==================== design 1
Figure 1. Routed clock nets over the placement (design 1).
The bar under the picture is 20 µm long.
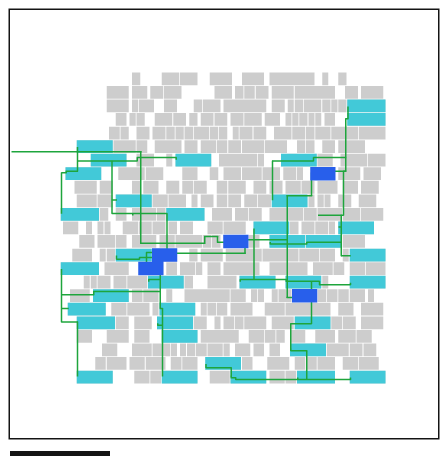

### src/rtl/bcd_count_source_if.sv
`default_nettype none
// ============================================================================
// Module      : bcd_count_source_if
// Description : Control/preset inputs and BCD digit outputs of the counter.
// Revision    : 1.0 - initial release
// ============================================================================
interface bcd_count_source_if;
    logic       en;
    logic       up;
    logic       load;
    logic [3:0] load_tens;
    logic [3:0] load_ones;
    logic [3:0] tens;
    logic [3:0] ones;
    logic       tick;
    logic       wrap;

    modport master (
        output en, up, load, load_tens, load_ones,
        input  tens, ones, tick, wrap
    );

    modport slave (
        input  en, up, load, load_tens, load_ones,
        output tens, ones, tick, wrap
    );
endinterface
`default_nettype wire

### src/rtl/bcd_count_source.sv
`default_nettype none
// ============================================================================
// Module      : bcd_count_source
// Description : Prescaled two-digit BCD up/down counter with wrap and preset.
// Revision    : 1.0 - initial release
// ============================================================================
module bcd_count_source #(
    parameter int CLK_DIV   = 50_000_000,
    parameter int MAX_COUNT = 99
) (
    input  logic               clk,
    input  logic               rst,
    bcd_count_source_if.slave  bus
);

    localparam int                 c_PRE_W    = (CLK_DIV > 1) ? $clog2(CLK_DIV) : 1;
    localparam logic [c_PRE_W-1:0] c_PRE_LAST = c_PRE_W'(CLK_DIV - 1);
    // Wrap point split into digits once at elaboration; runtime math stays per-digit.
    localparam logic [3:0]         c_MAX_TENS = 4'(MAX_COUNT / 10);
    localparam logic [3:0]         c_MAX_ONES = 4'(MAX_COUNT % 10);

    logic [c_PRE_W-1:0] r_pre;
    logic [3:0]         r_tens;
    logic [3:0]         r_ones;
    logic               r_tick;
    logic               r_wrap;

    logic               w_step;
    logic               w_at_max;
    logic               w_at_zero;
    logic               w_load_ok;
    logic [3:0]         w_nxt_tens;
    logic [3:0]         w_nxt_ones;
    logic               w_wrap;

    assign w_step    = bus.en && !bus.load && (r_pre == c_PRE_LAST);
    assign w_at_max  = (r_tens == c_MAX_TENS) && (r_ones == c_MAX_ONES);
    assign w_at_zero = (r_tens == 4'd0) && (r_ones == 4'd0);
    assign w_load_ok = (bus.load_tens <= 4'd9) && (bus.load_ones <= 4'd9) &&
                       ((bus.load_tens < c_MAX_TENS) ||
                        ((bus.load_tens == c_MAX_TENS) && (bus.load_ones <= c_MAX_ONES)));

    always_comb begin
        w_nxt_tens = r_tens;
        w_nxt_ones = r_ones;
        w_wrap     = 1'b0;
        if (bus.up) begin
            if (w_at_max) begin
                w_nxt_tens = 4'd0;
                w_nxt_ones = 4'd0;
                w_wrap     = 1'b1;
            end else if (r_ones == 4'd9) begin
                w_nxt_tens = r_tens + 4'd1;
                w_nxt_ones = 4'd0;
            end else begin
                w_nxt_ones = r_ones + 4'd1;
            end
        end else begin
            if (w_at_zero) begin
                w_nxt_tens = c_MAX_TENS;
                w_nxt_ones = c_MAX_ONES;
                w_wrap     = 1'b1;
            end else if (r_ones == 4'd0) begin
                w_nxt_tens = r_tens - 4'd1;
                w_nxt_ones = 4'd9;
            end else begin
                w_nxt_ones = r_ones - 4'd1;
            end
        end
    end

    // Prescaler restarts on load so a preset always gets a full interval.
    always_ff @(posedge clk) begin
        if (rst) begin
            r_pre <= '0;
        end else if (bus.load) begin
            r_pre <= '0;
        end else if (bus.en) begin
            if (r_pre == c_PRE_LAST) begin
                r_pre <= '0;
            end else begin
                r_pre <= r_pre + c_PRE_W'(1);
            end
        end
    end

    always_ff @(posedge clk) begin
        if (rst) begin
            r_tens <= 4'd0;
            r_ones <= 4'd0;
            r_tick <= 1'b0;
            r_wrap <= 1'b0;
        end else begin
            r_tick <= w_step;
            r_wrap <= w_step && w_wrap;
            if (bus.load) begin
                if (w_load_ok) begin
                    r_tens <= bus.load_tens;
                    r_ones <= bus.load_ones;
                end
            end else if (w_step) begin
                r_tens <= w_nxt_tens;
                r_ones <= w_nxt_ones;
            end
        end
    end

    assign bus.tens = r_tens;
    assign bus.ones = r_ones;
    assign bus.tick = r_tick;
    assign bus.wrap = r_wrap;

endmodule
`default_nettype wire
### src/flat_wrapper.sv
// flat-port wrapper written by rule: the top's interface ports become plain ports
module bcd_count_source_flat 
#(
    parameter int CLK_DIV   = 50_000_000,
    parameter int MAX_COUNT = 99
)
  (clk, rst, bus_en, bus_up, bus_load, bus_load_tens, bus_load_ones, bus_tens, bus_ones, bus_tick, bus_wrap);
  bcd_count_source_if bus_i ();
  input  logic clk;
  input  logic rst;
  input wire logic [$bits(bus_i.en)-1:0] bus_en;
  input wire logic [$bits(bus_i.up)-1:0] bus_up;
  input wire logic [$bits(bus_i.load)-1:0] bus_load;
  input wire logic [$bits(bus_i.load_tens)-1:0] bus_load_tens;
  input wire logic [$bits(bus_i.load_ones)-1:0] bus_load_ones;
  output wire logic [$bits(bus_i.tens)-1:0] bus_tens;
  output wire logic [$bits(bus_i.ones)-1:0] bus_ones;
  output wire logic [$bits(bus_i.tick)-1:0] bus_tick;
  output wire logic [$bits(bus_i.wrap)-1:0] bus_wrap;
  assign bus_i.en = bus_en;
  assign bus_i.up = bus_up;
  assign bus_i.load = bus_load;
  assign bus_i.load_tens = bus_load_tens;
  assign bus_i.load_ones = bus_load_ones;
  assign bus_tens = bus_i.tens;
  assign bus_ones = bus_i.ones;
  assign bus_tick = bus_i.tick;
  assign bus_wrap = bus_i.wrap;
  bcd_count_source #(.CLK_DIV(CLK_DIV), .MAX_COUNT(MAX_COUNT)) u_core (.clk(clk), .rst(rst), .bus(bus_i));
endmodule
### config.mk
export PLATFORM = sky130hd
export DESIGN_NAME = bcd_count_source_flat
export DESIGN_NICKNAME = d
export VERILOG_FILES = /design/src/rtl/bcd_count_source_if.sv /design/src/rtl/bcd_count_source.sv /design/src/flat_wrapper.sv
export SDC_FILE = /design/constraint.sdc
export NUM_CORES = 1
export LEC_CHECK = 0
export ABC_CLOCK_PERIOD_IN_PS = 2000
export CORE_MARGIN = 10
export CORE_UTILIZATION = 50
export CTS_CLUSTER_DIAMETER = 50
export CTS_CLUSTER_SIZE = 14
export DETAILED_ROUTE_END_ITERATION = 10
export PLACE_DENSITY = 0.74
export SETUP_SLACK_MARGIN = 0.4
export SKIP_CTS_REPAIR_TIMING = 1
export SKIP_LAST_GASP = 1
export SYNTH_ARGS = -nofsm -noshare
export SYNTH_HDL_FRONTEND = slang
export SYNTH_SLANG_ARGS = --single-unit
### constraint.sdc
create_clock -name clk -period 2 [get_ports clk]
set_input_delay 0.6 -clock clk [delete_from_list [all_inputs] [get_ports clk]]
set_output_delay 0.6 -clock clk [all_outputs]
set_load 0.02 [all_outputs]
==================== design 2
<file path="src/rtl/virtual_ds2431_rom_read_rom.sv">
// Read ROM (0x33) executor: streams the 64-bit ROM ID LSB-first, one byte per
// transmitter handshake, then holds cmdDone until the dispatcher releases it.
module virtual_ds2431_rom_read_rom (
   input  logic        clk,
   input  logic        nRst,
   input  logic [63:0] romID,
   input  logic        cmdRunTrig,
   output logic [7:0]  sentDat,
   output logic        transTrig,
   input  logic        ByteTransDone,
   output logic        cmdDone
);

   typedef enum logic [1:0] {IDLE, SEND, WAIT, DONE} state_t;

   state_t      state_q, state_d;
   logic [63:0] shift_q, shift_d;
   logic [2:0]  idx_q, idx_d;
   logic [7:0]  sent_dat_q, sent_dat_d;
   logic        trans_trig_q, trans_trig_d;
   logic        cmd_done_q, cmd_done_d;
   logic        btd_prev_q, btd_prev_d;
   logic        done_edge;

   always_comb begin
      state_d      = state_q;
      shift_d      = shift_q;
      idx_d        = idx_q;
      sent_dat_d   = sent_dat_q;
      trans_trig_d = 1'b0;
      cmd_done_d   = cmd_done_q;
      btd_prev_d   = ByteTransDone;
      done_edge    = ByteTransDone & ~btd_prev_q;

      // The byte for SEND is registered on entry so it is visible during SEND;
      // the ID register rotates so its low byte always tracks the byte on the wire.
      unique case (state_q)
         IDLE: begin
            sent_dat_d = '0;
            cmd_done_d = 1'b0;
            idx_d      = '0;
            if (cmdRunTrig) begin
               shift_d      = romID;
               sent_dat_d   = romID[7:0];
               trans_trig_d = 1'b1;
               state_d      = SEND;
            end
         end
         SEND: begin
            if (!cmdRunTrig) begin
               state_d    = IDLE;
               idx_d      = '0;
               sent_dat_d = '0;
               cmd_done_d = 1'b0;
            end else begin
               state_d = WAIT;
            end
         end
         WAIT: begin
            if (!cmdRunTrig) begin
               state_d    = IDLE;
               idx_d      = '0;
               sent_dat_d = '0;
               cmd_done_d = 1'b0;
            end else if (done_edge) begin
               if (idx_q != 3'd7) begin
                  shift_d      = {shift_q[7:0], shift_q[63:8]};
                  sent_dat_d   = shift_q[15:8];
                  trans_trig_d = 1'b1;
                  idx_d        = idx_q + 3'd1;
                  state_d      = SEND;
               end else begin
                  cmd_done_d = 1'b1;
                  state_d    = DONE;
               end
            end
         end
         DONE: begin
            if (!cmdRunTrig) begin
               state_d    = IDLE;
               idx_d      = '0;
               sent_dat_d = '0;
               cmd_done_d = 1'b0;
            end else begin
               cmd_done_d = 1'b1;
            end
         end
         default: state_d = IDLE;
      endcase
   end

   // Edge-detect history resets high so an idle-high done level never counts.
   always_ff @(posedge clk or negedge nRst) begin
      if (!nRst) begin
         state_q      <= IDLE;
         shift_q      <= '0;
         idx_q        <= '0;
         sent_dat_q   <= '0;
         trans_trig_q <= 1'b0;
         cmd_done_q   <= 1'b0;
         btd_prev_q   <= 1'b1;
      end else begin
         state_q      <= state_d;
         shift_q      <= shift_d;
         idx_q        <= idx_d;
         sent_dat_q   <= sent_dat_d;
         trans_trig_q <= trans_trig_d;
         cmd_done_q   <= cmd_done_d;
         btd_prev_q   <= btd_prev_d;
      end
   end

   assign sentDat   = sent_dat_q;
   assign transTrig = trans_trig_q;
   assign cmdDone   = cmd_done_q;

endmodule

</file>
<file path="config.mk">
export PLATFORM = sky130hd
export DESIGN_NAME = virtual_ds2431_rom_read_rom
export DESIGN_NICKNAME = d
export VERILOG_FILES = /design/src/rtl/virtual_ds2431_rom_read_rom.sv
export SDC_FILE = /design/constraint.sdc
export NUM_CORES = 1
export LEC_CHECK = 0
export ABC_AREA = 1
export CORE_ASPECT_RATIO = 0.6
export CORE_MARGIN = 2
export CORE_UTILIZATION = 58
export DETAILED_ROUTE_END_ITERATION = 8
export PLACE_DENSITY = 0.95
export SYNTH_ARGS = -nofsm -noshare
export SYNTH_HDL_FRONTEND = slang
export SYNTH_SLANG_ARGS = --single-unit
</file>
<file path="constraint.sdc">
create_clock -name clk -period 2.4 [get_ports clk]
set_input_delay 0.72 -clock clk [delete_from_list [all_inputs] [get_ports clk]]
set_output_delay 0.72 -clock clk [all_outputs]
set_load 0.03 [all_outputs]
</file>
Figure 2. Metal layers overlaid (design 2).
The bar under the picture is 20 µm long.
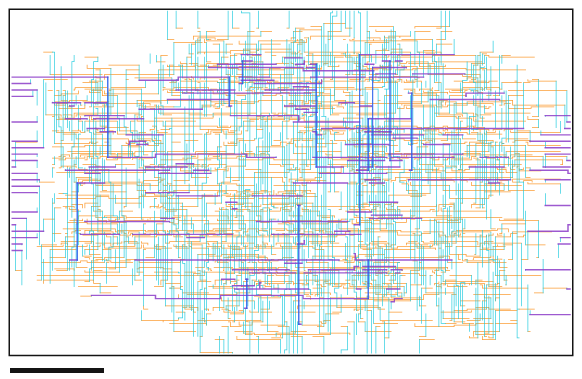
- cyan: metal 2 (wire length 5870 µm)
- blue: metal 4 (wire length 211 µm)
- orange: metal 1 (wire length 5310 µm)
- purple: metal 3 (wire length 1320 µm)
DR WL/cell: 15.8 µm
All-Layer GR Usage: 31.2%
number of vias after detailed routing: 4711
Total Routed Length: 12700 µm

Figure 3. Sequential cells coloured by netlist name (design 2).
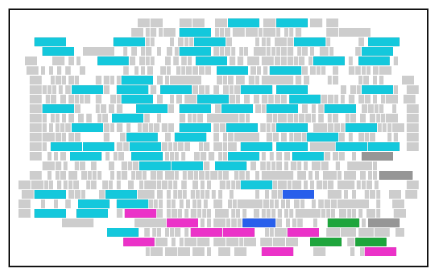
- magenta: `sentDat` (flops 8; where bottom middle)
- green: `idx_q` (flops 3)
- blue: `state_q` (flops 2)
- cyan: `shift_q` (flops 64)
- not coloured: 3
sequential power: 1890 µW
final core utilization: 72.1%
area used by sequential logic in the layout: 2000 µm²

==> results_dict.tcl, design 2 <==
# metrics dict for downstream scripts
set metrics [dict create \
    synth_nets 712 \
    drive_above_1_share_pct 6.61 \
    detail_route.vias_per_cell 5.86 \
    root_buffer "sky130_fd_sc_hd__clkbuf_16" \
    crit_path_cell_trace "clkdlybuf4s50_1" \
    rr_startpoint "state_q[0]$_DFFE_PN0P_" \
    met2_track_usage_gr_pct 50.8 \
    crit_arrival_ns 1.37 \
    synth_top_cell_by_count "sky130_fd_sc_hd__nand2_1" \
    cts_htree_levels 3 \
    run_status "completed" \
    max-cap-violations 0 \
    met1_length_um 5310 \
    post_layout_nonfiller_instances 804 \
    grt.overflow.total 0 \
    path_class "reg2out" \
    critPathRequiredTime_ns 1.68 \
    static-leakage-power_uw 0.00304 \
    routed-wl-met3_um 1320 \
    final_layout_top_logic_cell "sky130_fd_sc_hd__nand2_1" \
    common_cells "259 x sky130_fd_sc_hd__nand2_1, 205 x sky130_fd_sc_hd__nand3_1, 79 x sky130_fd_sc_hd__dfrtp_1" \
    ff2ff_path_depth 6 \
    tritoncts_clock_tree "done" \
    antenna_found_initial 0 \
    setup-tns-final_ns 0 \
    place.gp.congestion 0.871 \
    switching_share_pct 34.1 \
    seq_power_share_pct 43.4 \
    power.share.combinational_pct 27.0 \
    p_clk_uw 1290 \
    row_count 25 \
    crit_fanout 2 \
    die.size.x_um 119 \
    report.final.hold_viol_count 0 \
    routed.top_layer "met4" \
    drt_iter0_drc 744 \
    tightestPinTransition_ns 0.639 \
    final-max-slew-violation-count 0 \
]
[design 2: sequential cells by signal (all words and copies together) (netlist names)]
| signal | count |
|---|---|
| btd_prev_q | 1 |
| cmdDone | 1 |
| idx_q | 3 |
| sentDat | 8 |
| shift_q | 64 |
| state_q | 2 |
| transTrig | 1 |
[design 2: cells by family after synthesis]
logic type	Yosys count
buffers and inverters	74
AOI/OAI and AO/OA	3
and+or+nand+nor	481
adders and majority gates	3
DFF	80
[design 2: layout make-up]
type	instances	area [µm²]
inverter	22	82.6
clock buffer	12	256
fill	586	2180
multi-input combinational	487	2190
timing repair buffer	92	926
sequential	80	2000
tap	108	135
clock inverter	3	17.5
[design 2: per-stage QoR]
stage / area, µm² / worst slack (ns) / hold WS (ns) / power [µW] / util (%)
floorplan: 4610 / 0.942 / 0.424 / 2640 / -
global placement: 5340 / 0.232 / 0.457 / 2970 / 68.5
detailed placement: 5340 / 0.128 / 0.469 / 3040 / 68.5
CTS: 5610 / 0.295 / 0.295 / 4340 / 72.1
global route: 5610 / 0.275 / 0.304 / 4570 / 72.1
finish: 5610 / 0.305 / 0.287 / 4360 / 72.1
Figure 4. Sequential cells coloured by netlist name (design 1).
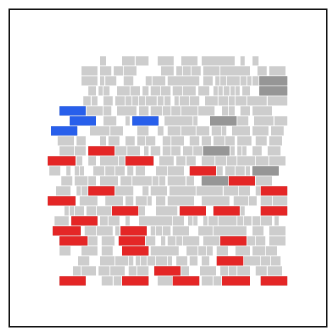
- red: `u_core.r_pre` (flops 26)
- blue: `u_core.bus.tens` (flops 4)
sequential power: 748 µW
sequential fraction of total cell area: 22.5%
final core utilization: 79.4%
area used by sequential logic in the layout: 731 µm²

About Figure 1:
- green: clock wires (length 457 µm)
- cyan: flip-flops (count 36)
- blue: clock drivers (count 5)
- routed clock nets: 6
part of the total power dissipated in the clock network: 34.0%
Worst Skew: 0.00428 ns
clk ins delay skew pair: 0.28 ns
total clock network power: 553 µW

==> results_dict.tcl, design 1 <==
# metrics dict for downstream scripts
set metrics [dict create \
    crit_arrival_ns 2.16 \
    bufAreaShareNonClock_pct 19.1 \
    simple_gate_share_of_the_synthesized_area_pct 30.7 \
    switching_share_pct 26.5 \
    flip_flops_with_a_built_in_enable 0 \
    max-cap-violations 0 \
    post_placement_worst_setup_slack_ns -0.315 \
    number_of_vias_after_detailed_routing 2199 \
    final_design_area_no_fill_um2 3240 \
    crit_fanout 7 \
    largestClassByArea "multi-input combinational cells" \
    areaGrowthSynthToFinish_pct 49.4 \
    use_met1_pct 19.3 \
    inv_count 14 \
    run_status "completed" \
    report.final.hold_viol_count 0 \
    synth_adder_area_share_pct 4.03 \
]
==> design 1: power groups by stage <==
stage          Sequential [µW]  Combinational [µW]  Clock [µW]
2_1_floorplan              770                 156           0
6_report                   748                 326         553
5_1_grt                    750                 351         597
4_1_cts                    747                 272         559
3_5_place_dp               763                 269           0
3_3_place_gp               763                 268           0
==> design 1: path summary, 6_finish.rpt <==
path,start,to,slack (ns),depth (start not counted)
min,u_core.r_pre[25]$_SDFFE_PP0P_,u_core.r_pre[25]$_SDFFE_PP0P_,0.54,2
max,u_core.r_pre[11]$_SDFFE_PP0P_,u_core.bus.ones[3]$_SDFFE_PP0P_,0.01,5
min reg2reg,u_core.r_pre[25]$_SDFFE_PP0P_,u_core.r_pre[25]$_SDFFE_PP0P_,0.54,2
max reg2reg,u_core.r_pre[11]$_SDFFE_PP0P_,u_core.bus.ones[3]$_SDFFE_PP0P_,0.01,5
==> design 1: worst max-delay path, stage by stage (launching register included) <==
cell and delay, ns:
sky130_fd_sc_hd__dfxtp_2 0.33, sky130_fd_sc_hd__or4b_4 0.58, sky130_fd_sc_hd__nor4_4 0.37, sky130_fd_sc_hd__nand3b_4 0.17
sky130_fd_sc_hd__a22o_1 0.23, sky130_fd_sc_hd__o221a_1 0.20

==================== design 3
Figure 5. Metal layers overlaid (design 3).
The bar under the picture is 100 µm long.
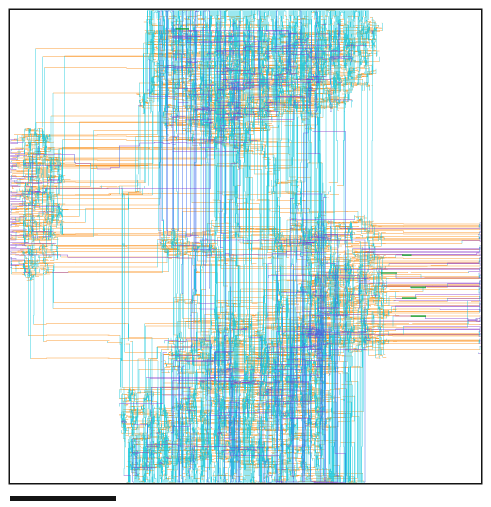

## src/rtl/axil_regmap_if.sv

```systemverilog
// AXI4-Lite bus bundle between the PS interconnect and the DAQ register file.
// Slave modport is the register file side, master modport is the bus driver.
interface axil_regmap_if #(
   parameter int ADDR_WIDTH = 8
);
   logic [ADDR_WIDTH-1:0] awaddr;
   logic                  awvalid;
   logic                  awready;

   logic [31:0]           wdata;
   logic [3:0]            wstrb;
   logic                  wvalid;
   logic                  wready;

   logic [1:0]            bresp;
   logic                  bvalid;
   logic                  bready;

   logic [ADDR_WIDTH-1:0] araddr;
   logic                  arvalid;
   logic                  arready;

   logic [31:0]           rdata;
   logic [1:0]            rresp;
   logic                  rvalid;
   logic                  rready;

   modport slave (
      input  awaddr, awvalid, wdata, wstrb, wvalid, bready, araddr, arvalid, rready,
      output awready, wready, bresp, bvalid, arready, rdata, rresp, rvalid
   );

   modport master (
      output awaddr, awvalid, wdata, wstrb, wvalid, bready, araddr, arvalid, rready,
      input  awready, wready, bresp, bvalid, arready, rdata, rresp, rvalid
   );
endinterface

```

## src/rtl/axil_regmap.sv

```systemverilog
// AXI4-Lite register file for the DAQ signal chain.
// RW words drive the flat cfg_regs bus, RO words read back status_regs.
// Write path: AW and W are captured independently; the write commits on the
// first edge where both are available (either held or handshaking now) and
// raises bvalid plus a single-cycle cfg_update pulse on the next cycle.
// Read path: one outstanding read, data registered on the AR handshake edge.
module axil_regmap #(
   parameter int                     N_REGS       = 16,
   parameter int                     ADDR_WIDTH   = 8,
   parameter logic [N_REGS-1:0]      RO_MASK      = {N_REGS{1'b0}},
   parameter logic [N_REGS*32-1:0]   RESET_VALUES = {N_REGS*32{1'b0}}
) (
   input  logic                  clk,
   input  logic                  reset,
   axil_regmap_if.slave          s_axil,
   output logic [N_REGS*32-1:0]  cfg_regs,
   output logic [N_REGS-1:0]     cfg_update,
   input  logic [N_REGS*32-1:0]  status_regs
);

   localparam int         IDX_W  = ADDR_WIDTH - 2;
   localparam logic [1:0] OKAY   = 2'b00;
   localparam logic [1:0] SLVERR = 2'b10;

   // write-side state
   logic              aw_held_q, aw_held_d;
   logic [IDX_W-1:0]  aw_idx_q, aw_idx_d;
   logic              w_held_q, w_held_d;
   logic [31:0]       wdata_q, wdata_d;
   logic [3:0]        wstrb_q, wstrb_d;
   logic              bvalid_q, bvalid_d;
   logic [1:0]        bresp_q, bresp_d;
   logic [31:0]       cfg_q [N_REGS];
   logic [31:0]       cfg_d [N_REGS];
   logic [N_REGS-1:0] cfg_update_q, cfg_update_d;

   // read-side state
   logic              rvalid_q, rvalid_d;
   logic [31:0]       rdata_q, rdata_d;
   logic [1:0]        rresp_q, rresp_d;

   // handshake / commit helpers
   logic              aw_hs, w_hs, ar_hs, commit;
   logic [IDX_W-1:0]  wr_idx, ar_idx;
   logic [31:0]       wr_data;
   logic [3:0]        wr_strb;

   // byte offset bits carry no meaning for 32-bit word registers
   logic              unused_addr_lsbs;
   assign unused_addr_lsbs = ^{s_axil.awaddr[1:0], s_axil.araddr[1:0]};

   // ready signals are held low during reset so nothing is accepted then
   assign s_axil.awready = !reset && !aw_held_q && !bvalid_q;
   assign s_axil.wready  = !reset && !w_held_q && !bvalid_q;
   assign s_axil.arready = !reset && !rvalid_q;

   assign aw_hs = s_axil.awvalid && s_axil.awready;
   assign w_hs  = s_axil.wvalid && s_axil.wready;
   assign ar_hs = s_axil.arvalid && s_axil.arready;

   assign s_axil.bvalid = bvalid_q;
   assign s_axil.bresp  = bresp_q;
   assign s_axil.rvalid = rvalid_q;
   assign s_axil.rdata  = rdata_q;
   assign s_axil.rresp  = rresp_q;

   assign cfg_update = cfg_update_q;

   assign ar_idx = s_axil.araddr[ADDR_WIDTH-1:2];

   // flatten the register array onto the config bus
   genvar g;
   generate
      for (g = 0; g < N_REGS; g++) begin : g_cfg_out
         assign cfg_regs[32*g +: 32] = cfg_q[g];
      end
   endgenerate

   // write channel capture, commit decode and B response
   always_comb begin
      aw_held_d    = aw_held_q;
      aw_idx_d     = aw_idx_q;
      w_held_d     = w_held_q;
      wdata_d      = wdata_q;
      wstrb_d      = wstrb_q;
      bvalid_d     = bvalid_q;
      bresp_d      = bresp_q;
      cfg_d        = cfg_q;
      cfg_update_d = '0;

      // a held beat wins over the live bus; the live bus only counts while handshaking
      wr_idx  = aw_held_q ? aw_idx_q : s_axil.awaddr[ADDR_WIDTH-1:2];
      wr_data = w_held_q ? wdata_q : s_axil.wdata;
      wr_strb = w_held_q ? wstrb_q : s_axil.wstrb;
      commit  = (aw_held_q || aw_hs) && (w_held_q || w_hs);

      if (aw_hs) begin
         aw_held_d = 1'b1;
         aw_idx_d  = s_axil.awaddr[ADDR_WIDTH-1:2];
      end
      if (w_hs) begin
         w_held_d = 1'b1;
         wdata_d  = s_axil.wdata;
         wstrb_d  = s_axil.wstrb;
      end

      if (bvalid_q && s_axil.bready) begin
         bvalid_d = 1'b0;
      end

      if (commit) begin
         aw_held_d = 1'b0;
         w_held_d  = 1'b0;
         bvalid_d  = 1'b1;
         // indices beyond N_REGS never match below and stay SLVERR
         bresp_d   = SLVERR;
         for (int i = 0; i < N_REGS; i++) begin
            if (wr_idx == IDX_W'(i) && !RO_MASK[i]) begin
               bresp_d         = OKAY;
               cfg_update_d[i] = 1'b1;
               for (int k = 0; k < 4; k++) begin
                  if (wr_strb[k]) begin
                     cfg_d[i][8*k +: 8] = wr_data[8*k +: 8];
                  end
               end
            end
         end
      end
   end

   // read address decode and R response
   always_comb begin
      rvalid_d = rvalid_q;
      rdata_d  = rdata_q;
      rresp_d  = rresp_q;

      if (rvalid_q && s_axil.rready) begin
         rvalid_d = 1'b0;
      end

      if (ar_hs) begin
         rvalid_d = 1'b1;
         rdata_d  = '0;
         rresp_d  = SLVERR;
         // cfg_q is the pre-commit value when a write lands on the same edge
         for (int i = 0; i < N_REGS; i++) begin
            if (ar_idx == IDX_W'(i)) begin
               rresp_d = OKAY;
               rdata_d = RO_MASK[i] ? status_regs[32*i +: 32] : cfg_q[i];
            end
         end
      end
   end

   // state registers with synchronous reset; in-flight beats are dropped
   always_ff @(posedge clk) begin
      if (reset) begin
         aw_held_q    <= 1'b0;
         aw_idx_q     <= '0;
         w_held_q     <= 1'b0;
         wdata_q      <= '0;
         wstrb_q      <= '0;
         bvalid_q     <= 1'b0;
         bresp_q      <= OKAY;
         cfg_update_q <= '0;
         rvalid_q     <= 1'b0;
         rdata_q      <= '0;
         rresp_q      <= OKAY;
         for (int i = 0; i < N_REGS; i++) begin
            cfg_q[i] <= RESET_VALUES[32*i +: 32];
         end
      end else begin
         aw_held_q    <= aw_held_d;
         aw_idx_q     <= aw_idx_d;
         w_held_q     <= w_held_d;
         wdata_q      <= wdata_d;
         wstrb_q      <= wstrb_d;
         bvalid_q     <= bvalid_d;
         bresp_q      <= bresp_d;
         cfg_update_q <= cfg_update_d;
         rvalid_q     <= rvalid_d;
         rdata_q      <= rdata_d;
         rresp_q      <= rresp_d;
         for (int i = 0; i < N_REGS; i++) begin
            cfg_q[i] <= cfg_d[i];
         end
      end
   end

endmodule

```

## src/flat_wrapper.sv

```systemverilog
// flat-port wrapper written by rule: the top's interface ports become plain ports
module axil_regmap_flat 
#(
   parameter int                     N_REGS       = 16,
   parameter int                     ADDR_WIDTH   = 8,
   parameter logic [N_REGS-1:0]      RO_MASK      = {N_REGS{1'b0}},
   parameter logic [N_REGS*32-1:0]   RESET_VALUES = {N_REGS*32{1'b0}}
)
  (clk, reset, cfg_regs, cfg_update, status_regs, s_axil_awaddr, s_axil_awvalid, s_axil_wdata, s_axil_wstrb, s_axil_wvalid, s_axil_bready, s_axil_araddr, s_axil_arvalid, s_axil_rready, s_axil_awready, s_axil_wready, s_axil_bresp, s_axil_bvalid, s_axil_arready, s_axil_rdata, s_axil_rresp, s_axil_rvalid);
  axil_regmap_if #(.ADDR_WIDTH(ADDR_WIDTH)) s_axil_i ();
  input  logic clk;
  input  logic reset;
  output logic [N_REGS*32-1:0] cfg_regs;
  output logic [N_REGS-1:0] cfg_update;
  input  logic [N_REGS*32-1:0] status_regs;
  input wire logic [$bits(s_axil_i.awaddr)-1:0] s_axil_awaddr;
  input wire logic [$bits(s_axil_i.awvalid)-1:0] s_axil_awvalid;
  input wire logic [$bits(s_axil_i.wdata)-1:0] s_axil_wdata;
  input wire logic [$bits(s_axil_i.wstrb)-1:0] s_axil_wstrb;
  input wire logic [$bits(s_axil_i.wvalid)-1:0] s_axil_wvalid;
  input wire logic [$bits(s_axil_i.bready)-1:0] s_axil_bready;
  input wire logic [$bits(s_axil_i.araddr)-1:0] s_axil_araddr;
  input wire logic [$bits(s_axil_i.arvalid)-1:0] s_axil_arvalid;
  input wire logic [$bits(s_axil_i.rready)-1:0] s_axil_rready;
  output wire logic [$bits(s_axil_i.awready)-1:0] s_axil_awready;
  output wire logic [$bits(s_axil_i.wready)-1:0] s_axil_wready;
  output wire logic [$bits(s_axil_i.bresp)-1:0] s_axil_bresp;
  output wire logic [$bits(s_axil_i.bvalid)-1:0] s_axil_bvalid;
  output wire logic [$bits(s_axil_i.arready)-1:0] s_axil_arready;
  output wire logic [$bits(s_axil_i.rdata)-1:0] s_axil_rdata;
  output wire logic [$bits(s_axil_i.rresp)-1:0] s_axil_rresp;
  output wire logic [$bits(s_axil_i.rvalid)-1:0] s_axil_rvalid;
  assign s_axil_i.awaddr = s_axil_awaddr;
  assign s_axil_i.awvalid = s_axil_awvalid;
  assign s_axil_i.wdata = s_axil_wdata;
  assign s_axil_i.wstrb = s_axil_wstrb;
  assign s_axil_i.wvalid = s_axil_wvalid;
  assign s_axil_i.bready = s_axil_bready;
  assign s_axil_i.araddr = s_axil_araddr;
  assign s_axil_i.arvalid = s_axil_arvalid;
  assign s_axil_i.rready = s_axil_rready;
  assign s_axil_awready = s_axil_i.awready;
  assign s_axil_wready = s_axil_i.wready;
  assign s_axil_bresp = s_axil_i.bresp;
  assign s_axil_bvalid = s_axil_i.bvalid;
  assign s_axil_arready = s_axil_i.arready;
  assign s_axil_rdata = s_axil_i.rdata;
  assign s_axil_rresp = s_axil_i.rresp;
  assign s_axil_rvalid = s_axil_i.rvalid;
  axil_regmap #(.N_REGS(N_REGS), .ADDR_WIDTH(ADDR_WIDTH), .RO_MASK(RO_MASK), .RESET_VALUES(RESET_VALUES)) u_core (.clk(clk), .reset(reset), .s_axil(s_axil_i), .cfg_regs(cfg_regs), .cfg_update(cfg_update), .status_regs(status_regs));
endmodule
```

## config.mk

```make
export PLATFORM = sky130hd
export DESIGN_NAME = axil_regmap_flat
export DESIGN_NICKNAME = d
export VERILOG_FILES = /design/src/rtl/axil_regmap_if.sv /design/src/rtl/axil_regmap.sv /design/src/flat_wrapper.sv
export SDC_FILE = /design/constraint.sdc
export NUM_CORES = 1
export LEC_CHECK = 0
export ABC_CLOCK_PERIOD_IN_PS = 2300
export CORE_AREA = 2 2 444 446
export DETAILED_ROUTE_END_ITERATION = 16
export DIE_AREA = 0 0 446 448
export SYNTH_ARGS = -nofsm -noshare
export SYNTH_HDL_FRONTEND = slang
export SYNTH_SLANG_ARGS = --single-unit
```

## constraint.sdc

```tcl
create_clock -name clk -period 2.3 [get_ports clk]
set_clock_uncertainty 0.05 [all_clocks]
set_input_delay 0.23 -clock clk [delete_from_list [all_inputs] [get_ports clk]]
set_output_delay 0.23 -clock clk [all_outputs]
set_load 0.005 [all_outputs]
```

==================== design 4
### config.mk
export PLATFORM = sky130hd
export DESIGN_NAME = pending_encoder
export DESIGN_NICKNAME = d
export VERILOG_FILES = /design/src/rtl/enc_pkg.sv /design/src/rtl/prio_enc8.sv /design/src/rtl/pending_encoder.sv
export SDC_FILE = /design/constraint.sdc
export NUM_CORES = 1
export LEC_CHECK = 0
export CORE_MARGIN = 4
export CORE_UTILIZATION = 44
export CTS_CLUSTER_DIAMETER = 120
export DETAILED_ROUTE_END_ITERATION = 8
export PLACE_DENSITY = 0.8
export SLEW_MARGIN = 20
export SYNTH_ARGS = -nofsm -noshare
export SYNTH_HDL_FRONTEND = slang
export SYNTH_SLANG_ARGS = --single-unit
### constraint.sdc
create_clock -name clk -period 4.3 [get_ports clk]
set_input_delay 0.86 -clock clk [delete_from_list [all_inputs] [get_ports clk]]
set_output_delay 0.86 -clock clk [all_outputs]
set_load 0.01 [all_outputs]
### src/rtl/enc_pkg.sv
// Shared constants and FSM state encoding for the pending request encoder.
package enc_pkg;
  localparam int N = 8;
  localparam int W = 3;

  typedef enum logic {IDLE, OFFER} state_t;
endpackage

### src/rtl/prio_enc8.sv
// Combinational 8-to-3 encoder: index of the highest set bit, plus a nonzero flag.
module prio_enc8
  import enc_pkg::*;
(
  input  logic [N-1:0] d,
  output logic [W-1:0] idx,
  output logic         any
);
  // Ascending scan so the last (highest) set bit overwrites lower ones.
  always_comb begin
    idx = '0;
    for (int i = 0; i < N; i++)
      if (d[i]) idx = W'(i);
  end

  assign any = |d;
endmodule

### src/rtl/pending_encoder.sv
// Latches request pulses into a pending register and offers the highest pending
// index over a valid/ready handshake, clearing it on acceptance.
module pending_encoder
  import enc_pkg::*;
(
  input  logic         clk,
  input  logic         rst,
  input  logic         en,
  input  logic [N-1:0] x,
  output logic [W-1:0] z,
  output logic         valid,
  input  logic         ready,
  output logic [N-1:0] pending,
  output logic         ovf
);
  state_t state, state_nx;

  logic [N-1:0] set, clr;
  logic [W-1:0] hi_idx;
  logic         hi_any;
  logic         grant;

  prio_enc8 u_enc (
    .d   (pending),
    .idx (hi_idx),
    .any (hi_any)
  );

  assign valid = (state == OFFER);
  assign grant = valid && ready;
  assign set   = en ? x : '0;
  assign clr   = grant ? (N'(1) << z) : '0;

  always_comb begin
    state_nx = state;
    case (state)
      IDLE:    if (hi_any) state_nx = OFFER;
      OFFER:   if (ready)  state_nx = IDLE;
      default: state_nx = IDLE;
    endcase
  end

  // Set wins over clear on the same bit, so a re-request during accept is kept.
  always_ff @(posedge clk) begin
    if (rst) begin
      state   <= IDLE;
      pending <= '0;
      z       <= '0;
      ovf     <= 1'b0;
    end else begin
      state   <= state_nx;
      pending <= (pending & ~clr) | set;
      if (|(set & pending & ~clr)) ovf <= 1'b1;
      // z is latched only when leaving IDLE; held without preemption in OFFER.
      if (state == IDLE && hi_any) z <= hi_idx;
    end
  end
endmodule

==================== design 5
==> config.mk <==
export PLATFORM = sky130hd
export DESIGN_NAME = toggle_sync_tx
export DESIGN_NICKNAME = d
export VERILOG_FILES = /design/src/rtl/toggle_sync_pkg.sv /design/src/rtl/sync_dff.sv /design/src/rtl/toggle_sync_tx.sv
export SDC_FILE = /design/constraint.sdc
export NUM_CORES = 1
export LEC_CHECK = 0
export CORE_UTILIZATION = 48
export CTS_CLUSTER_DIAMETER = 80
export DETAILED_ROUTE_END_ITERATION = 8
export GPL_TIMING_DRIVEN = 0
export PLACE_DENSITY_LB_ADDON = 0.05
export RECOVER_POWER = 25
export SYNTH_ARGS = -nofsm -noshare
export SYNTH_HDL_FRONTEND = slang
export SYNTH_HIERARCHICAL = 1
export SYNTH_SLANG_ARGS = --single-unit
==> constraint.sdc <==
create_clock -name clk -period 2.08 [get_ports clk]
set_clock_uncertainty 0.2 [all_clocks]
set_input_delay 0.416 -clock clk [delete_from_list [all_inputs] [get_ports clk]]
set_output_delay 0.416 -clock clk [all_outputs]
set_load 0.01 [all_outputs]
==> src/rtl/toggle_sync_pkg.sv <==
// Shared types for the toggle-synchronizer CDC handshake (transmit and receive sides).
package toggle_sync_pkg;

    typedef enum logic {
        TX_IDLE     = 1'b0,
        TX_WAIT_ACK = 1'b1
    } tsync_tx_state_e;

    // Counter width for a timeout limit; a disabled check still needs a legal 1-bit vector.
    function automatic int unsigned tsync_cnt_w(input int unsigned timeout_cyc);
        return (timeout_cyc == 0) ? 1 : $clog2(timeout_cyc + 1);
    endfunction

endpackage

==> src/rtl/sync_dff.sv <==
// Two-flop synchronizer bringing an asynchronous signal into the clk domain.
module sync_dff #(
    parameter int unsigned WIDTH = 1
) (
    input  logic             clk,
    input  logic             rst_n,
    input  logic [WIDTH-1:0] i_d,
    output logic [WIDTH-1:0] o_q
);

    logic [WIDTH-1:0] r_meta;
    logic [WIDTH-1:0] r_sync;

    always_ff @(posedge clk) begin
        if (!rst_n) begin
            r_meta <= '0;
            r_sync <= '0;
        end else begin
            r_meta <= i_d;
            r_sync <= r_meta;
        end
    end

    assign o_q = r_sync;

endmodule

==> src/rtl/toggle_sync_tx.sv <==
// Source-domain side of a toggle-synchronizer handshake: captures one word, flips req_tgl,
// and waits for the destination to echo the toggle on the asynchronous ack_tgl.
module toggle_sync_tx
    import toggle_sync_pkg::*;
#(
    parameter int unsigned WIDTH       = 8,
    parameter int unsigned TIMEOUT_CYC = 1024
) (
    input  logic             clk,
    input  logic             rst_n,
    input  logic             i_in_valid,
    output logic             o_in_ready,
    input  logic [WIDTH-1:0] i_in_data,
    output logic [WIDTH-1:0] o_xfer_data,
    output logic             o_req_tgl,
    input  logic             i_ack_tgl,
    output logic             o_xfer_done,
    output logic             o_timeout_err,
    input  logic             i_err_clr
);

    localparam int unsigned     CntW   = tsync_cnt_w(TIMEOUT_CYC);
    localparam logic [CntW-1:0] CntMax = CntW'(TIMEOUT_CYC);
    localparam logic [CntW-1:0] CntSet = CntW'((TIMEOUT_CYC > 0) ? TIMEOUT_CYC - 1 : 0);

    tsync_tx_state_e  r_state;
    tsync_tx_state_e  w_state_d;
    logic             r_req_tgl;
    logic             w_req_tgl_d;
    logic [WIDTH-1:0] r_xfer_data;
    logic [WIDTH-1:0] w_xfer_data_d;
    logic [CntW-1:0]  r_cnt;
    logic [CntW-1:0]  w_cnt_d;
    logic             r_in_ready;
    logic             w_in_ready_d;
    logic             r_xfer_done;
    logic             w_xfer_done_d;
    logic             r_timeout_err;
    logic             w_timeout_err_d;
    logic             w_timeout_set;

    logic             w_ack_s;
    logic             w_match;
    logic             w_accept;

    sync_dff #(
        .WIDTH (1)
    ) u_ack_sync (
        .clk   (clk),
        .rst_n (rst_n),
        .i_d   (i_ack_tgl),
        .o_q   (w_ack_s)
    );

    assign w_match  = (w_ack_s == r_req_tgl);
    assign w_accept = (r_state == TX_IDLE) && i_in_valid && r_in_ready;

    always_ff @(posedge clk) begin
        if (!rst_n) begin
            r_state <= TX_IDLE;
        end else begin
            r_state <= w_state_d;
        end
    end

    always_comb begin
        w_state_d = r_state;
        unique case (r_state)
            TX_IDLE:     if (w_accept) w_state_d = TX_WAIT_ACK;
            TX_WAIT_ACK: if (w_match)  w_state_d = TX_IDLE;
        endcase
    end

    always_comb begin
        w_req_tgl_d   = r_req_tgl;
        w_xfer_data_d = r_xfer_data;
        w_cnt_d       = r_cnt;
        w_xfer_done_d = 1'b0;
        w_timeout_set = 1'b0;

        if (w_accept) begin
            w_req_tgl_d   = ~r_req_tgl;
            w_xfer_data_d = i_in_data;
            w_cnt_d       = '0;
        end

        if (r_state == TX_WAIT_ACK) begin
            w_xfer_done_d = w_match;
            if (TIMEOUT_CYC != 0) begin
                if (r_cnt != CntMax) begin
                    w_cnt_d = r_cnt + CntW'(1);
                end
                // Counter saturates, so this fires once per outstanding word.
                w_timeout_set = (r_cnt == CntSet);
            end
        end

        // Ready only once the synchronized ack agrees with the request we will hold.
        w_in_ready_d    = (w_state_d == TX_IDLE) && (w_ack_s == w_req_tgl_d);
        w_timeout_err_d = w_timeout_set | (r_timeout_err & ~i_err_clr);
    end

    always_ff @(posedge clk) begin
        if (!rst_n) begin
            r_req_tgl     <= 1'b0;
            r_xfer_data   <= '0;
            r_cnt         <= '0;
            r_in_ready    <= 1'b0;
            r_xfer_done   <= 1'b0;
            r_timeout_err <= 1'b0;
        end else begin
            r_req_tgl     <= w_req_tgl_d;
            r_xfer_data   <= w_xfer_data_d;
            r_cnt         <= w_cnt_d;
            r_in_ready    <= w_in_ready_d;
            r_xfer_done   <= w_xfer_done_d;
            r_timeout_err <= w_timeout_err_d;
        end
    end

    assign o_in_ready    = r_in_ready;
    assign o_xfer_data   = r_xfer_data;
    assign o_req_tgl     = r_req_tgl;
    assign o_xfer_done   = r_xfer_done;
    assign o_timeout_err = r_timeout_err;

endmodule

==================== design 6
### src/rtl/mem_port_arbiter.sv
// Two-port round-robin arbiter onto the single byte-wide MemoryAccessor port.
// Optional BUSY watchdog is compiled in when MEM_ARB_TIMEOUT_EN is defined.
`ifndef ARCH_SIZE
`define ARCH_SIZE 16
`endif

module mem_port_arbiter #(
    parameter int unsigned ADDR_W  = `ARCH_SIZE
`ifdef MEM_ARB_TIMEOUT_EN
    ,
    parameter int unsigned TIMEOUT = 255
`endif
) (
    input  logic              clock,
    input  logic              reset,
    input  logic              req0_valid,
    input  logic              req0_write,
    input  logic [ADDR_W-1:0] req0_addr,
    input  logic [7:0]        req0_wdata,
    output logic              req0_busy,
    output logic              req0_done,
    output logic [7:0]        req0_rdata,
    input  logic              req1_valid,
    input  logic              req1_write,
    input  logic [ADDR_W-1:0] req1_addr,
    input  logic [7:0]        req1_wdata,
    output logic              req1_busy,
    output logic              req1_done,
    output logic [7:0]        req1_rdata,
    input  logic              mem_ready,
    output logic [ADDR_W-1:0] mem_address,
    output logic              mem_read,
    input  logic [7:0]        mem_rdata,
    output logic              mem_write,
    output logic [7:0]        mem_wdata
`ifdef MEM_ARB_TIMEOUT_EN
    ,
    output logic              timeout
`endif
);

    typedef enum logic {IDLE, BUSY} state_t;

    state_t            state_q, state_d;
    logic [1:0]        slot_vld_q, slot_vld_d;
    logic [1:0]        slot_wr_q, slot_wr_d;
    logic [ADDR_W-1:0] slot_addr_q [2];
    logic [ADDR_W-1:0] slot_addr_d [2];
    logic [7:0]        slot_wdata_q [2];
    logic [7:0]        slot_wdata_d [2];
    logic              owner_q, owner_d;
    logic              last_grant_q, last_grant_d;
    logic [ADDR_W-1:0] mem_address_q, mem_address_d;
    logic              mem_read_q, mem_read_d;
    logic              mem_write_q, mem_write_d;
    logic [7:0]        mem_wdata_q, mem_wdata_d;
    logic [1:0]        done_q, done_d;
    logic [7:0]        rdata_q [2];
    logic [7:0]        rdata_d [2];
    logic              gnt;

    logic [1:0]        req_valid, req_write;
    logic [ADDR_W-1:0] req_addr [2];
    logic [7:0]        req_wdata [2];

`ifdef MEM_ARB_TIMEOUT_EN
    localparam logic [7:0] TO_LAST = 8'(TIMEOUT - 1);
    logic [7:0] cnt_q, cnt_d;
    logic       timeout_q, timeout_d;
`endif

    assign req_valid    = {req1_valid, req0_valid};
    assign req_write    = {req1_write, req0_write};
    assign req_addr[0]  = req0_addr;
    assign req_addr[1]  = req1_addr;
    assign req_wdata[0] = req0_wdata;
    assign req_wdata[1] = req1_wdata;

    always_comb begin
        state_d       = state_q;
        slot_vld_d    = slot_vld_q;
        slot_wr_d     = slot_wr_q;
        slot_addr_d   = slot_addr_q;
        slot_wdata_d  = slot_wdata_q;
        owner_d       = owner_q;
        last_grant_d  = last_grant_q;
        mem_address_d = mem_address_q;
        mem_read_d    = mem_read_q;
        mem_write_d   = mem_write_q;
        mem_wdata_d   = mem_wdata_q;
        done_d        = '0;
        rdata_d       = rdata_q;
        gnt           = 1'b0;
`ifdef MEM_ARB_TIMEOUT_EN
        cnt_d         = cnt_q;
        timeout_d     = 1'b0;
`endif

        for (int unsigned n = 0; n < 2; n++) begin
            if (req_valid[n] && !slot_vld_q[n]) begin
                slot_vld_d[n]   = 1'b1;
                slot_wr_d[n]    = req_write[n];
                slot_addr_d[n]  = req_addr[n];
                slot_wdata_d[n] = req_wdata[n];
            end
        end

        unique case (state_q)
            IDLE: begin
                // Grant decision looks only at slots latched on earlier edges.
                if (|slot_vld_q) begin
                    gnt           = (&slot_vld_q) ? ~last_grant_q : slot_vld_q[1];
                    owner_d       = gnt;
                    last_grant_d  = gnt;
                    mem_address_d = slot_addr_q[gnt];
                    mem_wdata_d   = slot_wdata_q[gnt];
                    mem_read_d    = ~slot_wr_q[gnt];
                    mem_write_d   = slot_wr_q[gnt];
                    state_d       = BUSY;
`ifdef MEM_ARB_TIMEOUT_EN
                    cnt_d         = '0;
`endif
                end
            end
            BUSY: begin
                if (mem_ready) begin
                    if (mem_read_q) rdata_d[owner_q] = mem_rdata;
                    mem_read_d          = 1'b0;
                    mem_write_d         = 1'b0;
                    done_d[owner_q]     = 1'b1;
                    slot_vld_d[owner_q] = 1'b0;
                    state_d             = IDLE;
                end
`ifdef MEM_ARB_TIMEOUT_EN
                else if (cnt_q == TO_LAST) begin
                    if (mem_read_q) rdata_d[owner_q] = 8'hFF;
                    mem_read_d          = 1'b0;
                    mem_write_d         = 1'b0;
                    done_d[owner_q]     = 1'b1;
                    slot_vld_d[owner_q] = 1'b0;
                    timeout_d           = 1'b1;
                    state_d             = IDLE;
                end else begin
                    cnt_d = cnt_q + 8'd1;
                end
`endif
            end
            default: state_d = IDLE;
        endcase
    end

    always_ff @(posedge clock) begin
        if (reset) begin
            state_q       <= IDLE;
            slot_vld_q    <= '0;
            slot_wr_q     <= '0;
            slot_addr_q   <= '{default: '0};
            slot_wdata_q  <= '{default: '0};
            owner_q       <= 1'b0;
            last_grant_q  <= 1'b1;
            mem_address_q <= '0;
            mem_read_q    <= 1'b0;
            mem_write_q   <= 1'b0;
            mem_wdata_q   <= '0;
            done_q        <= '0;
            rdata_q       <= '{default: '0};
`ifdef MEM_ARB_TIMEOUT_EN
            cnt_q         <= '0;
            timeout_q     <= 1'b0;
`endif
        end else begin
            state_q       <= state_d;
            slot_vld_q    <= slot_vld_d;
            slot_wr_q     <= slot_wr_d;
            slot_addr_q   <= slot_addr_d;
            slot_wdata_q  <= slot_wdata_d;
            owner_q       <= owner_d;
            last_grant_q  <= last_grant_d;
            mem_address_q <= mem_address_d;
            mem_read_q    <= mem_read_d;
            mem_write_q   <= mem_write_d;
            mem_wdata_q   <= mem_wdata_d;
            done_q        <= done_d;
            rdata_q       <= rdata_d;
`ifdef MEM_ARB_TIMEOUT_EN
            cnt_q         <= cnt_d;
            timeout_q     <= timeout_d;
`endif
        end
    end

    assign req0_busy   = slot_vld_q[0];
    assign req1_busy   = slot_vld_q[1];
    assign req0_done   = done_q[0];
    assign req1_done   = done_q[1];
    assign req0_rdata  = rdata_q[0];
    assign req1_rdata  = rdata_q[1];
    assign mem_address = mem_address_q;
    assign mem_read    = mem_read_q;
    assign mem_write   = mem_write_q;
    assign mem_wdata   = mem_wdata_q;
`ifdef MEM_ARB_TIMEOUT_EN
    assign timeout     = timeout_q;
`endif

endmodule

### config.mk
export PLATFORM = sky130hd
export DESIGN_NAME = mem_port_arbiter
export DESIGN_NICKNAME = d
export VERILOG_FILES = /design/src/rtl/mem_port_arbiter.sv
export SDC_FILE = /design/constraint.sdc
export NUM_CORES = 1
export LEC_CHECK = 0
export ABC_AREA = 1
export ABC_CLOCK_PERIOD_IN_PS = 1300
export CAP_MARGIN = 5
export CORE_MARGIN = 3
export CORE_UTILIZATION = 49
export CTS_BUF_LIST = sky130_fd_sc_hd__clkbuf_4 sky130_fd_sc_hd__clkbuf_8
export DETAILED_ROUTE_END_ITERATION = 10
export GPL_ROUTABILITY_DRIVEN = 0
export PLACE_DENSITY = 0.82
export SKIP_LAST_GASP = 1
export SLEW_MARGIN = 20
export SYNTH_ARGS = -nofsm -noshare
export SYNTH_HDL_FRONTEND = slang
export SYNTH_SLANG_ARGS = --single-unit
### constraint.sdc
create_clock -name clock -period 1.3 [get_ports clock]
set_input_delay 0.13 -clock clock [delete_from_list [all_inputs] [get_ports clock]]
set_output_delay 0.13 -clock clock [all_outputs]
set_load 0.02 [all_outputs]

==> notes/layouts.md <==
Pictures saved along the way, in no particular order.

Sequential cells coloured by netlist name.
panel A
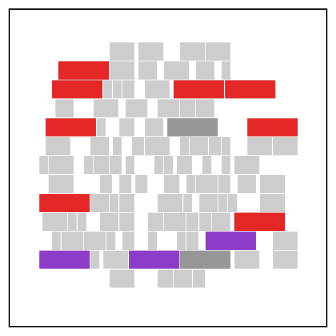
panel B
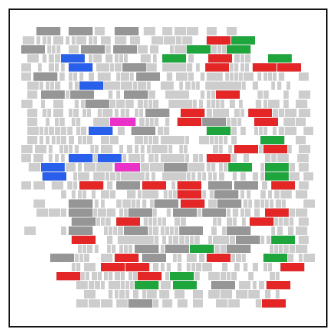
panel C
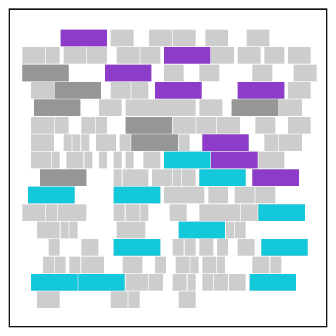
panel D
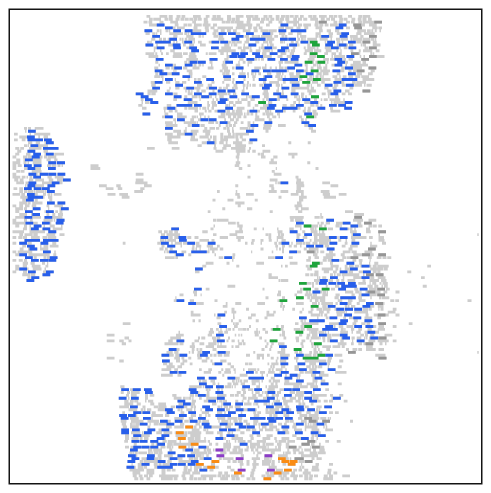
design 5: panel C
design 3: panel D
design 6: panel B
design 4: panel A
The one with the most sequential cells is panel D.

Figure 6. Ports around the boundary (design 6).
Pins as bars across the die edge, other pins in grey.
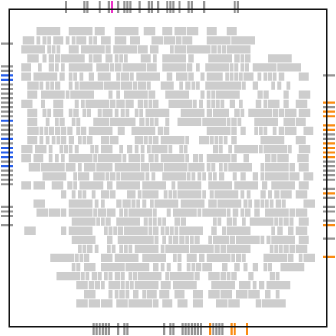
- magenta: `req0_valid` (pins 1; direction input; edge top)
- orange: `req1_addr` (pins 16; direction input; edge 12 right, 4 bottom)
- blue: `req1_rdata` (pins 8; direction output; edge left)
- all pins by edge: 32 left, 27 bottom, 27 right, 23 top
buffers added on ports: 108
overall die height: 94.8 µm
Die X-Extent: 94.8 µm

==> results_dict.tcl, design 6 <==
# metrics dict for downstream scripts
set metrics [dict create \
    drt_first_pass_iters 4 \
    tightestPinTransition_ns 0.352 \
    tritoncts_clock_tree "done" \
    run_status "completed" \
    synth.yosys.chip_area_um2 3860 \
    synth_nets 605 \
    timing.critical_path.buf_inv 1 \
    slew_headroom_pct 76.5 \
    met2_track_usage_gr_pct 37.2 \
    cp_slowest_cell "sky130_fd_sc_hd__dfxtp_2" \
    fmaxAchievable_mhz 815 \
    async_flop_share_pct 0 \
    grt_pass1_wl_um 16600 \
    synth-seq-area-share_pct 51.3 \
    clock_area_share_pct 4.15 \
    areaGrowthSynthToFinish_pct 38.2 \
    synth_logic_family "simple AND/OR/NAND/NOR gates" \
    comb_area_share_pct 29.4 \
    worstSetupStartpointType "register" \
    pwr_density_cell_nw_per_um2 1290 \
    timing.hold.worst.class "in2reg" \
    synth-cells-yosys 542 \
    report.final.hold_viol_count 0 \
    route.antenna.remaining_nets 0 \
    first_global_vias 3586 \
]
## design 6: stage by stage
stage                     hold WS [ns]  std cells  setup WS (ns)  setup TNS, ns  power (µW)
after floorplan                  0.199        542         0.0353              0        4220
after global placement           0.436        738        -0.0556         -0.725        4850
after detailed placement         0.447        738         -0.103          -1.92        4900
after CTS                        0.391        754       -0.00966       -0.00966        6930
after global routing             0.395        754       0.000876              0        7270
final                            0.398        754         0.0723              0        6910
## design 6: worst paths after layout
kind / startpoint / endpoint / slack (ns) / cells after the start
max: slot_vld_q[1]$_SDFF_PP0_ / req1_busy / 0.07 / 1
min: req1_wdata[5] / slot_wdata_q[5]$_SDFFE_PP0P_ / 0.40 / 3
max reg2reg: state_q$_SDFF_PP0_ / req1_rdata[5]$_SDFFE_PP0P_ / 0.10 / 5
min reg2reg: slot_addr_q[12]$_SDFFE_PP0P_ / slot_addr_q[12]$_SDFFE_PP0P_ / 0.46 / 2
## design 6: power by group
part / leakage (µW) / total (µW) / internal [µW] / switching (µW)
sequential: 0.000817 / 3400 / 3280 / 122
clock: 0.000110 / 2140 / 1110 / 1030
combinational: 0.00151 / 1360 / 590 / 772
total: 0.00244 / 6910 / 4980 / 1920
Figure 7. Ports around the boundary (design 3).
Pins as bars across the die edge, other pins in grey.
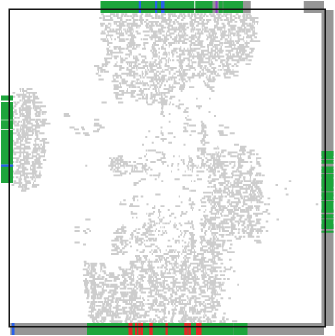
- blue: `s_axil_araddr` (pins 8; direction input; edge 5 top, 2 bottom, 1 left)
- green: `cfg_regs` (pins 512; direction output; edge 194 bottom, 191 top, 76 left, 51 right)
- red: `cfg_update` (pins 16; direction output; edge bottom)
- purple: `s_axil_arready` (pins 1; direction output; edge top)
- all pins by edge: 481 bottom, 328 right, 254 top, 77 left
buffers added on ports: 621
Die X-Extent: 446 µm
overall die height: 448 µm

Figure 8. Routed clock nets over the placement (design 3).
The bar under the picture is 100 µm long.
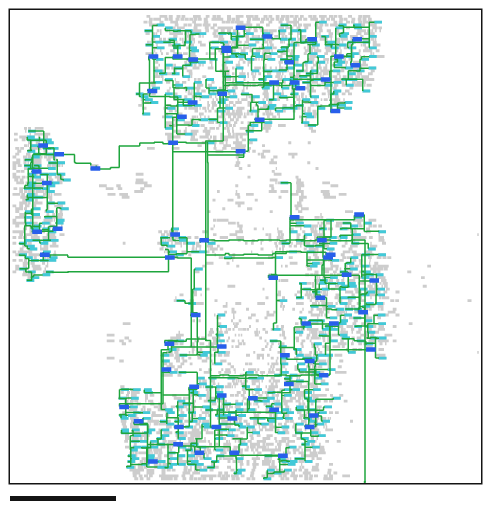
- cyan: flip-flops (count 608)
- green: clock wires (length 9930 µm)
- blue: clock drivers (count 72)
- routed clock nets: 73
- flops lie: spread over the die
part of the total power dissipated in the clock network: 47.8%
clk ins delay skew pair: 0.70 ns
total clock network power: 12100 µW

## Picture notes: Figure 5
- cyan: metal 2 (wire length 86.6 mm)
- orange: metal 1 (wire length 64.5 mm)
- green: metal 5 (wire length 69.9 µm)
- blue: metal 4 (wire length 14000 µm)
- purple: metal 3 (wire length 9770 µm)
Total Routed Length: 175000 µm
DR WL/cell: 27.6 µm
All-Layer GR Usage: 16.8%
number of vias after detailed routing: 27400

==> results_dict.tcl, design 3 <==
# metrics dict for downstream scripts
set metrics [dict create \
    run_status "complete, but fails checks" \
    violations_in_the_final_reports "setup timing" \
    detail_route.vias_per_cell 4.33 \
    grt_peak_use_layer "met2" \
    drc 0 \
    antenna-diode-count 2 \
    largest_area_contributor_in_the_netlist "sky130_fd_sc_hd__dfxtp_1" \
    final.hold.worst_slack_ns 0.0709 \
    path_class "in2reg" \
    layout_setup_ws_ns -0.0373 \
    ff2ff_path_depth 7 \
    first_global_vias 26100 \
    top_delay_family_on_crit_path "buffers and inverters" \
    final.clkbuf_count 104 \
    power.internal_uw 18400 \
    cts-root-to-sink-buffers 3 \
    timing.final.crit_period_ns 2.34 \
    comb_area_share_pct 32.1 \
    worst-r2r-setup-slack_ns 0.02 \
    use_met1_pct 18.3 \
    flip_flop_and_latch_count_after_synthesis 608 \
    power.share.combinational_pct 10.1 \
    crit_path_end_kind "register" \
    setup_viol_count_final 5 \
    grt_max_degree 145 \
    seq_area_um2 12200 \
    warnings 550 \
    drt_first_pass_iters 6 \
    cts_hold_repair.buffers 1 \
    synth_warnings 0 \
    antenna_found_initial 15 \
    hold-path-cell-count 3 \
    post_synthesis_mean_instance_area_um2 9.12 \
    placed_cells_incl_taps 6180 \
    rr_endpoint "u_core.cfg_regs[363]$_SDFFE_PP0P_" \
    netlist_top_cells_area "sky130_fd_sc_hd__dfxtp_1 46%, sky130_fd_sc_hd__a211oi_1 14%, sky130_fd_sc_hd__nor2_1 8.9%" \
    root_buffer "sky130_fd_sc_hd__clkbuf_16" \
    post_layout_nonfiller_instances 6333 \
    row_count 162 \
]
## design 3: registers in the layout, indices dropped and copies added (netlist names)
signal / cells
u_core.s_axil.rdata: 32
u_core.cfg_update: 16
u_core.wdata_q: 32
u_core.s_axil.bvalid: 1
u_core.aw_idx_q: 6
u_core.s_axil.bresp: 1
u_core.wstrb_q: 4
u_core.s_axil.rresp: 1
u_core.s_axil.rvalid: 1
u_core.aw_held_q: 1
u_core.cfg_regs: 512
u_core.w_held_q: 1
## design 3: routing by layer
metal  part of all wire, %  wire [µm]
met1                    37      64500
met2                    50      86600
met3                   5.6       9770
met4                   8.0      14000
met5                 0.039         69
## design 3: kinds of logic (layout without fill, tap and decap cells)
group                  after synthesis  count (layout)  synth area share [%]
multiplexers                       108             108                  5.66
XOR/XNOR                             2               2                0.0656
AND-OR/OR-AND                      969             969                  26.3
buffers and inverters              281            1137                  5.42
flip-flops                         608             608                  45.5
other                                1               4                0.0140
AND/OR/NAND/NOR                    961             963                  17.0
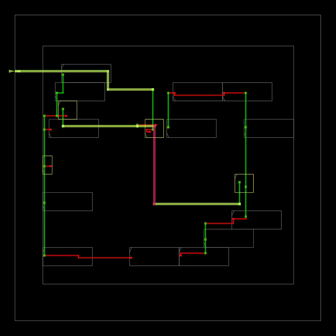
Figure 9: design 4, the clock network.
Worst Skew: 0.00260 ns
total clock network power: 75.1 µW
Clock buffer cells: 4

==> results_dict.tcl, design 4 <==
# metrics dict for downstream scripts
set metrics [dict create \
    run_status "completed" \
    slowest_stage_delay_cp_ns 0.50 \
    layout.sequential_cells 13 \
    largest_area_contributor_in_the_netlist "sky130_fd_sc_hd__dfxtp_1" \
    pin_count 25 \
    routed.top_layer "met4" \
    drive_above_1_share_pct 3.85 \
    tightestPinTransition_ns 0.534 \
    fmaxAchievable_mhz 444 \
    well_tap_count 15 \
    critPathRequiredTime_ns 4.45 \
    flip_flops_with_a_built_in_enable 0 \
    antenna_found_initial 0 \
    placed_area_um2 862 \
    power.share.combinational_pct 26.4 \
    floorplanUtilization_pct 46.7 \
    synth-cells-yosys 79 \
    synthFlopType "sky130_fd_sc_hd__dfxtp_1" \
    final_net_count 117 \
    ir_worst_vdd_mv 0.254 \
    cts_buffers 3 \
    clock_area_share_pct 2.96 \
    synth_logic_family "AND-OR/OR-AND gates" \
    cts_htree_levels 1 \
    post_synthesis_cell_type_count 24 \
    grt_pass1_wl_um 2870 \
    synthDominantCellAreaShare_pct 42.3 \
    cts-root-to-sink-buffers 2 \
    placed_cells_incl_taps 115 \
    power.internal_uw 213 \
    report.final.hold_viol_count 0 \
    layout_setup_ws_ns 2.05 \
    areaGrowthSynthToFinish_pct 44.3 \
    top_delay_family_on_crit_path "AND-OR/OR-AND gates" \
    sh_seq_area_pct 29.3 \
    largestClassByArea "multi-input combinational cells" \
    ys_sh_xor_pct 0 \
    grt_peak_use_layer "met2" \
]
design 4: sequential cells by signal, indices dropped and copies added (netlist names):
signal   flops
valid        1
pending      8
z            3
ovf          1
design 4: worst paths after layout:
| path | start | to | slack (ns) | depth (start not counted) |
|---|---|---|---|---|
| max | ready | ovf$_SDFFE_PP0P_ | 2.05 | 5 |
| min | z[1]$_SDFFE_PP0P_ | z[1]$_SDFFE_PP0P_ | 0.54 | 2 |
| max reg2reg | valid$_SDFF_PP0_ | ovf$_SDFFE_PP0P_ | 2.67 | 4 |
| min reg2reg | z[1]$_SDFFE_PP0P_ | z[1]$_SDFFE_PP0P_ | 0.54 | 2 |
design 4: power by group through the flow:
stage          combinational (µW)  sequential (µW)  clock [µW]
2_1_floorplan                35.0              152           0
3_3_place_gp                 78.5              150           0
3_5_place_dp                 79.7              151           0
4_1_cts                      80.3              148        78.0
5_1_grt                      88.0              151        83.4
6_report                     80.3              148        75.1
design 4: cell families after synthesis:
group	after synthesis
simple gates	33
compound gates	28
flops	13
buf+inv	5
design 4: tightest hold or removal path: cells and delay by family (launching register included):
kind / cells / cell delay (ns)
AND-OR/OR-AND: 1 / 0.05
flip-flops: 1 / 0.34
AND/OR/NAND/NOR: 1 / 0.10
Figure 10. Routed clock nets over the placement (design 5).
The bar under the picture is 10 µm long.
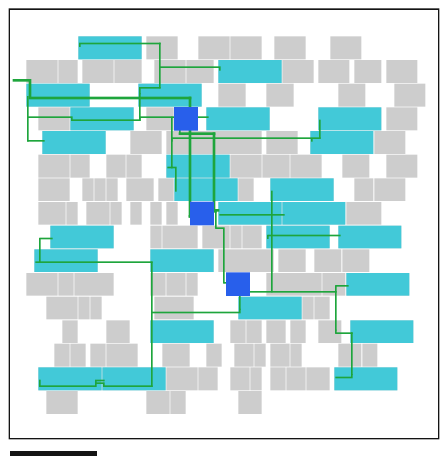
- green: clock wires (length 263 µm)
- cyan: flip-flops (count 26)
- blue: clock drivers (count 3)
- flops lie: spread over the die
- routed clock nets: 4
total clock network power: 339 µW
clk ins delay skew pair: 0.32 ns
part of the total power dissipated in the clock network: 34.4%

==> results_dict.tcl, design 5 <==
# metrics dict for downstream scripts
set metrics [dict create \
    run_status "completed" \
    timing.critical_path.buf_inv 1 \
    synth-seq-area-share_pct 48.6 \
    rr_endpoint "r_cnt[5]$_SDFF_PN0_" \
    crit_fanout 3 \
    antenna-diode-count 0 \
    crit_path_cell_trace "clkdlybuf4s50_1" \
    final.hold.worst_slack_ns 0.257 \
    async_flop_share_pct 0 \
    number_of_vias_after_detailed_routing 879 \
    met2_track_usage_gr_pct 34.5 \
    final.clkbuf_count 3 \
    first_global_vias 823 \
    grt_pass1_wl_um 3790 \
    fin_crit_sh_pct 90.9 \
    flip_flops_with_a_built_in_enable 0 \
    final-comb-area_um2 507 \
    clk_transition_reported_paths_ns 0.13 \
    areaGrowthSynthToFinish_pct 30.1 \
    mappedNetlistArea_um2 1070 \
    post_synthesis_cell_type_count 32 \
    inv_count 6 \
    synth_warnings 6 \
    dieArea_um2 2420 \
    clock_area_share_pct 3.77 \
    largestClassByArea "flip-flops and latches" \
    timing.final.crit_period_ns 1.89 \
    final_net_count 150 \
    synth_logic_family "simple AND/OR/NAND/NOR gates" \
    place.gp.congestion 0.832 \
    cts_buffers 3 \
    ys_sh_mux_pct 3.74 \
    tightestPinTransition_ns 0.624 \
    n_all_buffers 28 \
]
[design 5: synthesized netlist by cell type, types with 2 or more instances]
| master | instances |
|---|---|
| sky130_fd_sc_hd__a22o_1 | 8 |
| sky130_fd_sc_hd__a21oi_1 | 4 |
| sky130_fd_sc_hd__nand3_1 | 8 |
| sky130_fd_sc_hd__buf_2 | 2 |
| sky130_fd_sc_hd__o21ai_0 | 2 |
| sky130_fd_sc_hd__mux2i_1 | 4 |
| sky130_fd_sc_hd__inv_1 | 6 |
| sky130_fd_sc_hd__ha_1 | 2 |
| sky130_fd_sc_hd__or3_2 | 2 |
| sky130_fd_sc_hd__nand2_1 | 4 |
| sky130_fd_sc_hd__and2_1 | 3 |
| sky130_fd_sc_hd__nand3b_1 | 3 |
| sky130_fd_sc_hd__nor4_1 | 3 |
| sky130_fd_sc_hd__o31ai_1 | 2 |
| sky130_fd_sc_hd__nor2_1 | 4 |
| sky130_fd_sc_hd__xor2_1 | 4 |
| sky130_fd_sc_hd__nand4_1 | 3 |
| sky130_fd_sc_hd__dfxtp_1 | 26 |
| sky130_fd_sc_hd__a21oi_2 | 2 |
| sky130_fd_sc_hd__nand3_4 | 2 |

==================== design 7
Figure 11. Sequential cells coloured by netlist name (design 7).
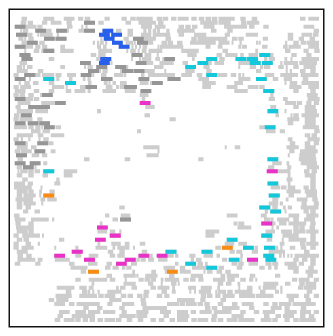

## config.mk

```make
export PLATFORM = sky130hd
export DESIGN_NAME = hub_arb
export DESIGN_NICKNAME = d
export VERILOG_FILES = /design/src/rtl/hub_pkg.sv /design/src/rtl/hub_rr_pick.sv /design/src/rtl/hub_arb.sv
export SDC_FILE = /design/constraint.sdc
export NUM_CORES = 1
export LEC_CHECK = 0
export CAP_MARGIN = 40
export CORE_AREA = 2 2 210 212
export DETAILED_ROUTE_END_ITERATION = 12
export DIE_AREA = 0 0 212 214
export GPL_TIMING_DRIVEN = 1
export PLACE_DENSITY = 0.52
export SLEW_MARGIN = 10
export SYNTH_ARGS = -nofsm -noshare
export SYNTH_HDL_FRONTEND = slang
export SYNTH_SLANG_ARGS = --single-unit
export TNS_END_PERCENT = 10
```

## constraint.sdc

```tcl
create_clock -name clk_cog -period 3.12 [get_ports clk_cog]
set_clock_uncertainty 0.1 [all_clocks]
set_input_delay 0.624 -clock clk_cog [delete_from_list [all_inputs] [get_ports clk_cog]]
set_output_delay 0.624 -clock clk_cog [all_outputs]
set_load 0.05 [all_outputs]
```

## src/rtl/hub_pkg.sv

```systemverilog
// Shared types and constants for the hub memory arbiter.
package hub_pkg;

    localparam int NCOGS  = 8;
    localparam int HUB_AW = 14;
    localparam int HUB_DW = 32;
    localparam int HUB_WB = 4;
    localparam int COG_W  = 3;

    typedef logic [COG_W-1:0] cog_id_t;

    localparam cog_id_t COG_ONE = 3'd1;

    typedef struct packed {
        logic              w;
        logic [HUB_WB-1:0] wb;
        logic [HUB_AW-1:0] a;
        logic [HUB_DW-1:0] d;
    } hub_cmd_t;

    function automatic logic [NCOGS-1:0] cog_onehot(input cog_id_t id);
        cog_onehot = 8'd1 << id;
    endfunction

endpackage

```

## src/rtl/hub_rr_pick.sv

```systemverilog
// Cyclic priority picker: first set bit of req_mask at or after start.
module hub_rr_pick
    import hub_pkg::*;
(
    input  logic [NCOGS-1:0] req_mask,
    input  cog_id_t          start,
    output logic             valid,
    output cog_id_t          idx
);

    cog_id_t cand_s;

    // Scan from farthest to nearest so the nearest qualifying cog wins.
    always_comb begin
        valid  = 1'b0;
        idx    = start;
        cand_s = start;
        for (int k = NCOGS - 1; k >= 0; k--) begin
            cand_s = start + cog_id_t'(k);
            if (req_mask[cand_s]) begin
                valid = 1'b1;
                idx   = cand_s;
            end else begin
                valid = valid;
                idx   = idx;
            end
        end
    end

endmodule

```

## src/rtl/hub_arb.sv

```systemverilog
// Time-slot arbiter sharing hub memory between cogs; HUB_SKIP_IDLE_EN
// selects work-conserving slot skipping instead of strict fixed slots.
module hub_arb #(
    parameter int NCOGS = hub_pkg::NCOGS,
    parameter int AW    = hub_pkg::HUB_AW,
    parameter int DW    = hub_pkg::HUB_DW
) (
    input  logic                  clk_cog,
    input  logic                  res,
    input  logic                  ena_bus,
    input  logic [NCOGS-1:0]      cog_req,
    input  logic [NCOGS-1:0]      cog_w,
    input  logic [NCOGS*4-1:0]    cog_wb,
    input  logic [NCOGS*AW-1:0]   cog_a,
    input  logic [NCOGS*DW-1:0]   cog_d,
    output logic [NCOGS-1:0]      cog_ack,
    output logic [DW-1:0]         cog_q,
    output logic                  mem_ena,
    output logic                  mem_w,
    output logic [3:0]            mem_wb,
    output logic [AW-1:0]         mem_a,
    output logic [DW-1:0]         mem_d,
    input  logic [DW-1:0]         mem_q,
    output logic [2:0]            slot
);

    import hub_pkg::*;

    cog_id_t          slot_r;
    cog_id_t          cmd_cog_r;
    cog_id_t          rd_cog_r;
    logic             cmd_valid_r;
    logic             rd_pulse_r;
    logic [NCOGS-1:0] busy_r;
    logic [NCOGS-1:0] ack_r;
    logic [DW-1:0]    q_r;
    hub_cmd_t         cmd_r;

    logic             grant_s;
    cog_id_t          grant_cog_s;
    cog_id_t          slot_nxt_s;
    hub_cmd_t         sel_cmd_s;

`ifdef HUB_SKIP_IDLE_EN
    logic    pick_valid_s;
    cog_id_t pick_idx_s;

    hub_rr_pick u_pick (
        .req_mask (cog_req & ~busy_r),
        .start    (slot_r),
        .valid    (pick_valid_s),
        .idx      (pick_idx_s)
    );

    // Grant the nearest idle requester and restart rotation just past it.
    always_comb begin
        grant_s     = pick_valid_s;
        grant_cog_s = pick_idx_s;
        if (pick_valid_s) begin
            slot_nxt_s = pick_idx_s + COG_ONE;
        end else begin
            slot_nxt_s = slot_r + COG_ONE;
        end
    end
`else
    // Fixed slots: only the slot owner may be granted; idle slots stay empty.
    always_comb begin
        grant_s     = cog_req[slot_r] & ~busy_r[slot_r];
        grant_cog_s = slot_r;
        slot_nxt_s  = slot_r + COG_ONE;
    end
`endif

    // Extract the granted cog's command fields from the flat buses.
    always_comb begin
        sel_cmd_s.w  = cog_w[grant_cog_s];
        sel_cmd_s.wb = cog_wb[int'(grant_cog_s) * HUB_WB +: HUB_WB];
        sel_cmd_s.a  = cog_a[int'(grant_cog_s) * AW +: AW];
        sel_cmd_s.d  = cog_d[int'(grant_cog_s) * DW +: DW];
    end

    // Issue stage: slot rotation, grant capture and per-cog busy tracking.
    always_ff @(posedge clk_cog) begin
        if (res) begin
            slot_r      <= 3'd0;
            cmd_valid_r <= 1'b0;
            cmd_cog_r   <= 3'd0;
            cmd_r       <= {$bits(hub_cmd_t){1'b0}};
            busy_r      <= {NCOGS{1'b0}};
        end else begin
            // Busy drops the clock after ack, so a cog that releases req on ack
            // is never seen as a fresh request.
            busy_r <= (busy_r & ~ack_r)
                    | ((ena_bus && grant_s) ? cog_onehot(grant_cog_s) : {NCOGS{1'b0}});
            if (ena_bus) begin
                slot_r      <= slot_nxt_s;
                cmd_valid_r <= grant_s;
                if (grant_s) begin
                    cmd_cog_r <= grant_cog_s;
                    cmd_r     <= sel_cmd_s;
                end
            end
        end
    end

    // Execute/return stage: one-clock read pulse, then ack and data capture.
    always_ff @(posedge clk_cog) begin
        if (res) begin
            rd_pulse_r <= 1'b0;
            rd_cog_r   <= 3'd0;
            ack_r      <= {NCOGS{1'b0}};
            q_r        <= {DW{1'b0}};
        end else begin
            rd_pulse_r <= ena_bus & cmd_valid_r;
            if (ena_bus) begin
                rd_cog_r <= cmd_cog_r;
            end
            if (rd_pulse_r) begin
                ack_r <= cog_onehot(rd_cog_r);
                q_r   <= mem_q;
            end else begin
                ack_r <= {NCOGS{1'b0}};
            end
        end
    end

    assign mem_ena = ena_bus & cmd_valid_r;
    assign mem_w   = cmd_r.w;
    assign mem_wb  = cmd_r.wb;
    assign mem_a   = cmd_r.a;
    assign mem_d   = cmd_r.d;
    assign cog_ack = ack_r;
    assign cog_q   = q_r;
    assign slot    = slot_r;

endmodule
```

==================== design 8
===== src/rtl/ras_predecode.sv =====
// Fetch-stage predecoder feeding a return address stack.
// Classifies each accepted instruction as call/return using the RISC-V
// link-register hints, drives combinational RAS push/pop strobes, registers a
// next-PC prediction, and keeps saturating call/return/miss counters.
module ras_predecode #(
  parameter int unsigned DATAWIDTH = 40,
  parameter int unsigned CNTWIDTH  = 16
) (
  input  logic                 clk,
  input  logic                 rst,
  input  logic                 i_valid,
  output logic                 o_ready,
  input  logic [DATAWIDTH-1:0] i_pc,
  input  logic [31:0]          i_instr,
  input  logic                 i_flush,
  output logic                 o_valid,
  input  logic                 i_ready,
  output logic [DATAWIDTH-1:0] o_pc,
  output logic [31:0]          o_instr,
  output logic [DATAWIDTH-1:0] o_next_pc,
  output logic                 o_pred_taken,
  output logic                 o_ras_write_en,
  output logic [DATAWIDTH-1:0] o_ras_write_pc,
  output logic                 o_ras_read_en,
  input  logic [DATAWIDTH-1:0] i_ras_read_pc,
  input  logic                 i_ras_empty,
  output logic [CNTWIDTH-1:0]  o_call_cnt,
  output logic [CNTWIDTH-1:0]  o_ret_cnt,
  output logic [CNTWIDTH-1:0]  o_ret_miss_cnt
);

  localparam int unsigned JIMMW = 21;
  localparam logic [6:0] OPC_JAL  = 7'b1101111;
  localparam logic [6:0] OPC_JALR = 7'b1100111;

  logic                 r_alive;
  logic                 r_valid;
  logic [DATAWIDTH-1:0] r_pc;
  logic [31:0]          r_instr;
  logic [DATAWIDTH-1:0] r_next_pc;
  logic                 r_pred_taken;
  logic [CNTWIDTH-1:0]  r_call_cnt;
  logic [CNTWIDTH-1:0]  r_ret_cnt;
  logic [CNTWIDTH-1:0]  r_ret_miss_cnt;

  logic                 w_accept;
  logic [4:0]           w_rd;
  logic [4:0]           w_rs1;
  logic                 w_rd_link;
  logic                 w_rs1_link;
  logic                 w_is_jal;
  logic                 w_is_jalr;
  logic                 w_push;
  logic                 w_pop;
  logic                 w_pop_hit;
  logic [DATAWIDTH-1:0] w_pc_plus4;
  logic [DATAWIDTH-1:0] w_jimm;
  logic [DATAWIDTH-1:0] w_next_pc;
  logic                 w_taken;

  // Output stage accepts when empty or draining; held off until out of reset.
  assign o_ready  = r_alive & (~r_valid | i_ready);
  assign w_accept = i_valid & o_ready & ~i_flush;

  // Decode fields, classify the instruction and form the prediction.
  always_comb begin
    w_push     = 1'b0;
    w_pop      = 1'b0;
    w_taken    = 1'b0;
    w_rd       = i_instr[11:7];
    w_rs1      = i_instr[19:15];
    w_rd_link  = (w_rd == 5'd1) || (w_rd == 5'd5);
    w_rs1_link = (w_rs1 == 5'd1) || (w_rs1 == 5'd5);
    w_is_jal   = (i_instr[6:0] == OPC_JAL);
    w_is_jalr  = (i_instr[6:0] == OPC_JALR) && (i_instr[14:12] == 3'b000);
    w_pc_plus4 = i_pc + DATAWIDTH'(4);
    w_jimm     = {{(DATAWIDTH-JIMMW){i_instr[31]}}, i_instr[31], i_instr[19:12],
                  i_instr[20], i_instr[30:21], 1'b0};
    w_next_pc  = w_pc_plus4;
    if (w_is_jal) begin
      w_push    = w_rd_link;
      w_next_pc = i_pc + w_jimm;
      w_taken   = 1'b1;
    end else if (w_is_jalr) begin
      w_push = w_rd_link;
      w_pop  = w_rs1_link && (!w_rd_link || (w_rs1 != w_rd));
      if (w_pop && !i_ras_empty) begin
        // Top-of-stack is read before any same-cycle push lands.
        w_next_pc = i_ras_read_pc;
        w_taken   = 1'b1;
      end
    end
    w_pop_hit = w_pop & ~i_ras_empty;
  end

  // RAS strobes are qualified by the accept handshake only.
  assign o_ras_write_en = w_accept & w_push;
  assign o_ras_write_pc = w_pc_plus4;
  assign o_ras_read_en  = w_accept & w_pop_hit;

  // Ready enable comes up on the first edge after reset release.
  always_ff @(posedge clk or posedge rst) begin
    if (rst) r_alive <= 1'b0;
    else     r_alive <= 1'b1;
  end

  // Single output register stage: load on accept, drop on flush or drain.
  always_ff @(posedge clk or posedge rst) begin
    if (rst) begin
      r_valid      <= 1'b0;
      r_pc         <= '0;
      r_instr      <= '0;
      r_next_pc    <= '0;
      r_pred_taken <= 1'b0;
    end else if (i_flush) begin
      r_valid <= 1'b0;
    end else if (w_accept) begin
      r_valid      <= 1'b1;
      r_pc         <= i_pc;
      r_instr      <= i_instr;
      r_next_pc    <= w_next_pc;
      r_pred_taken <= w_taken;
    end else if (i_ready) begin
      r_valid <= 1'b0;
    end
  end

  // Saturating statistics counters; flush does not touch them.
  always_ff @(posedge clk or posedge rst) begin
    if (rst) begin
      r_call_cnt     <= '0;
      r_ret_cnt      <= '0;
      r_ret_miss_cnt <= '0;
    end else if (w_accept) begin
      if (w_push && (r_call_cnt != '1))
        r_call_cnt <= r_call_cnt + CNTWIDTH'(1);
      if (w_pop && (r_ret_cnt != '1))
        r_ret_cnt <= r_ret_cnt + CNTWIDTH'(1);
      if (w_pop && i_ras_empty && (r_ret_miss_cnt != '1))
        r_ret_miss_cnt <= r_ret_miss_cnt + CNTWIDTH'(1);
    end
  end

  assign o_valid        = r_valid;
  assign o_pc           = r_pc;
  assign o_instr        = r_instr;
  assign o_next_pc      = r_next_pc;
  assign o_pred_taken   = r_pred_taken;
  assign o_call_cnt     = r_call_cnt;
  assign o_ret_cnt      = r_ret_cnt;
  assign o_ret_miss_cnt = r_ret_miss_cnt;

endmodule


===== config.mk =====
export PLATFORM = sky130hd
export DESIGN_NAME = ras_predecode
export DESIGN_NICKNAME = d
export VERILOG_FILES = /design/src/rtl/ras_predecode.sv
export SDC_FILE = /design/constraint.sdc
export NUM_CORES = 1
export LEC_CHECK = 0
export CORE_UTILIZATION = 48
export DETAILED_ROUTE_END_ITERATION = 8
export MAX_ROUTING_LAYER = met4
export PLACE_DENSITY = 0.93
export SLEW_MARGIN = 30
export SYNTH_ARGS = -nofsm -noshare
export SYNTH_HDL_FRONTEND = slang
export SYNTH_SLANG_ARGS = --single-unit
export TNS_END_PERCENT = 100

===== constraint.sdc =====
create_clock -name clk -period 17.53 [get_ports clk]
set_clock_uncertainty 0.1 [all_clocks]
set_input_delay 3.506 -clock clk [delete_from_list [all_inputs] [get_ports clk]]
set_output_delay 3.506 -clock clk [all_outputs]
set_load 0.02 [all_outputs]

==================== design 9
--- src/rtl/alu_test_seq.sv ---
// Script-driven ALU self-test sequencer: walks a ROM script, drives an internal registered ALU,
// compares results two clocks downstream, counts failures and guards runaway scripts with a watchdog.
module alu_test_seq #(
    parameter int unsigned WIDTH     = 16,
    parameter int unsigned DEPTH     = 16,
    parameter int unsigned MAX_STEPS = 255,
    parameter int unsigned CNT_W     = 8,
    // ROM image, entry i at [i*EW +: EW], entry = {op[3:0], arg0, arg1, cmp, xpct, next}
    parameter logic [DEPTH*(5+3*WIDTH+$clog2(DEPTH))-1:0] SCRIPT = '0
) (
    input  logic                     i_clk,
    input  logic                     i_rst,
    input  logic                     i_run,
    output logic                     o_running,
    output logic                     o_done,
    output logic                     o_passed,
    output logic                     o_timeout,
    output logic [CNT_W-1:0]         o_fail_cnt,
    output logic [$clog2(DEPTH)-1:0] o_fail_step
);
    localparam int unsigned AW = $clog2(DEPTH);
    localparam int unsigned EW = 5 + 3*WIDTH + AW;
    localparam int unsigned SW = $clog2(MAX_STEPS + 1);

    typedef enum logic [1:0] {S_IDLE, S_RUN, S_DRAIN, S_DONE} state_t;
    typedef enum logic [3:0] {
        OP_NOP  = 4'h0,
        OP_ADD  = 4'h1,
        OP_SUB  = 4'h2,
        OP_AND  = 4'h3,
        OP_OR   = 4'h4,
        OP_XOR  = 4'h5,
        OP_PASS = 4'h6
    } op_t;

    typedef struct packed {
        logic [3:0]       op;
        logic [WIDTH-1:0] arg0;
        logic [WIDTH-1:0] arg1;
        logic             cmp;
        logic [WIDTH-1:0] xpct;
        logic [AW-1:0]    next;
    } entry_t;

    state_t           state;
    logic [AW-1:0]    pc;
    logic [SW-1:0]    step;
    logic             drain_cnt;
    logic             run_q;
    logic             run_rise;
    entry_t           rom [DEPTH];
    entry_t           ent;

    op_t              alu_op;
    logic [WIDTH-1:0] alu_a;
    logic [WIDTH-1:0] alu_b;
    logic [WIDTH-1:0] alu_res;
    logic [WIDTH-1:0] alu_q;

    logic             cmp_q;
    logic [WIDTH-1:0] data_q;
    logic [WIDTH-1:0] xpct_q;
    logic [AW-1:0]    cmp_pc;

    always_comb begin
        for (int unsigned i = 0; i < DEPTH; i++) begin
            rom[i] = SCRIPT[i*EW +: EW];
        end
    end

    assign ent      = rom[pc];
    assign run_rise = i_run & ~run_q;

    // ALU sees the active entry only while RUN; every other state feeds NO_OP
    always_comb begin
        alu_op  = OP_NOP;
        alu_a   = '0;
        alu_b   = '0;
        alu_res = '0;
        if (state == S_RUN) begin
            alu_op = op_t'(ent.op);
            alu_a  = ent.arg0;
            alu_b  = ent.arg1;
        end
        case (alu_op)
            OP_ADD:  alu_res = alu_a + alu_b;
            OP_SUB:  alu_res = alu_a - alu_b;
            OP_AND:  alu_res = alu_a & alu_b;
            OP_OR:   alu_res = alu_a | alu_b;
            OP_XOR:  alu_res = alu_a ^ alu_b;
            OP_PASS: alu_res = alu_a;
            default: alu_res = '0;
        endcase
    end

    always_ff @(posedge i_clk or posedge i_rst) begin
        if (i_rst) begin
            alu_q <= '0;
        end else begin
            alu_q <= alu_res;
        end
    end

    always_ff @(posedge i_clk or posedge i_rst) begin
        if (i_rst) begin
            state       <= S_IDLE;
            pc          <= AW'(1);
            step        <= '0;
            drain_cnt   <= 1'b0;
            run_q       <= 1'b1;
            o_running   <= 1'b0;
            o_done      <= 1'b0;
            o_passed    <= 1'b1;
            o_timeout   <= 1'b0;
            o_fail_cnt  <= '0;
            o_fail_step <= '0;
            cmp_q       <= 1'b0;
            data_q      <= '0;
            xpct_q      <= '0;
            cmp_pc      <= '0;
        end else begin
            run_q <= i_run;
            cmp_q <= 1'b0;

            // retire the compare captured last cycle
            if (cmp_q && (data_q != xpct_q)) begin
                if (o_fail_cnt != '1) begin
                    o_fail_cnt <= o_fail_cnt + 1'b1;
                end
                if (o_fail_cnt == '0) begin
                    o_fail_step <= cmp_pc;
                end
                o_passed <= 1'b0;
            end

            case (state)
                S_IDLE, S_DONE: begin
                    if (run_rise) begin
                        state       <= S_RUN;
                        pc          <= AW'(1);
                        step        <= '0;
                        o_running   <= 1'b1;
                        o_done      <= 1'b0;
                        o_passed    <= 1'b1;
                        o_timeout   <= 1'b0;
                        o_fail_cnt  <= '0;
                        o_fail_step <= '0;
                    end
                end
                S_RUN: begin
                    if (!i_run) begin
                        state     <= S_IDLE;
                        o_running <= 1'b0;
                    end else begin
                        cmp_q  <= ent.cmp;
                        data_q <= alu_q;
                        xpct_q <= ent.xpct;
                        cmp_pc <= pc;
                        pc     <= ent.next;
                        step   <= step + 1'b1;
                        if (ent.next == '0) begin
                            state     <= S_DRAIN;
                            drain_cnt <= 1'b0;
                        end else if (step == SW'(MAX_STEPS - 1)) begin
                            state     <= S_DRAIN;
                            drain_cnt <= 1'b0;
                            o_timeout <= 1'b1;
                            o_passed  <= 1'b0;
                        end
                    end
                end
                S_DRAIN: begin
                    if (!i_run) begin
                        state     <= S_IDLE;
                        o_running <= 1'b0;
                    end else if (drain_cnt) begin
                        state     <= S_DONE;
                        o_running <= 1'b0;
                        o_done    <= 1'b1;
                    end else begin
                        drain_cnt <= 1'b1;
                    end
                end
                default: state <= S_IDLE;
            endcase
        end
    end
endmodule

--- config.mk ---
export PLATFORM = sky130hd
export DESIGN_NAME = alu_test_seq
export DESIGN_NICKNAME = d
export VERILOG_FILES = /design/src/rtl/alu_test_seq.sv
export SDC_FILE = /design/constraint.sdc
export NUM_CORES = 1
export LEC_CHECK = 0
export CORE_AREA = 2 2 39 41
export DETAILED_ROUTE_END_ITERATION = 7
export DIE_AREA = 0 0 41 43
export GPL_TIMING_DRIVEN = 0
export PLACE_DENSITY = 0.79
export SLEW_MARGIN = 20
export SYNTH_ARGS = -nofsm -noshare
export SYNTH_HDL_FRONTEND = slang
export SYNTH_SLANG_ARGS = --single-unit
--- constraint.sdc ---
create_clock -name i_clk -period 3.4 [get_ports i_clk]
set_input_delay 0.68 -clock i_clk [delete_from_list [all_inputs] [get_ports i_clk]]
set_output_delay 0.68 -clock i_clk [all_outputs]
set_load 0.005 [all_outputs]
Figure 12. The clock network (design 8).
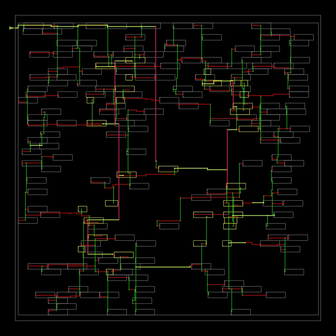
total clock network power: 380 µW
number of buffers created by CTS: 17
clk ins delay skew pair: 0.44 ns
Clock buffer cells: 18

==> results_dict.tcl, design 8 <==
# metrics dict for downstream scripts
set metrics [dict create \
    run_status "completed" \
    timing.hold.worst.class "reg2reg" \
    antenna_found_initial 0 \
    report.final.hold_viol_count 0 \
    final_layout_top_logic_cell "sky130_fd_sc_hd__clkdlybuf4s50_1" \
    netlist_top_cells_area "sky130_fd_sc_hd__dfrtp_1 41%, sky130_fd_sc_hd__nand2_1 12%, sky130_fd_sc_hd__xnor2_1 6.3%" \
    mappedNetlistArea_um2 9830 \
    common_cells "304 x sky130_fd_sc_hd__nand2_1, 163 x sky130_fd_sc_hd__dfrtp_1, 83 x sky130_fd_sc_hd__nor2_1" \
    synth_nets 1313 \
    tritoncts_clock_tree "done" \
    wl_per_cell_um 19.8 \
    placed_wire_length_estimate_after_detailed_placement_um 25400 \
    p_seq_uw 447 \
    top_delay_family_on_crit_path "simple AND/OR/NAND/NOR gates" \
    cts-root-to-sink-buffers 2 \
    core_area_um2 19800 \
    seq_power_share_pct 37.3 \
    critical_path_depth 8 \
    synth_warnings 0 \
    drc 0 \
    flip_flop_and_latch_count_after_synthesis 163 \
]
[design 8: through the flow]
| stage | cell area (µm²) | worst slack (ns) |
|---|---|---|
| after CTS | 13900 | 7.25 |
| final | 13900 | 7.17 |
| after global placement | 13200 | 7.00 |
| after floorplan | 9830 | 8.84 |
| after global routing | 13900 | 6.98 |
| after detailed placement | 13300 | 7.27 |
[design 8: area by class of cell]
class | count | area (µm²)
timing repair buffer | 332 | 3330
sequential | 163 | 4080
clock buffer | 18 | 439
fill | 1500 | 5880
clock inverter | 14 | 163
tap | 265 | 332
inverter | 21 | 83.8
multi-input combinational | 914 | 5480
[design 8: flip-flops by register name, indices dropped and copies added, names as in the netlist]
register and count:
o_next_pc 40, o_pc 40, o_ret_cnt 16, o_valid 1, o_instr 32, o_call_cnt 16, o_pred_taken 1, r_alive 1
o_ret_miss_cnt 16
[design 8: metal layers]
| metal | routed length (µm) | track usage [%] | up-vias |
|---|---|---|---|
| met5 | 0 | - | - |
| met4 | 1490 | 16.2 | 0 |
| met3 | 2810 | 7.58 | 102 |
| met2 | 16200 | 53.7 | 549 |
| met1 | 13600 | 40.4 | 4745 |
| li1 | - | - | 4586 |
Figure 13. The clock network (design 9).
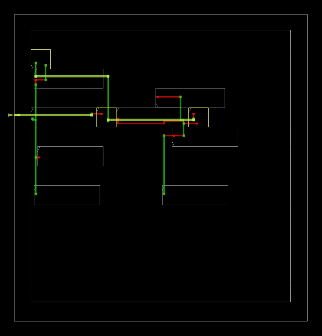
total number of sequential cells: 8
number of buffers created by CTS: 3
Clock buffer cells: 3

==> results_dict.tcl, design 9 <==
# metrics dict for downstream scripts
set metrics [dict create \
    antenna_found_initial 0 \
    slowest_stage_delay_cp_ns 0.52 \
    root_buffer "sky130_fd_sc_hd__clkbuf_4" \
    crit_path_end_kind "output port" \
    synth-seq-area-share_pct 39.0 \
    wl_per_cell_um 9.66 \
    insertion_delay_ns 0.25 \
    use_met1_pct 14.7 \
    first_global_vias 309 \
    cts-root-to-sink-buffers 2 \
    die_y_um 43 \
    drt_iter0_drc 3 \
    timing.hold.worst.class "reg2reg" \
    cp-startpoint "o_passed$_DFFE_PP1P_" \
    synthDominantCellAreaShare_pct 28.9 \
    layout_setup_ws_ns 1.46 \
    cts_hold_repair.buffers 0 \
    run_status "completed" \
    cts_post_setup_buffers_inserted 0 \
    switching_power_uw 167 \
    critPathRequiredTime_ns 2.72 \
    power.share.combinational_pct 52.0 \
    final_net_count 80 \
    seq_power_share_pct 31.9 \
    clockPowerShare_pct 16.1 \
    setup_viol_count_final 0 \
    met1_length_um 382 \
    die.size.x_um 41 \
    drt_first_pass_iters 2 \
    row_count 14 \
    post_synthesis_mean_instance_area_um2 9.99 \
    whs_endpoint "o_timeout$_DFFE_PP0P_" \
    post_synth_inst_count 52 \
    grt_peak_use_layer "met1" \
    fmaxAchievable_mhz 516 \
    place.gp.congestion 0.817 \
    routed.top_layer "met3" \
    dr_wl_met2_um 375 \
    mappedNetlistArea_um2 519 \
    ir_worst_vdd_mv 0.355 \
    crit_arrival_ns 1.26 \
    layout.cells.most_common_list "12 x sky130_fd_sc_hd__buf_4, 12 x sky130_fd_sc_hd__conb_1, 8 x sky130_fd_sc_hd__inv_1" \
    timing.critical_path.buf_inv 1 \
    dieArea_um2 1760 \
    min_from "o_timeout$_DFFE_PP0P_" \
    grt_pass1_wl_um 1280 \
]
-- design 9: area by class of cell --
class,count,area (µm²)
Fill cell,132,721
Multi-Input combinational cell,34,233
Sequential cell,8,203
Buffer,13,95.1
Timing Repair Buffer,6,60.1
Inverter,8,30.0
Clock buffer,3,22.5
Tap cell,16,20.0
-- design 9: flip-flops by register name, summed over array words and instances, names as in the netlist --
name	cells
o_running	1
state	2
o_passed	1
o_timeout	1
drain_cnt	1
o_done	1
run_q	1
-- design 9: through the flow --
| stage | util, % | instances | cell area (µm²) | total power (µW) |
|---|---|---|---|---|
| after global routing | 47.9 | 88 | 663 | 461 |
| after global placement | 46.3 | 85 | 641 | 347 |
| after detailed placement | 46.3 | 85 | 641 | 361 |
| final | 47.9 | 88 | 663 | 433 |
| after floorplan | - | 63 | 561 | 304 |
| after CTS | 47.9 | 88 | 663 | 434 |
-- design 9: cell families (layout without fill, tap and decap cells) --
family,Yosys count,after routing,synth area share (%)
DFF,8,8,39.0
other,1,12,0.722
muxes,2,2,3.86
buffers and inverters,21,30,24.1
and+or+nand+nor,4,4,5.78
adders and majority gates,3,3,7.23
AOI/OAI and AO/OA,13,13,19.3
Figure 14. Ports around the boundary (design 7).
Pins as bars across the die edge, other pins in grey.
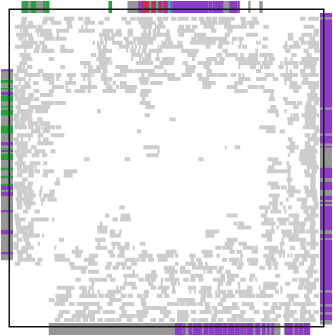
- red: `cog_req` (pins 8; direction input; edge top)
- green: `cog_q` (pins 32; direction output; edge 21 left, 11 top)
- purple: `cog_d` (pins 256; direction input; edge 126 right, 63 bottom, 53 top, 14 left)
- cyan: `slot` (pins 3; direction output; edge top)
overall die height: 214 µm
buffers added on ports: 545
Die X-Extent: 212 µm

Figure 15. Routed clock nets over the placement (design 7).
The bar under the picture is 50 µm long.
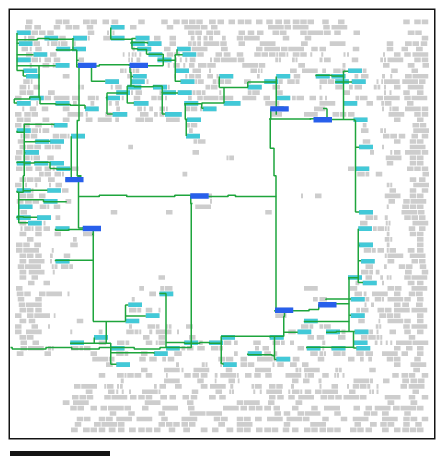
- blue: clock drivers (count 9)
- green: clock wires (length 1850 µm)
- cyan: flip-flops (count 110)
- flops lie: spread over the die
- routed clock nets: 10
total clock network power: 1220 µW
clk ins delay skew pair: 0.37 ns
part of the total power dissipated in the clock network: 25.5%

Notes on Figure 11 above:
- magenta: `mem_a` (flops 14)
- orange: `mem_wb` (flops 4)
- cyan: `mem_d` (flops 32)
- blue: `cog_ack` (flops 8)
sequential power: 1560 µW
sequential fraction of total cell area: 16.0%
area used by sequential logic in the layout: 2210 µm²

==> results_dict.tcl, design 7 <==
# metrics dict for downstream scripts
set metrics [dict create \
    placed_wire_length_estimate_after_detailed_placement_um 28800 \
    worstSetupStartpointType "register" \
    post_layout_nonfiller_instances 1780 \
    floorplanUtilization_pct 17.1 \
    root_buffer "sky130_fd_sc_hd__clkbuf_16" \
    grt_pass1_wl_um 51500 \
    run_status "completed" \
    layout.core_utilization_pct 32.1 \
    final_net_count 1646 \
    met3_layer_usage_reported_by_global_route_pct 4.54 \
    async_flop_share_pct 0 \
    whs_endpoint "cmd_valid_r$_SDFFE_PP0P_" \
    grt.overflow.total 0 \
    pin_count 546 \
    synthDominantCellAreaShare_pct 31.9 \
    cp-startpoint "slot[0]$_SDFFE_PP0P_" \
    synth.yosys.chip_area_um2 7330 \
    number_of_vias_after_detailed_routing 7462 \
]
design 7: area by class of cell:
class                           instances  area (µm²)  area share (%)
Tap cell                              585         732            5.31
Antenna cell                            1        2.50          0.0182
Clock inverter                          7        93.8           0.681
Clock buffer                            9         225            1.63
Sequential cell                       110        2210            16.0
Timing Repair Buffer                  561        5660            41.1
Multi-Input combinational cell        496        4810            34.9
Inverter                               11        41.3           0.300
design 7: power breakdown:
| group | switching (µW) | internal, µW |
|---|---|---|
| combinational | 866 | 1130 |
| sequential | 67.8 | 1490 |
| clock | 636 | 581 |
design 7: per-layer routing:
layer / part of all wire [%] / up-vias
met5: 0.096 / -
met4: 1.5 / 6
met3: 7.7 / 33
met2: 50 / 315
met1: 41 / 3607
li1: - / 3501
design 7: registers in the layout (all words and copies together) (netlist names):
register,count
cog_ack,8
cmd_cog_r,3
busy_r,8
slot,3
mem_wb,4
mem_a,14
cog_q,32
mem_w,1
rd_pulse_r,1
mem_d,32
cmd_valid_r,1
rd_cog_r,3
design 7: logic make-up after synthesis:
group,synth area share (%)
AOI/OAI and AO/OA,5.19
xor gates and xnor gates,0.119
adders and majority gates,1.02
buffers and inverters,4.30
DFF,30.0
muxes,45.0
and+or+nand+nor,14.4

==================== design 10
File: config.mk
export PLATFORM = sky130hd
export DESIGN_NAME = ring_buffer_v2
export DESIGN_NICKNAME = d
export VERILOG_FILES = /design/src/rtl/ring_buffer_v2.sv
export SDC_FILE = /design/constraint.sdc
export NUM_CORES = 1
export LEC_CHECK = 0
export CORE_MARGIN = 2
export CORE_UTILIZATION = 30
export DETAILED_ROUTE_END_ITERATION = 6
export GPL_ROUTABILITY_DRIVEN = 1
export SLEW_MARGIN = 40
export SYNTH_ARGS = -nofsm -noshare
export SYNTH_HDL_FRONTEND = slang
export SYNTH_SLANG_ARGS = --single-unit
File: constraint.sdc
create_clock -name clk -period 7 [get_ports clk]
set_input_delay 1.4 -clock clk [delete_from_list [all_inputs] [get_ports clk]]
set_output_delay 1.4 -clock clk [all_outputs]
set_load 0.02 [all_outputs]
File: src/rtl/ring_buffer_v2.sv
// rtl/ring_buffer_v2.sv - parametrised ring FIFO with level, threshold flags and synchronous flush
// Optional high-watermark output enabled by defining RB_PEAK_EN.
module ring_buffer_v2 #(
   parameter int WIDTH     = 32,
   parameter int DEPTH     = 16,
   parameter int AF_THRESH = DEPTH - 2,
   parameter int AE_THRESH = 2,
   parameter int LW        = $clog2(DEPTH + 1)
) (
   input  logic             clk,
   input  logic             rst_n,
   input  logic             flush,
   input  logic             i_valid,
   output logic             i_ready,
   input  logic [WIDTH-1:0] i_data,
   output logic             o_valid,
   input  logic             o_ready,
   output logic [WIDTH-1:0] o_data,
   output logic [LW-1:0]    level,
   output logic             full,
   output logic             empty,
   output logic             almost_full,
   output logic             almost_empty,
   output logic [LW-1:0]    peak_level
);

   localparam int PW = $clog2(DEPTH);
   localparam logic [PW-1:0] PTR_LAST = PW'(DEPTH - 1);
   localparam logic [LW-1:0] LVL_FULL = LW'(DEPTH);
   localparam logic [LW-1:0] AF_LVL   = LW'(AF_THRESH);
   localparam logic [LW-1:0] AE_LVL   = LW'(AE_THRESH);

   logic [WIDTH-1:0] mem [DEPTH];
   logic [PW-1:0]    wr_ptr;
   logic [PW-1:0]    rd_ptr;
   logic [LW-1:0]    level_q;
   logic [LW-1:0]    level_nxt;
   logic             wr;
   logic             rd;

   // Depth need not be a power of two, so the wrap is an explicit compare.
   function automatic logic [PW-1:0] ptr_inc(input logic [PW-1:0] p);
      return (p == PTR_LAST) ? '0 : p + PW'(1);
   endfunction

   assign i_ready = (level_q != LVL_FULL);
   assign o_valid = (level_q != '0);
   assign wr      = i_valid & i_ready;
   assign rd      = o_valid & o_ready;

   always_comb begin
      level_nxt = level_q;
      if (flush)
         level_nxt = '0;
      else if (wr && !rd)
         level_nxt = level_q + LW'(1);
      else if (rd && !wr)
         level_nxt = level_q - LW'(1);
   end

   always_ff @(posedge clk or negedge rst_n) begin
      if (!rst_n) begin
         wr_ptr  <= '0;
         rd_ptr  <= '0;
         level_q <= '0;
      end else if (flush) begin
         wr_ptr  <= '0;
         rd_ptr  <= '0;
         level_q <= '0;
      end else begin
         if (wr)
            wr_ptr <= ptr_inc(wr_ptr);
         if (rd)
            rd_ptr <= ptr_inc(rd_ptr);
         level_q <= level_nxt;
      end
   end

   // Storage carries no reset; only the bookkeeping above does.
   always_ff @(posedge clk) begin
      if (wr && !flush)
         mem[wr_ptr] <= i_data;
   end

   assign o_data       = mem[rd_ptr];
   assign level        = level_q;
   assign full         = (level_q == LVL_FULL);
   assign empty        = (level_q == '0);
   assign almost_full  = (level_q >= AF_LVL);
   assign almost_empty = (level_q <= AE_LVL);

`ifdef RB_PEAK_EN
   logic [LW-1:0] peak_q;

   always_ff @(posedge clk or negedge rst_n) begin
      if (!rst_n)
         peak_q <= '0;
      else if (flush)
         peak_q <= '0;
      else if (level_nxt > peak_q)
         peak_q <= level_nxt;
   end

   assign peak_level = peak_q;
`else
   assign peak_level = '0;
`endif

endmodule

==================== design 11
==> src/rtl/wavelet_decimator.sv <==
// Dyadic downsampler: drops the filter warm-up transient, keeps one sample in two and buffers
// kept samples in a small FIFO with a valid/ready output. Optional DECIM_OVF_EN adds ovf/drop_cnt.
module wavelet_decimator #(
    parameter int DATA_WIDTH = 11,
    parameter int FIFO_DEPTH = 4,
    parameter int WARMUP     = 9,
    parameter int PHASE      = 0
) (
    input  logic                          clk,
    input  logic                          rst,
    input  logic                          x_valid,
    input  logic [DATA_WIDTH-1:0]         x,
    output logic [DATA_WIDTH-1:0]         y,
    output logic                          y_valid,
    input  logic                          y_ready,
    output logic [$clog2(FIFO_DEPTH):0]   level
`ifdef DECIM_OVF_EN
    ,
    output logic                          ovf,
    output logic [7:0]                    drop_cnt
`endif
);

    localparam int AW  = $clog2(FIFO_DEPTH);
    localparam int LW  = AW + 1;
    localparam int WCW = (WARMUP > 0) ? $clog2(WARMUP + 1) : 1;
    localparam logic PHASE_BIT = (PHASE != 0) ? 1'b1 : 1'b0;

    typedef enum logic [0:0] {
        ST_WARMUP = 1'b0,
        ST_RUN    = 1'b1
    } state_t;

    localparam state_t RESET_STATE = (WARMUP == 0) ? ST_RUN : ST_WARMUP;

    state_t                 state_r;
    state_t                 state_next_s;
    logic [WCW-1:0]         warm_cnt_r;
    logic [WCW-1:0]         warm_cnt_next_s;
    logic                   phase_r;
    logic                   phase_next_s;
    logic                   kept_s;

    logic [DATA_WIDTH-1:0]  mem_r [FIFO_DEPTH];
    logic [AW-1:0]          rd_ptr_r;
    logic [AW-1:0]          wr_ptr_r;
    logic [LW-1:0]          level_r;
    logic                   y_valid_r;
    logic [DATA_WIDTH-1:0]  y_r;

    logic                   full_s;
    logic                   pop_s;
    logic                   push_s;
    logic                   drop_s;
    logic [AW-1:0]          rd_ptr_next_s;
    logic [AW-1:0]          wr_ptr_next_s;
    logic [LW-1:0]          level_next_s;
    logic [DATA_WIDTH-1:0]  y_next_s;

    // State, warm-up counter and phase registers.
    always_ff @(posedge clk or posedge rst) begin
        if (rst) begin
            state_r    <= RESET_STATE;
            warm_cnt_r <= {WCW{1'b0}};
            phase_r    <= 1'b0;
        end else begin
            state_r    <= state_next_s;
            warm_cnt_r <= warm_cnt_next_s;
            phase_r    <= phase_next_s;
        end
    end

    // Next-state logic and keep decision; phase advances on every accepted RUN sample.
    always_comb begin
        state_next_s    = state_r;
        warm_cnt_next_s = warm_cnt_r;
        phase_next_s    = phase_r;
        kept_s          = 1'b0;
        case (state_r)
            ST_WARMUP: begin
                phase_next_s = 1'b0;
                if (x_valid) begin
                    warm_cnt_next_s = warm_cnt_r + {{(WCW-1){1'b0}}, 1'b1};
                    if (warm_cnt_r == WCW'(WARMUP - 1)) begin
                        state_next_s = ST_RUN;
                    end else begin
                        state_next_s = ST_WARMUP;
                    end
                end else begin
                    warm_cnt_next_s = warm_cnt_r;
                end
            end
            ST_RUN: begin
                if (x_valid) begin
                    kept_s       = (phase_r == PHASE_BIT);
                    phase_next_s = ~phase_r;
                end else begin
                    kept_s       = 1'b0;
                end
            end
            default: begin
                state_next_s    = RESET_STATE;
                warm_cnt_next_s = {WCW{1'b0}};
                phase_next_s    = 1'b0;
            end
        endcase
    end

    assign full_s = (level_r == LW'(FIFO_DEPTH));
    assign pop_s  = y_valid_r & y_ready;
    assign push_s = kept_s & (~full_s | pop_s);
    assign drop_s = kept_s & full_s & ~pop_s;

    // FIFO pointer/occupancy update and look-ahead of the next head so y is registered.
    always_comb begin
        rd_ptr_next_s = rd_ptr_r;
        wr_ptr_next_s = wr_ptr_r;
        level_next_s  = level_r;
        y_next_s      = {DATA_WIDTH{1'b0}};
        if (push_s) begin
            wr_ptr_next_s = wr_ptr_r + {{(AW-1){1'b0}}, 1'b1};
        end else begin
            wr_ptr_next_s = wr_ptr_r;
        end
        if (pop_s) begin
            rd_ptr_next_s = rd_ptr_r + {{(AW-1){1'b0}}, 1'b1};
        end else begin
            rd_ptr_next_s = rd_ptr_r;
        end
        if (push_s && !pop_s) begin
            level_next_s = level_r + {{(LW-1){1'b0}}, 1'b1};
        end else if (pop_s && !push_s) begin
            level_next_s = level_r - {{(LW-1){1'b0}}, 1'b1};
        end else begin
            level_next_s = level_r;
        end
        // The new head may be the slot being written this very cycle.
        if (level_next_s == {LW{1'b0}}) begin
            y_next_s = {DATA_WIDTH{1'b0}};
        end else if (push_s && (rd_ptr_next_s == wr_ptr_r)) begin
            y_next_s = x;
        end else begin
            y_next_s = mem_r[rd_ptr_next_s];
        end
    end

    // FIFO storage, pointers and registered outputs.
    always_ff @(posedge clk or posedge rst) begin
        if (rst) begin
            for (int i = 0; i < FIFO_DEPTH; i++) begin
                mem_r[i] <= {DATA_WIDTH{1'b0}};
            end
            rd_ptr_r  <= {AW{1'b0}};
            wr_ptr_r  <= {AW{1'b0}};
            level_r   <= {LW{1'b0}};
            y_valid_r <= 1'b0;
            y_r       <= {DATA_WIDTH{1'b0}};
        end else begin
            if (push_s) begin
                mem_r[wr_ptr_r] <= x;
            end
            rd_ptr_r  <= rd_ptr_next_s;
            wr_ptr_r  <= wr_ptr_next_s;
            level_r   <= level_next_s;
            y_valid_r <= (level_next_s != {LW{1'b0}});
            y_r       <= y_next_s;
        end
    end

    assign y       = y_r;
    assign y_valid = y_valid_r;
    assign level   = level_r;

`ifdef DECIM_OVF_EN
    logic       ovf_r;
    logic [7:0] drop_cnt_r;

    // Sticky overflow flag and saturating drop counter.
    always_ff @(posedge clk or posedge rst) begin
        if (rst) begin
            ovf_r      <= 1'b0;
            drop_cnt_r <= 8'd0;
        end else begin
            if (drop_s) begin
                ovf_r <= 1'b1;
            end
            if (drop_s && (drop_cnt_r != 8'hFF)) begin
                drop_cnt_r <= drop_cnt_r + 8'd1;
            end
        end
    end

    assign ovf      = ovf_r;
    assign drop_cnt = drop_cnt_r;
`else
    logic unused_drop_s;
    assign unused_drop_s = drop_s;
`endif

endmodule

==> config.mk <==
export PLATFORM = sky130hd
export DESIGN_NAME = wavelet_decimator
export DESIGN_NICKNAME = d
export VERILOG_FILES = /design/src/rtl/wavelet_decimator.sv
export SDC_FILE = /design/constraint.sdc
export NUM_CORES = 1
export LEC_CHECK = 0
export CORE_MARGIN = 2
export CORE_UTILIZATION = 58
export DETAILED_ROUTE_END_ITERATION = 12
export HOLD_SLACK_MARGIN = 0.12
export PLACE_DENSITY = 0.79
export SYNTH_ARGS = -nofsm -noshare
export SYNTH_HDL_FRONTEND = slang
export SYNTH_SLANG_ARGS = --single-unit
export TNS_END_PERCENT = 50
==> constraint.sdc <==
create_clock -name clk -period 2.4 [get_ports clk]
set_clock_uncertainty 0.15 [all_clocks]
set_input_delay 0.24 -clock clk [delete_from_list [all_inputs] [get_ports clk]]
set_output_delay 0.24 -clock clk [all_outputs]
set_load 0.005 [all_outputs]
Figure 16. Metal layers overlaid (design 10).
The bar under the picture is 100 µm long.
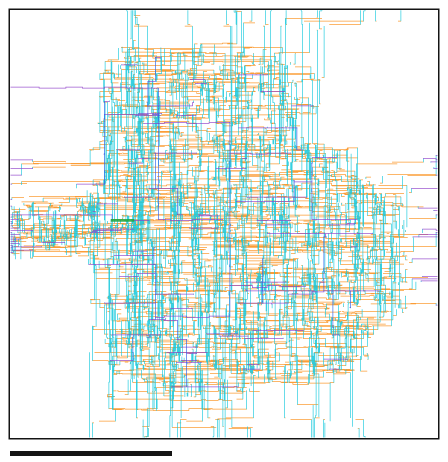
- cyan: metal 2 (wire length 21.7 mm)
- orange: metal 1 (wire length 19900 µm)
- purple: metal 3 (wire length 2030 µm)
- green: metal 5 (wire length 12.9 µm)
- blue: metal 4 (wire length 582 µm)
number of vias after detailed routing: 9159
All-Layer GR Usage: 12.8%
Total Routed Length: 44200 µm
DR WL/cell: 23.5 µm

Figure 17. Sequential cells coloured by netlist name (design 10).
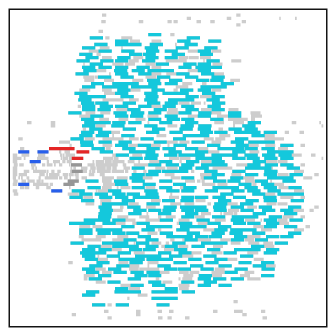
- red: `rd_ptr` (flops 4; where left middle)
- blue: `level` (flops 5; where left middle)
- cyan: `mem` (flops 512)
- not coloured: 4
sequential power: 3610 µW
sequential fraction of total cell area: 64.8%

==> results_dict.tcl, design 10 <==
# metrics dict for downstream scripts
set metrics [dict create \
    clock_area_share_pct 7.31 \
    well_tap_count 873 \
    drc 0 \
    ff2ff_path_depth 5 \
    placed_wire_length_estimate_after_detailed_placement_um 26000 \
    core_area_um2 67000 \
    row_count 95 \
    simple_gate_share_of_the_synthesized_area_pct 1.29 \
    grt.overflow.total 0 \
    root_buffer "sky130_fd_sc_hd__clkbuf_16" \
    final.fill_count 6131 \
    placed_cells_incl_taps 1787 \
    floorplanUtilization_pct 30.3 \
    pwr_density_cell_nw_per_um2 325 \
    setup-tns-final_ns 0 \
    final-comb-area_um2 4450 \
    post_synth_inst_count 846 \
    power.total_uw 7880 \
    worst-r2r-setup-slack_ns 3.74 \
    antenna-diode-count 0 \
    inv_count 7 \
    drive_above_1_share_pct 28.9 \
    slowest_stage_delay_cp_ns 0.71 \
    mappedNetlistArea_um2 20300 \
    run_status "completed" \
]
## design 10: report_power, final
group          switching [µW]  internal (µW)  total, µW
sequential                100           3510       3610
clock                    1160           1700       2860
combinational             674            734       1410
## design 10: layer usage
layer / global-route usage (%) / vias to the layer above / share of wire, %
met5: 0 / - / 0.027
met4: 2.70 / 2 / 1.3
met3: 2.51 / 52 / 4.6
met2: 20.7 / 226 / 49
met1: 17.9 / 5001 / 45
li1: - / 3878 / -
## design 10: worst min path at each step
stage	startpoint	end	slack (ns)	cells past startpoint
after floorplan	wr_ptr[1]$_DFFE_PN0P_	wr_ptr[1]$_DFFE_PN0P_	0.56	2
after global placement	wr_ptr[1]$_DFFE_PN0P_	wr_ptr[1]$_DFFE_PN0P_	0.60	2
after detailed placement	wr_ptr[1]$_DFFE_PN0P_	wr_ptr[1]$_DFFE_PN0P_	0.62	2
after CTS	wr_ptr[1]$_DFFE_PN0P_	wr_ptr[1]$_DFFE_PN0P_	0.63	2
after global routing	wr_ptr[1]$_DFFE_PN0P_	wr_ptr[1]$_DFFE_PN0P_	0.68	2
final	wr_ptr[1]$_DFFE_PN0P_	wr_ptr[1]$_DFFE_PN0P_	0.64	2
Figure 18. Sequential cells coloured by netlist name (design 11).
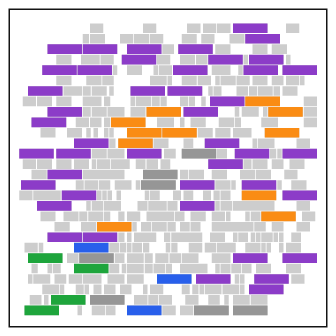
- blue: `level` (flops 3)
- green: `warm_cnt_r` (flops 4; where bottom left)
- orange: `y` (flops 11)
- purple: `mem_r` (flops 44; where spread over the die)
- not coloured: 7
final core utilization: 72.5%
area used by sequential logic in the layout: 1730 µm²
sequential power: 2180 µW

Figure 19. The clock network (design 11).
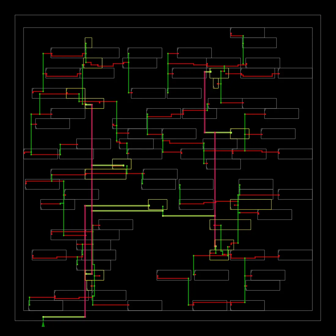
Clock buffer cells: 12
clk ins delay skew pair: 0.35 ns
Clock Sinks: 69
total clock network power: 1150 µW
number of buffers created by CTS: 9

==> results_dict.tcl, design 11 <==
# metrics dict for downstream scripts
set metrics [dict create \
    static-leakage-power_uw 0.00188 \
    report.final.hold_viol_count 0 \
    critPathRequiredTime_ns 2.47 \
    bufAreaShareNonClock_pct 11.7 \
    core_area_um2 5920 \
    synth-seq-area-share_pct 48.6 \
    slowest_stage_delay_cp_ns 0.42 \
    first_global_vias 2553 \
    cts_post_setup_buffers_inserted 0 \
    largest_area_contributor_in_the_netlist "sky130_fd_sc_hd__dfrtp_1" \
    worstSetupStartpointType "register" \
    synth_compound_gate_area_share_pct 13.7 \
    run_status "completed" \
    final-comb-area_um2 1690 \
    antenna-diode-count 0 \
]
==> design 11: routing by layer <==
metal | wire (µm) | track usage, % | up-vias
met4 | 182 | 11.8 | 0
met5 | 0 | 0 | -
met1 | 3380 | 32.1 | 1260
li1 | - | - | 1197
met2 | 3730 | 40.9 | 66
met3 | 351 | 4.67 | 16
==> design 11: cells in the mapped netlist (all sizes together) (2+ instances only) <==
cell type,count
a211oi,11
a21oi,2
a32oi,12
and2,4
buf,14
clkbuf,6
dfrtp,69
ha,9
inv,10
mux2,44
mux2i,12
nand2,35
nand3,3
nor2,15
nor2b,2
o21ai,13
o221a,10
or3,10
or4,2
xnor2,8
==> design 11: power groups by stage <==
stage | Sequential [µW] | Combinational [µW] | Clock (µW)
2_1_floorplan | 2070 | 1940 | 0
3_3_place_gp | 2170 | 2640 | 0
3_5_place_dp | 2200 | 2720 | 0
4_1_cts | 2170 | 2740 | 1170
5_1_grt | 2250 | 3010 | 1220
6_report | 2180 | 2730 | 1150
==> design 11: state kept, by name, summed over array words and instances, names as in the netlist <==
signal,count
level,3
mem_r,44
phase_r,1
rd_ptr_r,2
state_r,1
warm_cnt_r,4
wr_ptr_r,2
y,11
y_valid,1

==================== design 12
[src/rtl/dvfs_clock_controller.sv]
// DVFS clock controller: maps opcodes to performance levels and
// sequences divider-select changes behind a core stall handshake.
module dvfs_clock_controller #(
    parameter int SETTLE_CYCLES = 4,
    parameter int DOWN_HOLD     = 8,
    parameter int MIN_DWELL     = 16,
    parameter int ACK_TIMEOUT   = 32
) (
    input  logic       clk_in,
    input  logic       reset,
    input  logic [2:0] opcode,
    input  logic       opcode_valid,
    input  logic       stall_ack,
    output logic       stall_req,
    output logic [1:0] div_sel,
    output logic       busy,
    output logic [7:0] switch_count,
    output logic       timeout_err
);

    typedef enum logic [1:0] {IDLE, STALL, SWITCH, DWELL} state_t;

    localparam int CMAX0 = (ACK_TIMEOUT > MIN_DWELL) ? ACK_TIMEOUT : MIN_DWELL;
    localparam int CMAX  = (CMAX0 > SETTLE_CYCLES) ? CMAX0 : SETTLE_CYCLES;
    localparam int CW    = $clog2(CMAX) + 1;
    localparam int DW    = $clog2(DOWN_HOLD) + 1;

    state_t         state, state_n;
    logic [1:0]     tgt, tgt_n;
    logic [1:0]     div_n;
    logic [CW-1:0]  cnt, cnt_n;
    logic [DW-1:0]  down_cnt, down_n;
    logic [7:0]     sw_n;
    logic           terr_n;

    function automatic logic [1:0] lvl(input logic [2:0] op);
        logic [1:0] l;
        l = 2'd0;
        unique case (1'b1)
            (op == 3'b100):                    l = 2'd2;
            (op == 3'b000) || (op == 3'b001):  l = 2'd1;
            default:                           l = 2'd0;
        endcase
        return l;
    endfunction

    always_ff @(posedge clk_in or negedge reset) begin
        if (!reset) begin
            state        <= IDLE;
            tgt          <= 2'd0;
            div_sel      <= 2'd0;
            cnt          <= '0;
            down_cnt     <= '0;
            switch_count <= 8'd0;
            timeout_err  <= 1'b0;
        end else begin
            state        <= state_n;
            tgt          <= tgt_n;
            div_sel      <= div_n;
            cnt          <= cnt_n;
            down_cnt     <= down_n;
            switch_count <= sw_n;
            timeout_err  <= terr_n;
        end
    end

    always_comb begin
        state_n = state;
        tgt_n   = opcode_valid ? lvl(opcode) : tgt;
        div_n   = div_sel;
        cnt_n   = cnt;
        down_n  = down_cnt;
        sw_n    = switch_count;
        terr_n  = timeout_err;
        case (state)
            IDLE: begin
                cnt_n = '0;
                if (tgt > div_sel) begin
                    state_n = STALL;
                    down_n  = '0;
                end else if (tgt < div_sel) begin
                    if (down_cnt == DW'(DOWN_HOLD - 1)) begin
                        state_n = STALL;
                        down_n  = '0;
                    end else begin
                        down_n = down_cnt + 1'b1;
                    end
                end else begin
                    down_n = '0;
                end
            end
            STALL: begin
                // ack wins over a timeout landing on the same edge
                if (stall_ack) begin
                    cnt_n = '0;
                    if (tgt == div_sel) begin
                        state_n = IDLE;
                    end else begin
                        div_n   = tgt;
                        state_n = SWITCH;
                    end
                end else if (cnt == CW'(ACK_TIMEOUT - 1)) begin
                    state_n = IDLE;
                    terr_n  = 1'b1;
                    cnt_n   = '0;
                    down_n  = '0;
                end else begin
                    cnt_n = cnt + 1'b1;
                end
            end
            SWITCH: begin
                if (cnt == CW'(SETTLE_CYCLES - 1)) begin
                    state_n = DWELL;
                    cnt_n   = '0;
                    if (switch_count != 8'hFF)
                        sw_n = switch_count + 8'd1;
                end else begin
                    cnt_n = cnt + 1'b1;
                end
            end
            DWELL: begin
                down_n = '0;
                if (cnt == CW'(MIN_DWELL - 1)) begin
                    state_n = IDLE;
                    cnt_n   = '0;
                end else begin
                    cnt_n = cnt + 1'b1;
                end
            end
            default: state_n = IDLE;
        endcase
    end

    assign stall_req = (state == STALL) || (state == SWITCH);
    assign busy      = (state != IDLE);

endmodule

[config.mk]
export PLATFORM = sky130hd
export DESIGN_NAME = dvfs_clock_controller
export DESIGN_NICKNAME = d
export VERILOG_FILES = /design/src/rtl/dvfs_clock_controller.sv
export SDC_FILE = /design/constraint.sdc
export NUM_CORES = 1
export LEC_CHECK = 0
export CORE_ASPECT_RATIO = 0.8
export CORE_MARGIN = 2
export CORE_UTILIZATION = 50
export CTS_BUF_LIST = sky130_fd_sc_hd__clkbuf_4 sky130_fd_sc_hd__clkbuf_8
export DETAILED_ROUTE_END_ITERATION = 16
export GPL_ROUTABILITY_DRIVEN = 0
export PLACE_DENSITY = 0.76
export REMOVE_ABC_BUFFERS = 1
export SLEW_MARGIN = 40
export SYNTH_ARGS = -nofsm -noshare
export SYNTH_HDL_FRONTEND = slang
export SYNTH_SLANG_ARGS = --single-unit
[constraint.sdc]
create_clock -name clk_in -period 2 [get_ports clk_in]
set_input_delay 0.4 -clock clk_in [delete_from_list [all_inputs] [get_ports clk_in]]
set_output_delay 0.4 -clock clk_in [all_outputs]
set_load 0.05 [all_outputs]
Figure 20. Metal layers overlaid (design 12).
The bar under the picture is 20 µm long.
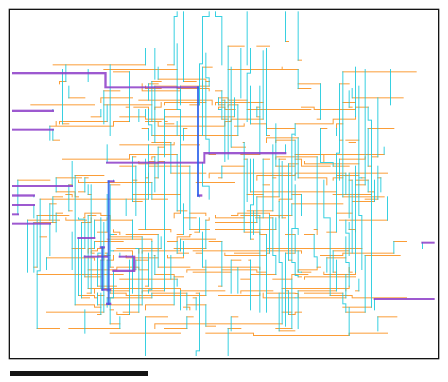
- blue: metal 4 (wire length 39.4 µm)
- purple: metal 3 (wire length 113 µm)
- orange: metal 1 (wire length 1200 µm)
- cyan: metal 2 (wire length 1320 µm)
Total Routed Length: 2670 µm
DR WL/cell: 14.3 µm
All-Layer GR Usage: 20.3%

Figure 21. Sequential cells coloured by netlist name (design 12).
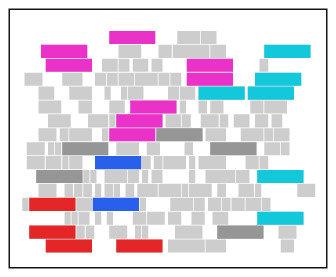
- magenta: `switch_count` (flops 8)
- cyan: `cnt` (flops 6)
- blue: `div_sel` (flops 2)
- red: `down_cnt` (flops 4; where bottom left)
- not coloured: 5
final core utilization: 65.8%
sequential fraction of total cell area: 38.0%
sequential power: 611 µW
area used by sequential logic in the layout: 626 µm²

==> results_dict.tcl <==
# metrics dict for downstream scripts
set metrics [dict create \
    flip_flops_with_a_built_in_enable 0 \
    synthDominantCellAreaShare_pct 46.8 \
    grt.overflow.total 0 \
    drt_iter0_drc 29 \
    root_buffer "sky130_fd_sc_hd__clkbuf_4" \
    largest_area_contributor_in_the_netlist "sky130_fd_sc_hd__dfrtp_1" \
    ff2ff_path_depth 4 \
    comb.multi_input.count 92 \
    row_count 16 \
    drc 0 \
    crit_path_cell_trace "clkdlybuf4s50_1" \
    crit_arrival_ns 1.52 \
    layout.cells.most_common_list "25 x sky130_fd_sc_hd__dfrtp_1, 11 x sky130_fd_sc_hd__nand2_1, 9 x sky130_fd_sc_hd__xnor2_1, 9 x sky130_fd_sc_hd__ha_1, 9 x sky130_fd_sc_hd__clkdlybuf4s50_1" \
    synth.yosys.chip_area_um2 1340 \
    antenna_found_initial 0 \
    die.size.x_um 61.8 \
    mappedNetlistArea_um2 1340 \
    cp_slowest_cell "sky130_fd_sc_hd__clkdlybuf4s50_1" \
    synth_top_cell_by_count "sky130_fd_sc_hd__dfrtp_1" \
    grt_pass1_wl_um 4690 \
    bufAreaShareNonClock_pct 14.4 \
    synthFlopType "sky130_fd_sc_hd__dfrtp_1" \
    synth-cells-yosys 127 \
    cp-startpoint "switch_count[1]$_DFFE_PN0P_" \
    comb_area_share_pct 41.2 \
    report.final.hold_viol_count 0 \
    insertion_delay_ns 0.32 \
    placed_area_um2 1600 \
    endpoint "switch_count[1]" \
    tritoncts_clock_tree "done" \
    ir_worst_vdd_mv 0.575 \
    synth_warnings 0 \
    tightestPinTransition_ns 0.510 \
    pwr_density_cell_nw_per_um2 991 \
    grt_setup_unrepaired "no" \
    run_status "completed" \
    rr_startpoint "cnt[3]$_DFF_PN0_" \
    largestClassByArea "multi-input combinational cells" \
    slew_headroom_pct 65.9 \
    rr_endpoint "switch_count[1]$_DFFE_PN0P_" \
    final_net_count 169 \
    cts_htree_levels 1 \
    timing.hold.worst.class "in2async" \
    fmaxAchievable_mhz 519 \
    areaGrowthSynthToFinish_pct 23.0 \
    crit_path_end_kind "output port" \
    first_global_vias 1033 \
    setup-tns-final_ns 0 \
    post_synth_inst_count 127 \
    route.antenna.remaining_nets 0 \
    number_of_vias_after_detailed_routing 1021 \
    detail_route.vias_per_cell 5.46 \
    drive_above_1_share_pct 15.9 \
    grt_max_degree 26 \
]
Figure 22. The clock network (design 12).
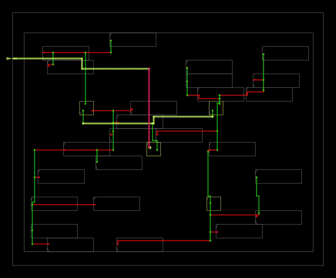
Clock buffer cells: 4
Worst Skew: 0.0127 ns

[registers in the layout, summed over array words and instances (netlist names), named ones only]
signal and flops:
cnt 6, tgt 2, switch_count 8, down_cnt 4, state 1, timeout_err 1, div_sel 2
[cells by family after synthesis]
family | synth area share [%]
and+or+nand+nor | 21.4
DFF | 46.8
AOI/OAI and AO/OA | 9.35
xor gates and xnor gates | 7.20
buffers and inverters | 3.09
adders and majority gates | 9.35
muxes | 2.81
[metrics by stage]
stage          power, µW  setup slack [ns]  util [%]  std cells
2_1_floorplan       1100            -0.142         -        125
3_5_place_dp        1390            0.0881      64.0        183
4_1_cts             1640            0.0186      65.1        187
6_report            1630            0.0750      65.8        187
5_1_grt             1750           0.00598      65.8        187
3_3_place_gp        1350             0.149      64.0        183
[where the power goes]
group	total (µW)	switching (µW)	internal (µW)
logic	781	448	333
clock network	239	147	91.6
registers	611	52.6	558
total	1630	648	983
[per-layer routing]
metal,vias up,GRT usage (%),share of wire [%]
met2,23,32.8,49
met3,6,4.90,4.2
met5,-,0,0
met4,0,5.67,1.5
li1,493,-,-
met1,499,26.9,45
[timing repair]
item                       in CTS  in global routing
gates resized                   4                  6
pin swaps                       0                  0
setup endpoints to repair       4                  7


## Gallery

Routed clock nets over the placement.
shot_01.png
The bar under the picture is 50 µm long.
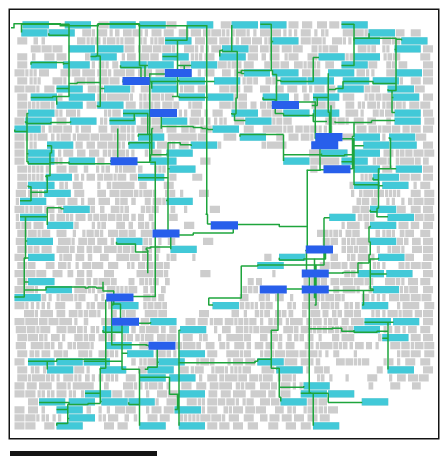
shot_02.png
The bar under the picture is 20 µm long.
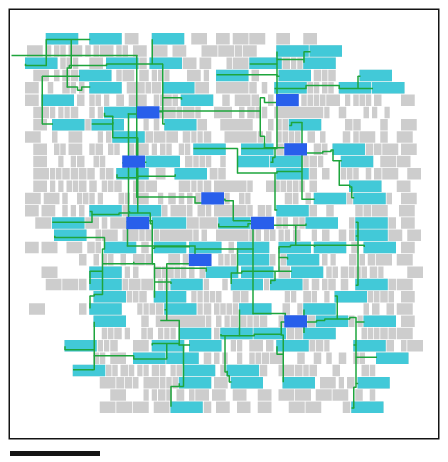
shot_03.png
The bar under the picture is 20 µm long.
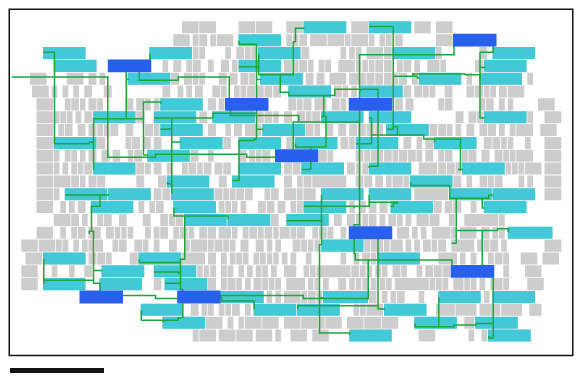
shot_04.png
The bar under the picture is 10 µm long.
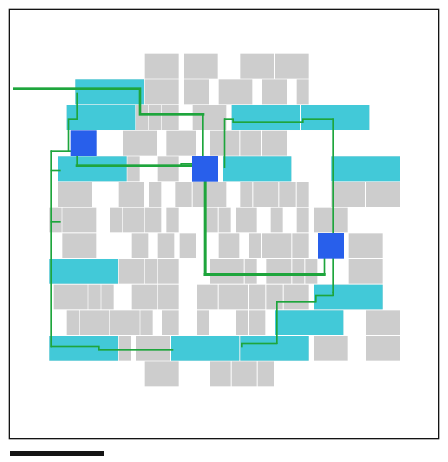
shot_05.png
The bar under the picture is 20 µm long.
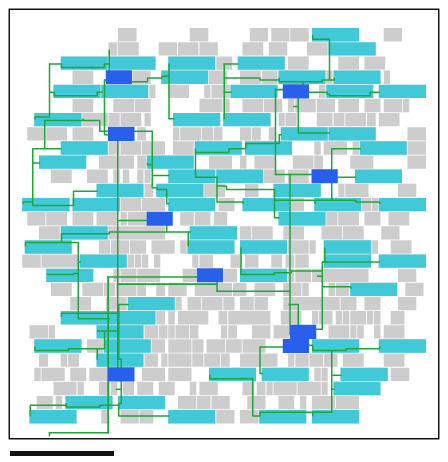
shot_06.png
The bar under the picture is 20 µm long.
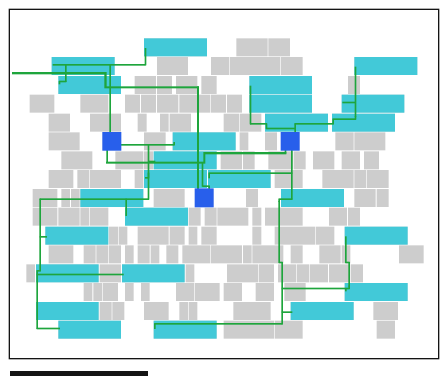
shot_04.png: design 4
shot_06.png: design 12
shot_01.png: design 8
shot_02.png: design 6
shot_05.png: design 11
shot_03.png: design 2
The one with the fewest sequential cells is shot_04.png.


==> screenshots <==
Metal layers overlaid.
(a)
The bar under the picture is 10 µm long.
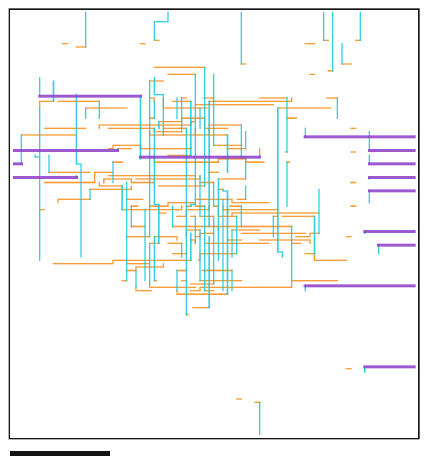
(b)
The bar under the picture is 50 µm long.
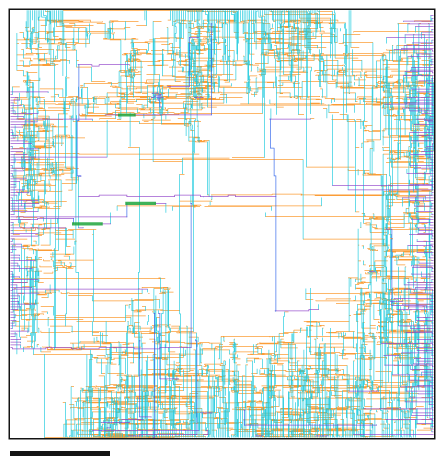
(c)
The bar under the picture is 20 µm long.
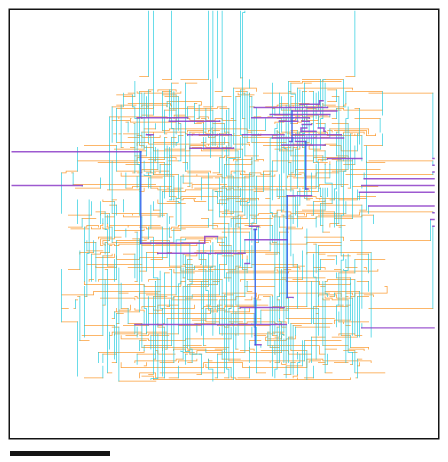
(d)
The bar under the picture is 50 µm long.
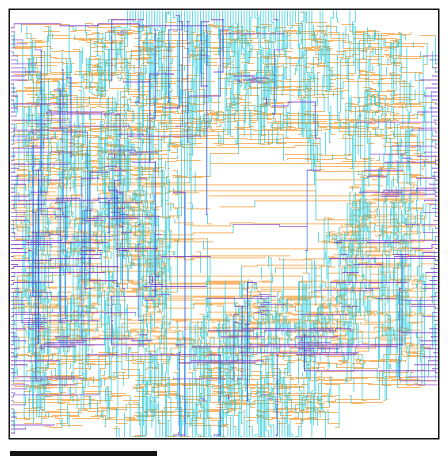
(e)
The bar under the picture is 20 µm long.
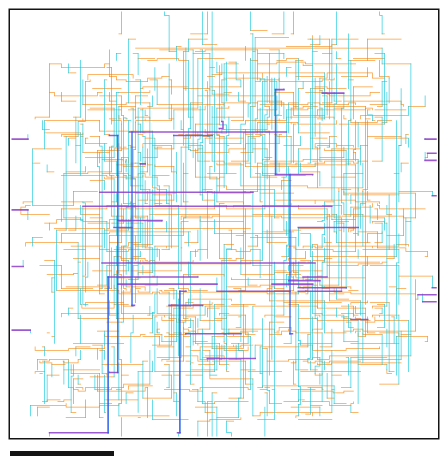
(f)
The bar under the picture is 10 µm long.
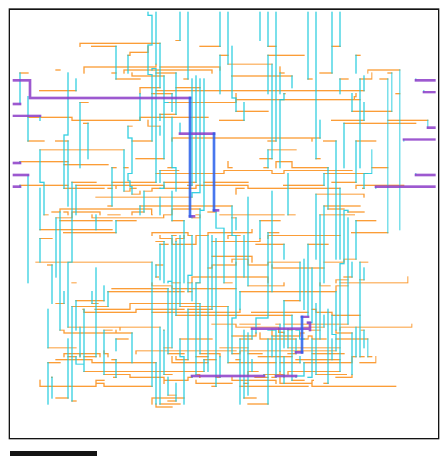
design 1: (c)
design 11: (e)
design 9: (a)
design 7: (b)
design 8: (d)
design 5: (f)
The one with the smallest die is (a).
The one with the least wire is (a).

Power figures rest on the tool's default switching activity, not on a simulated workload.
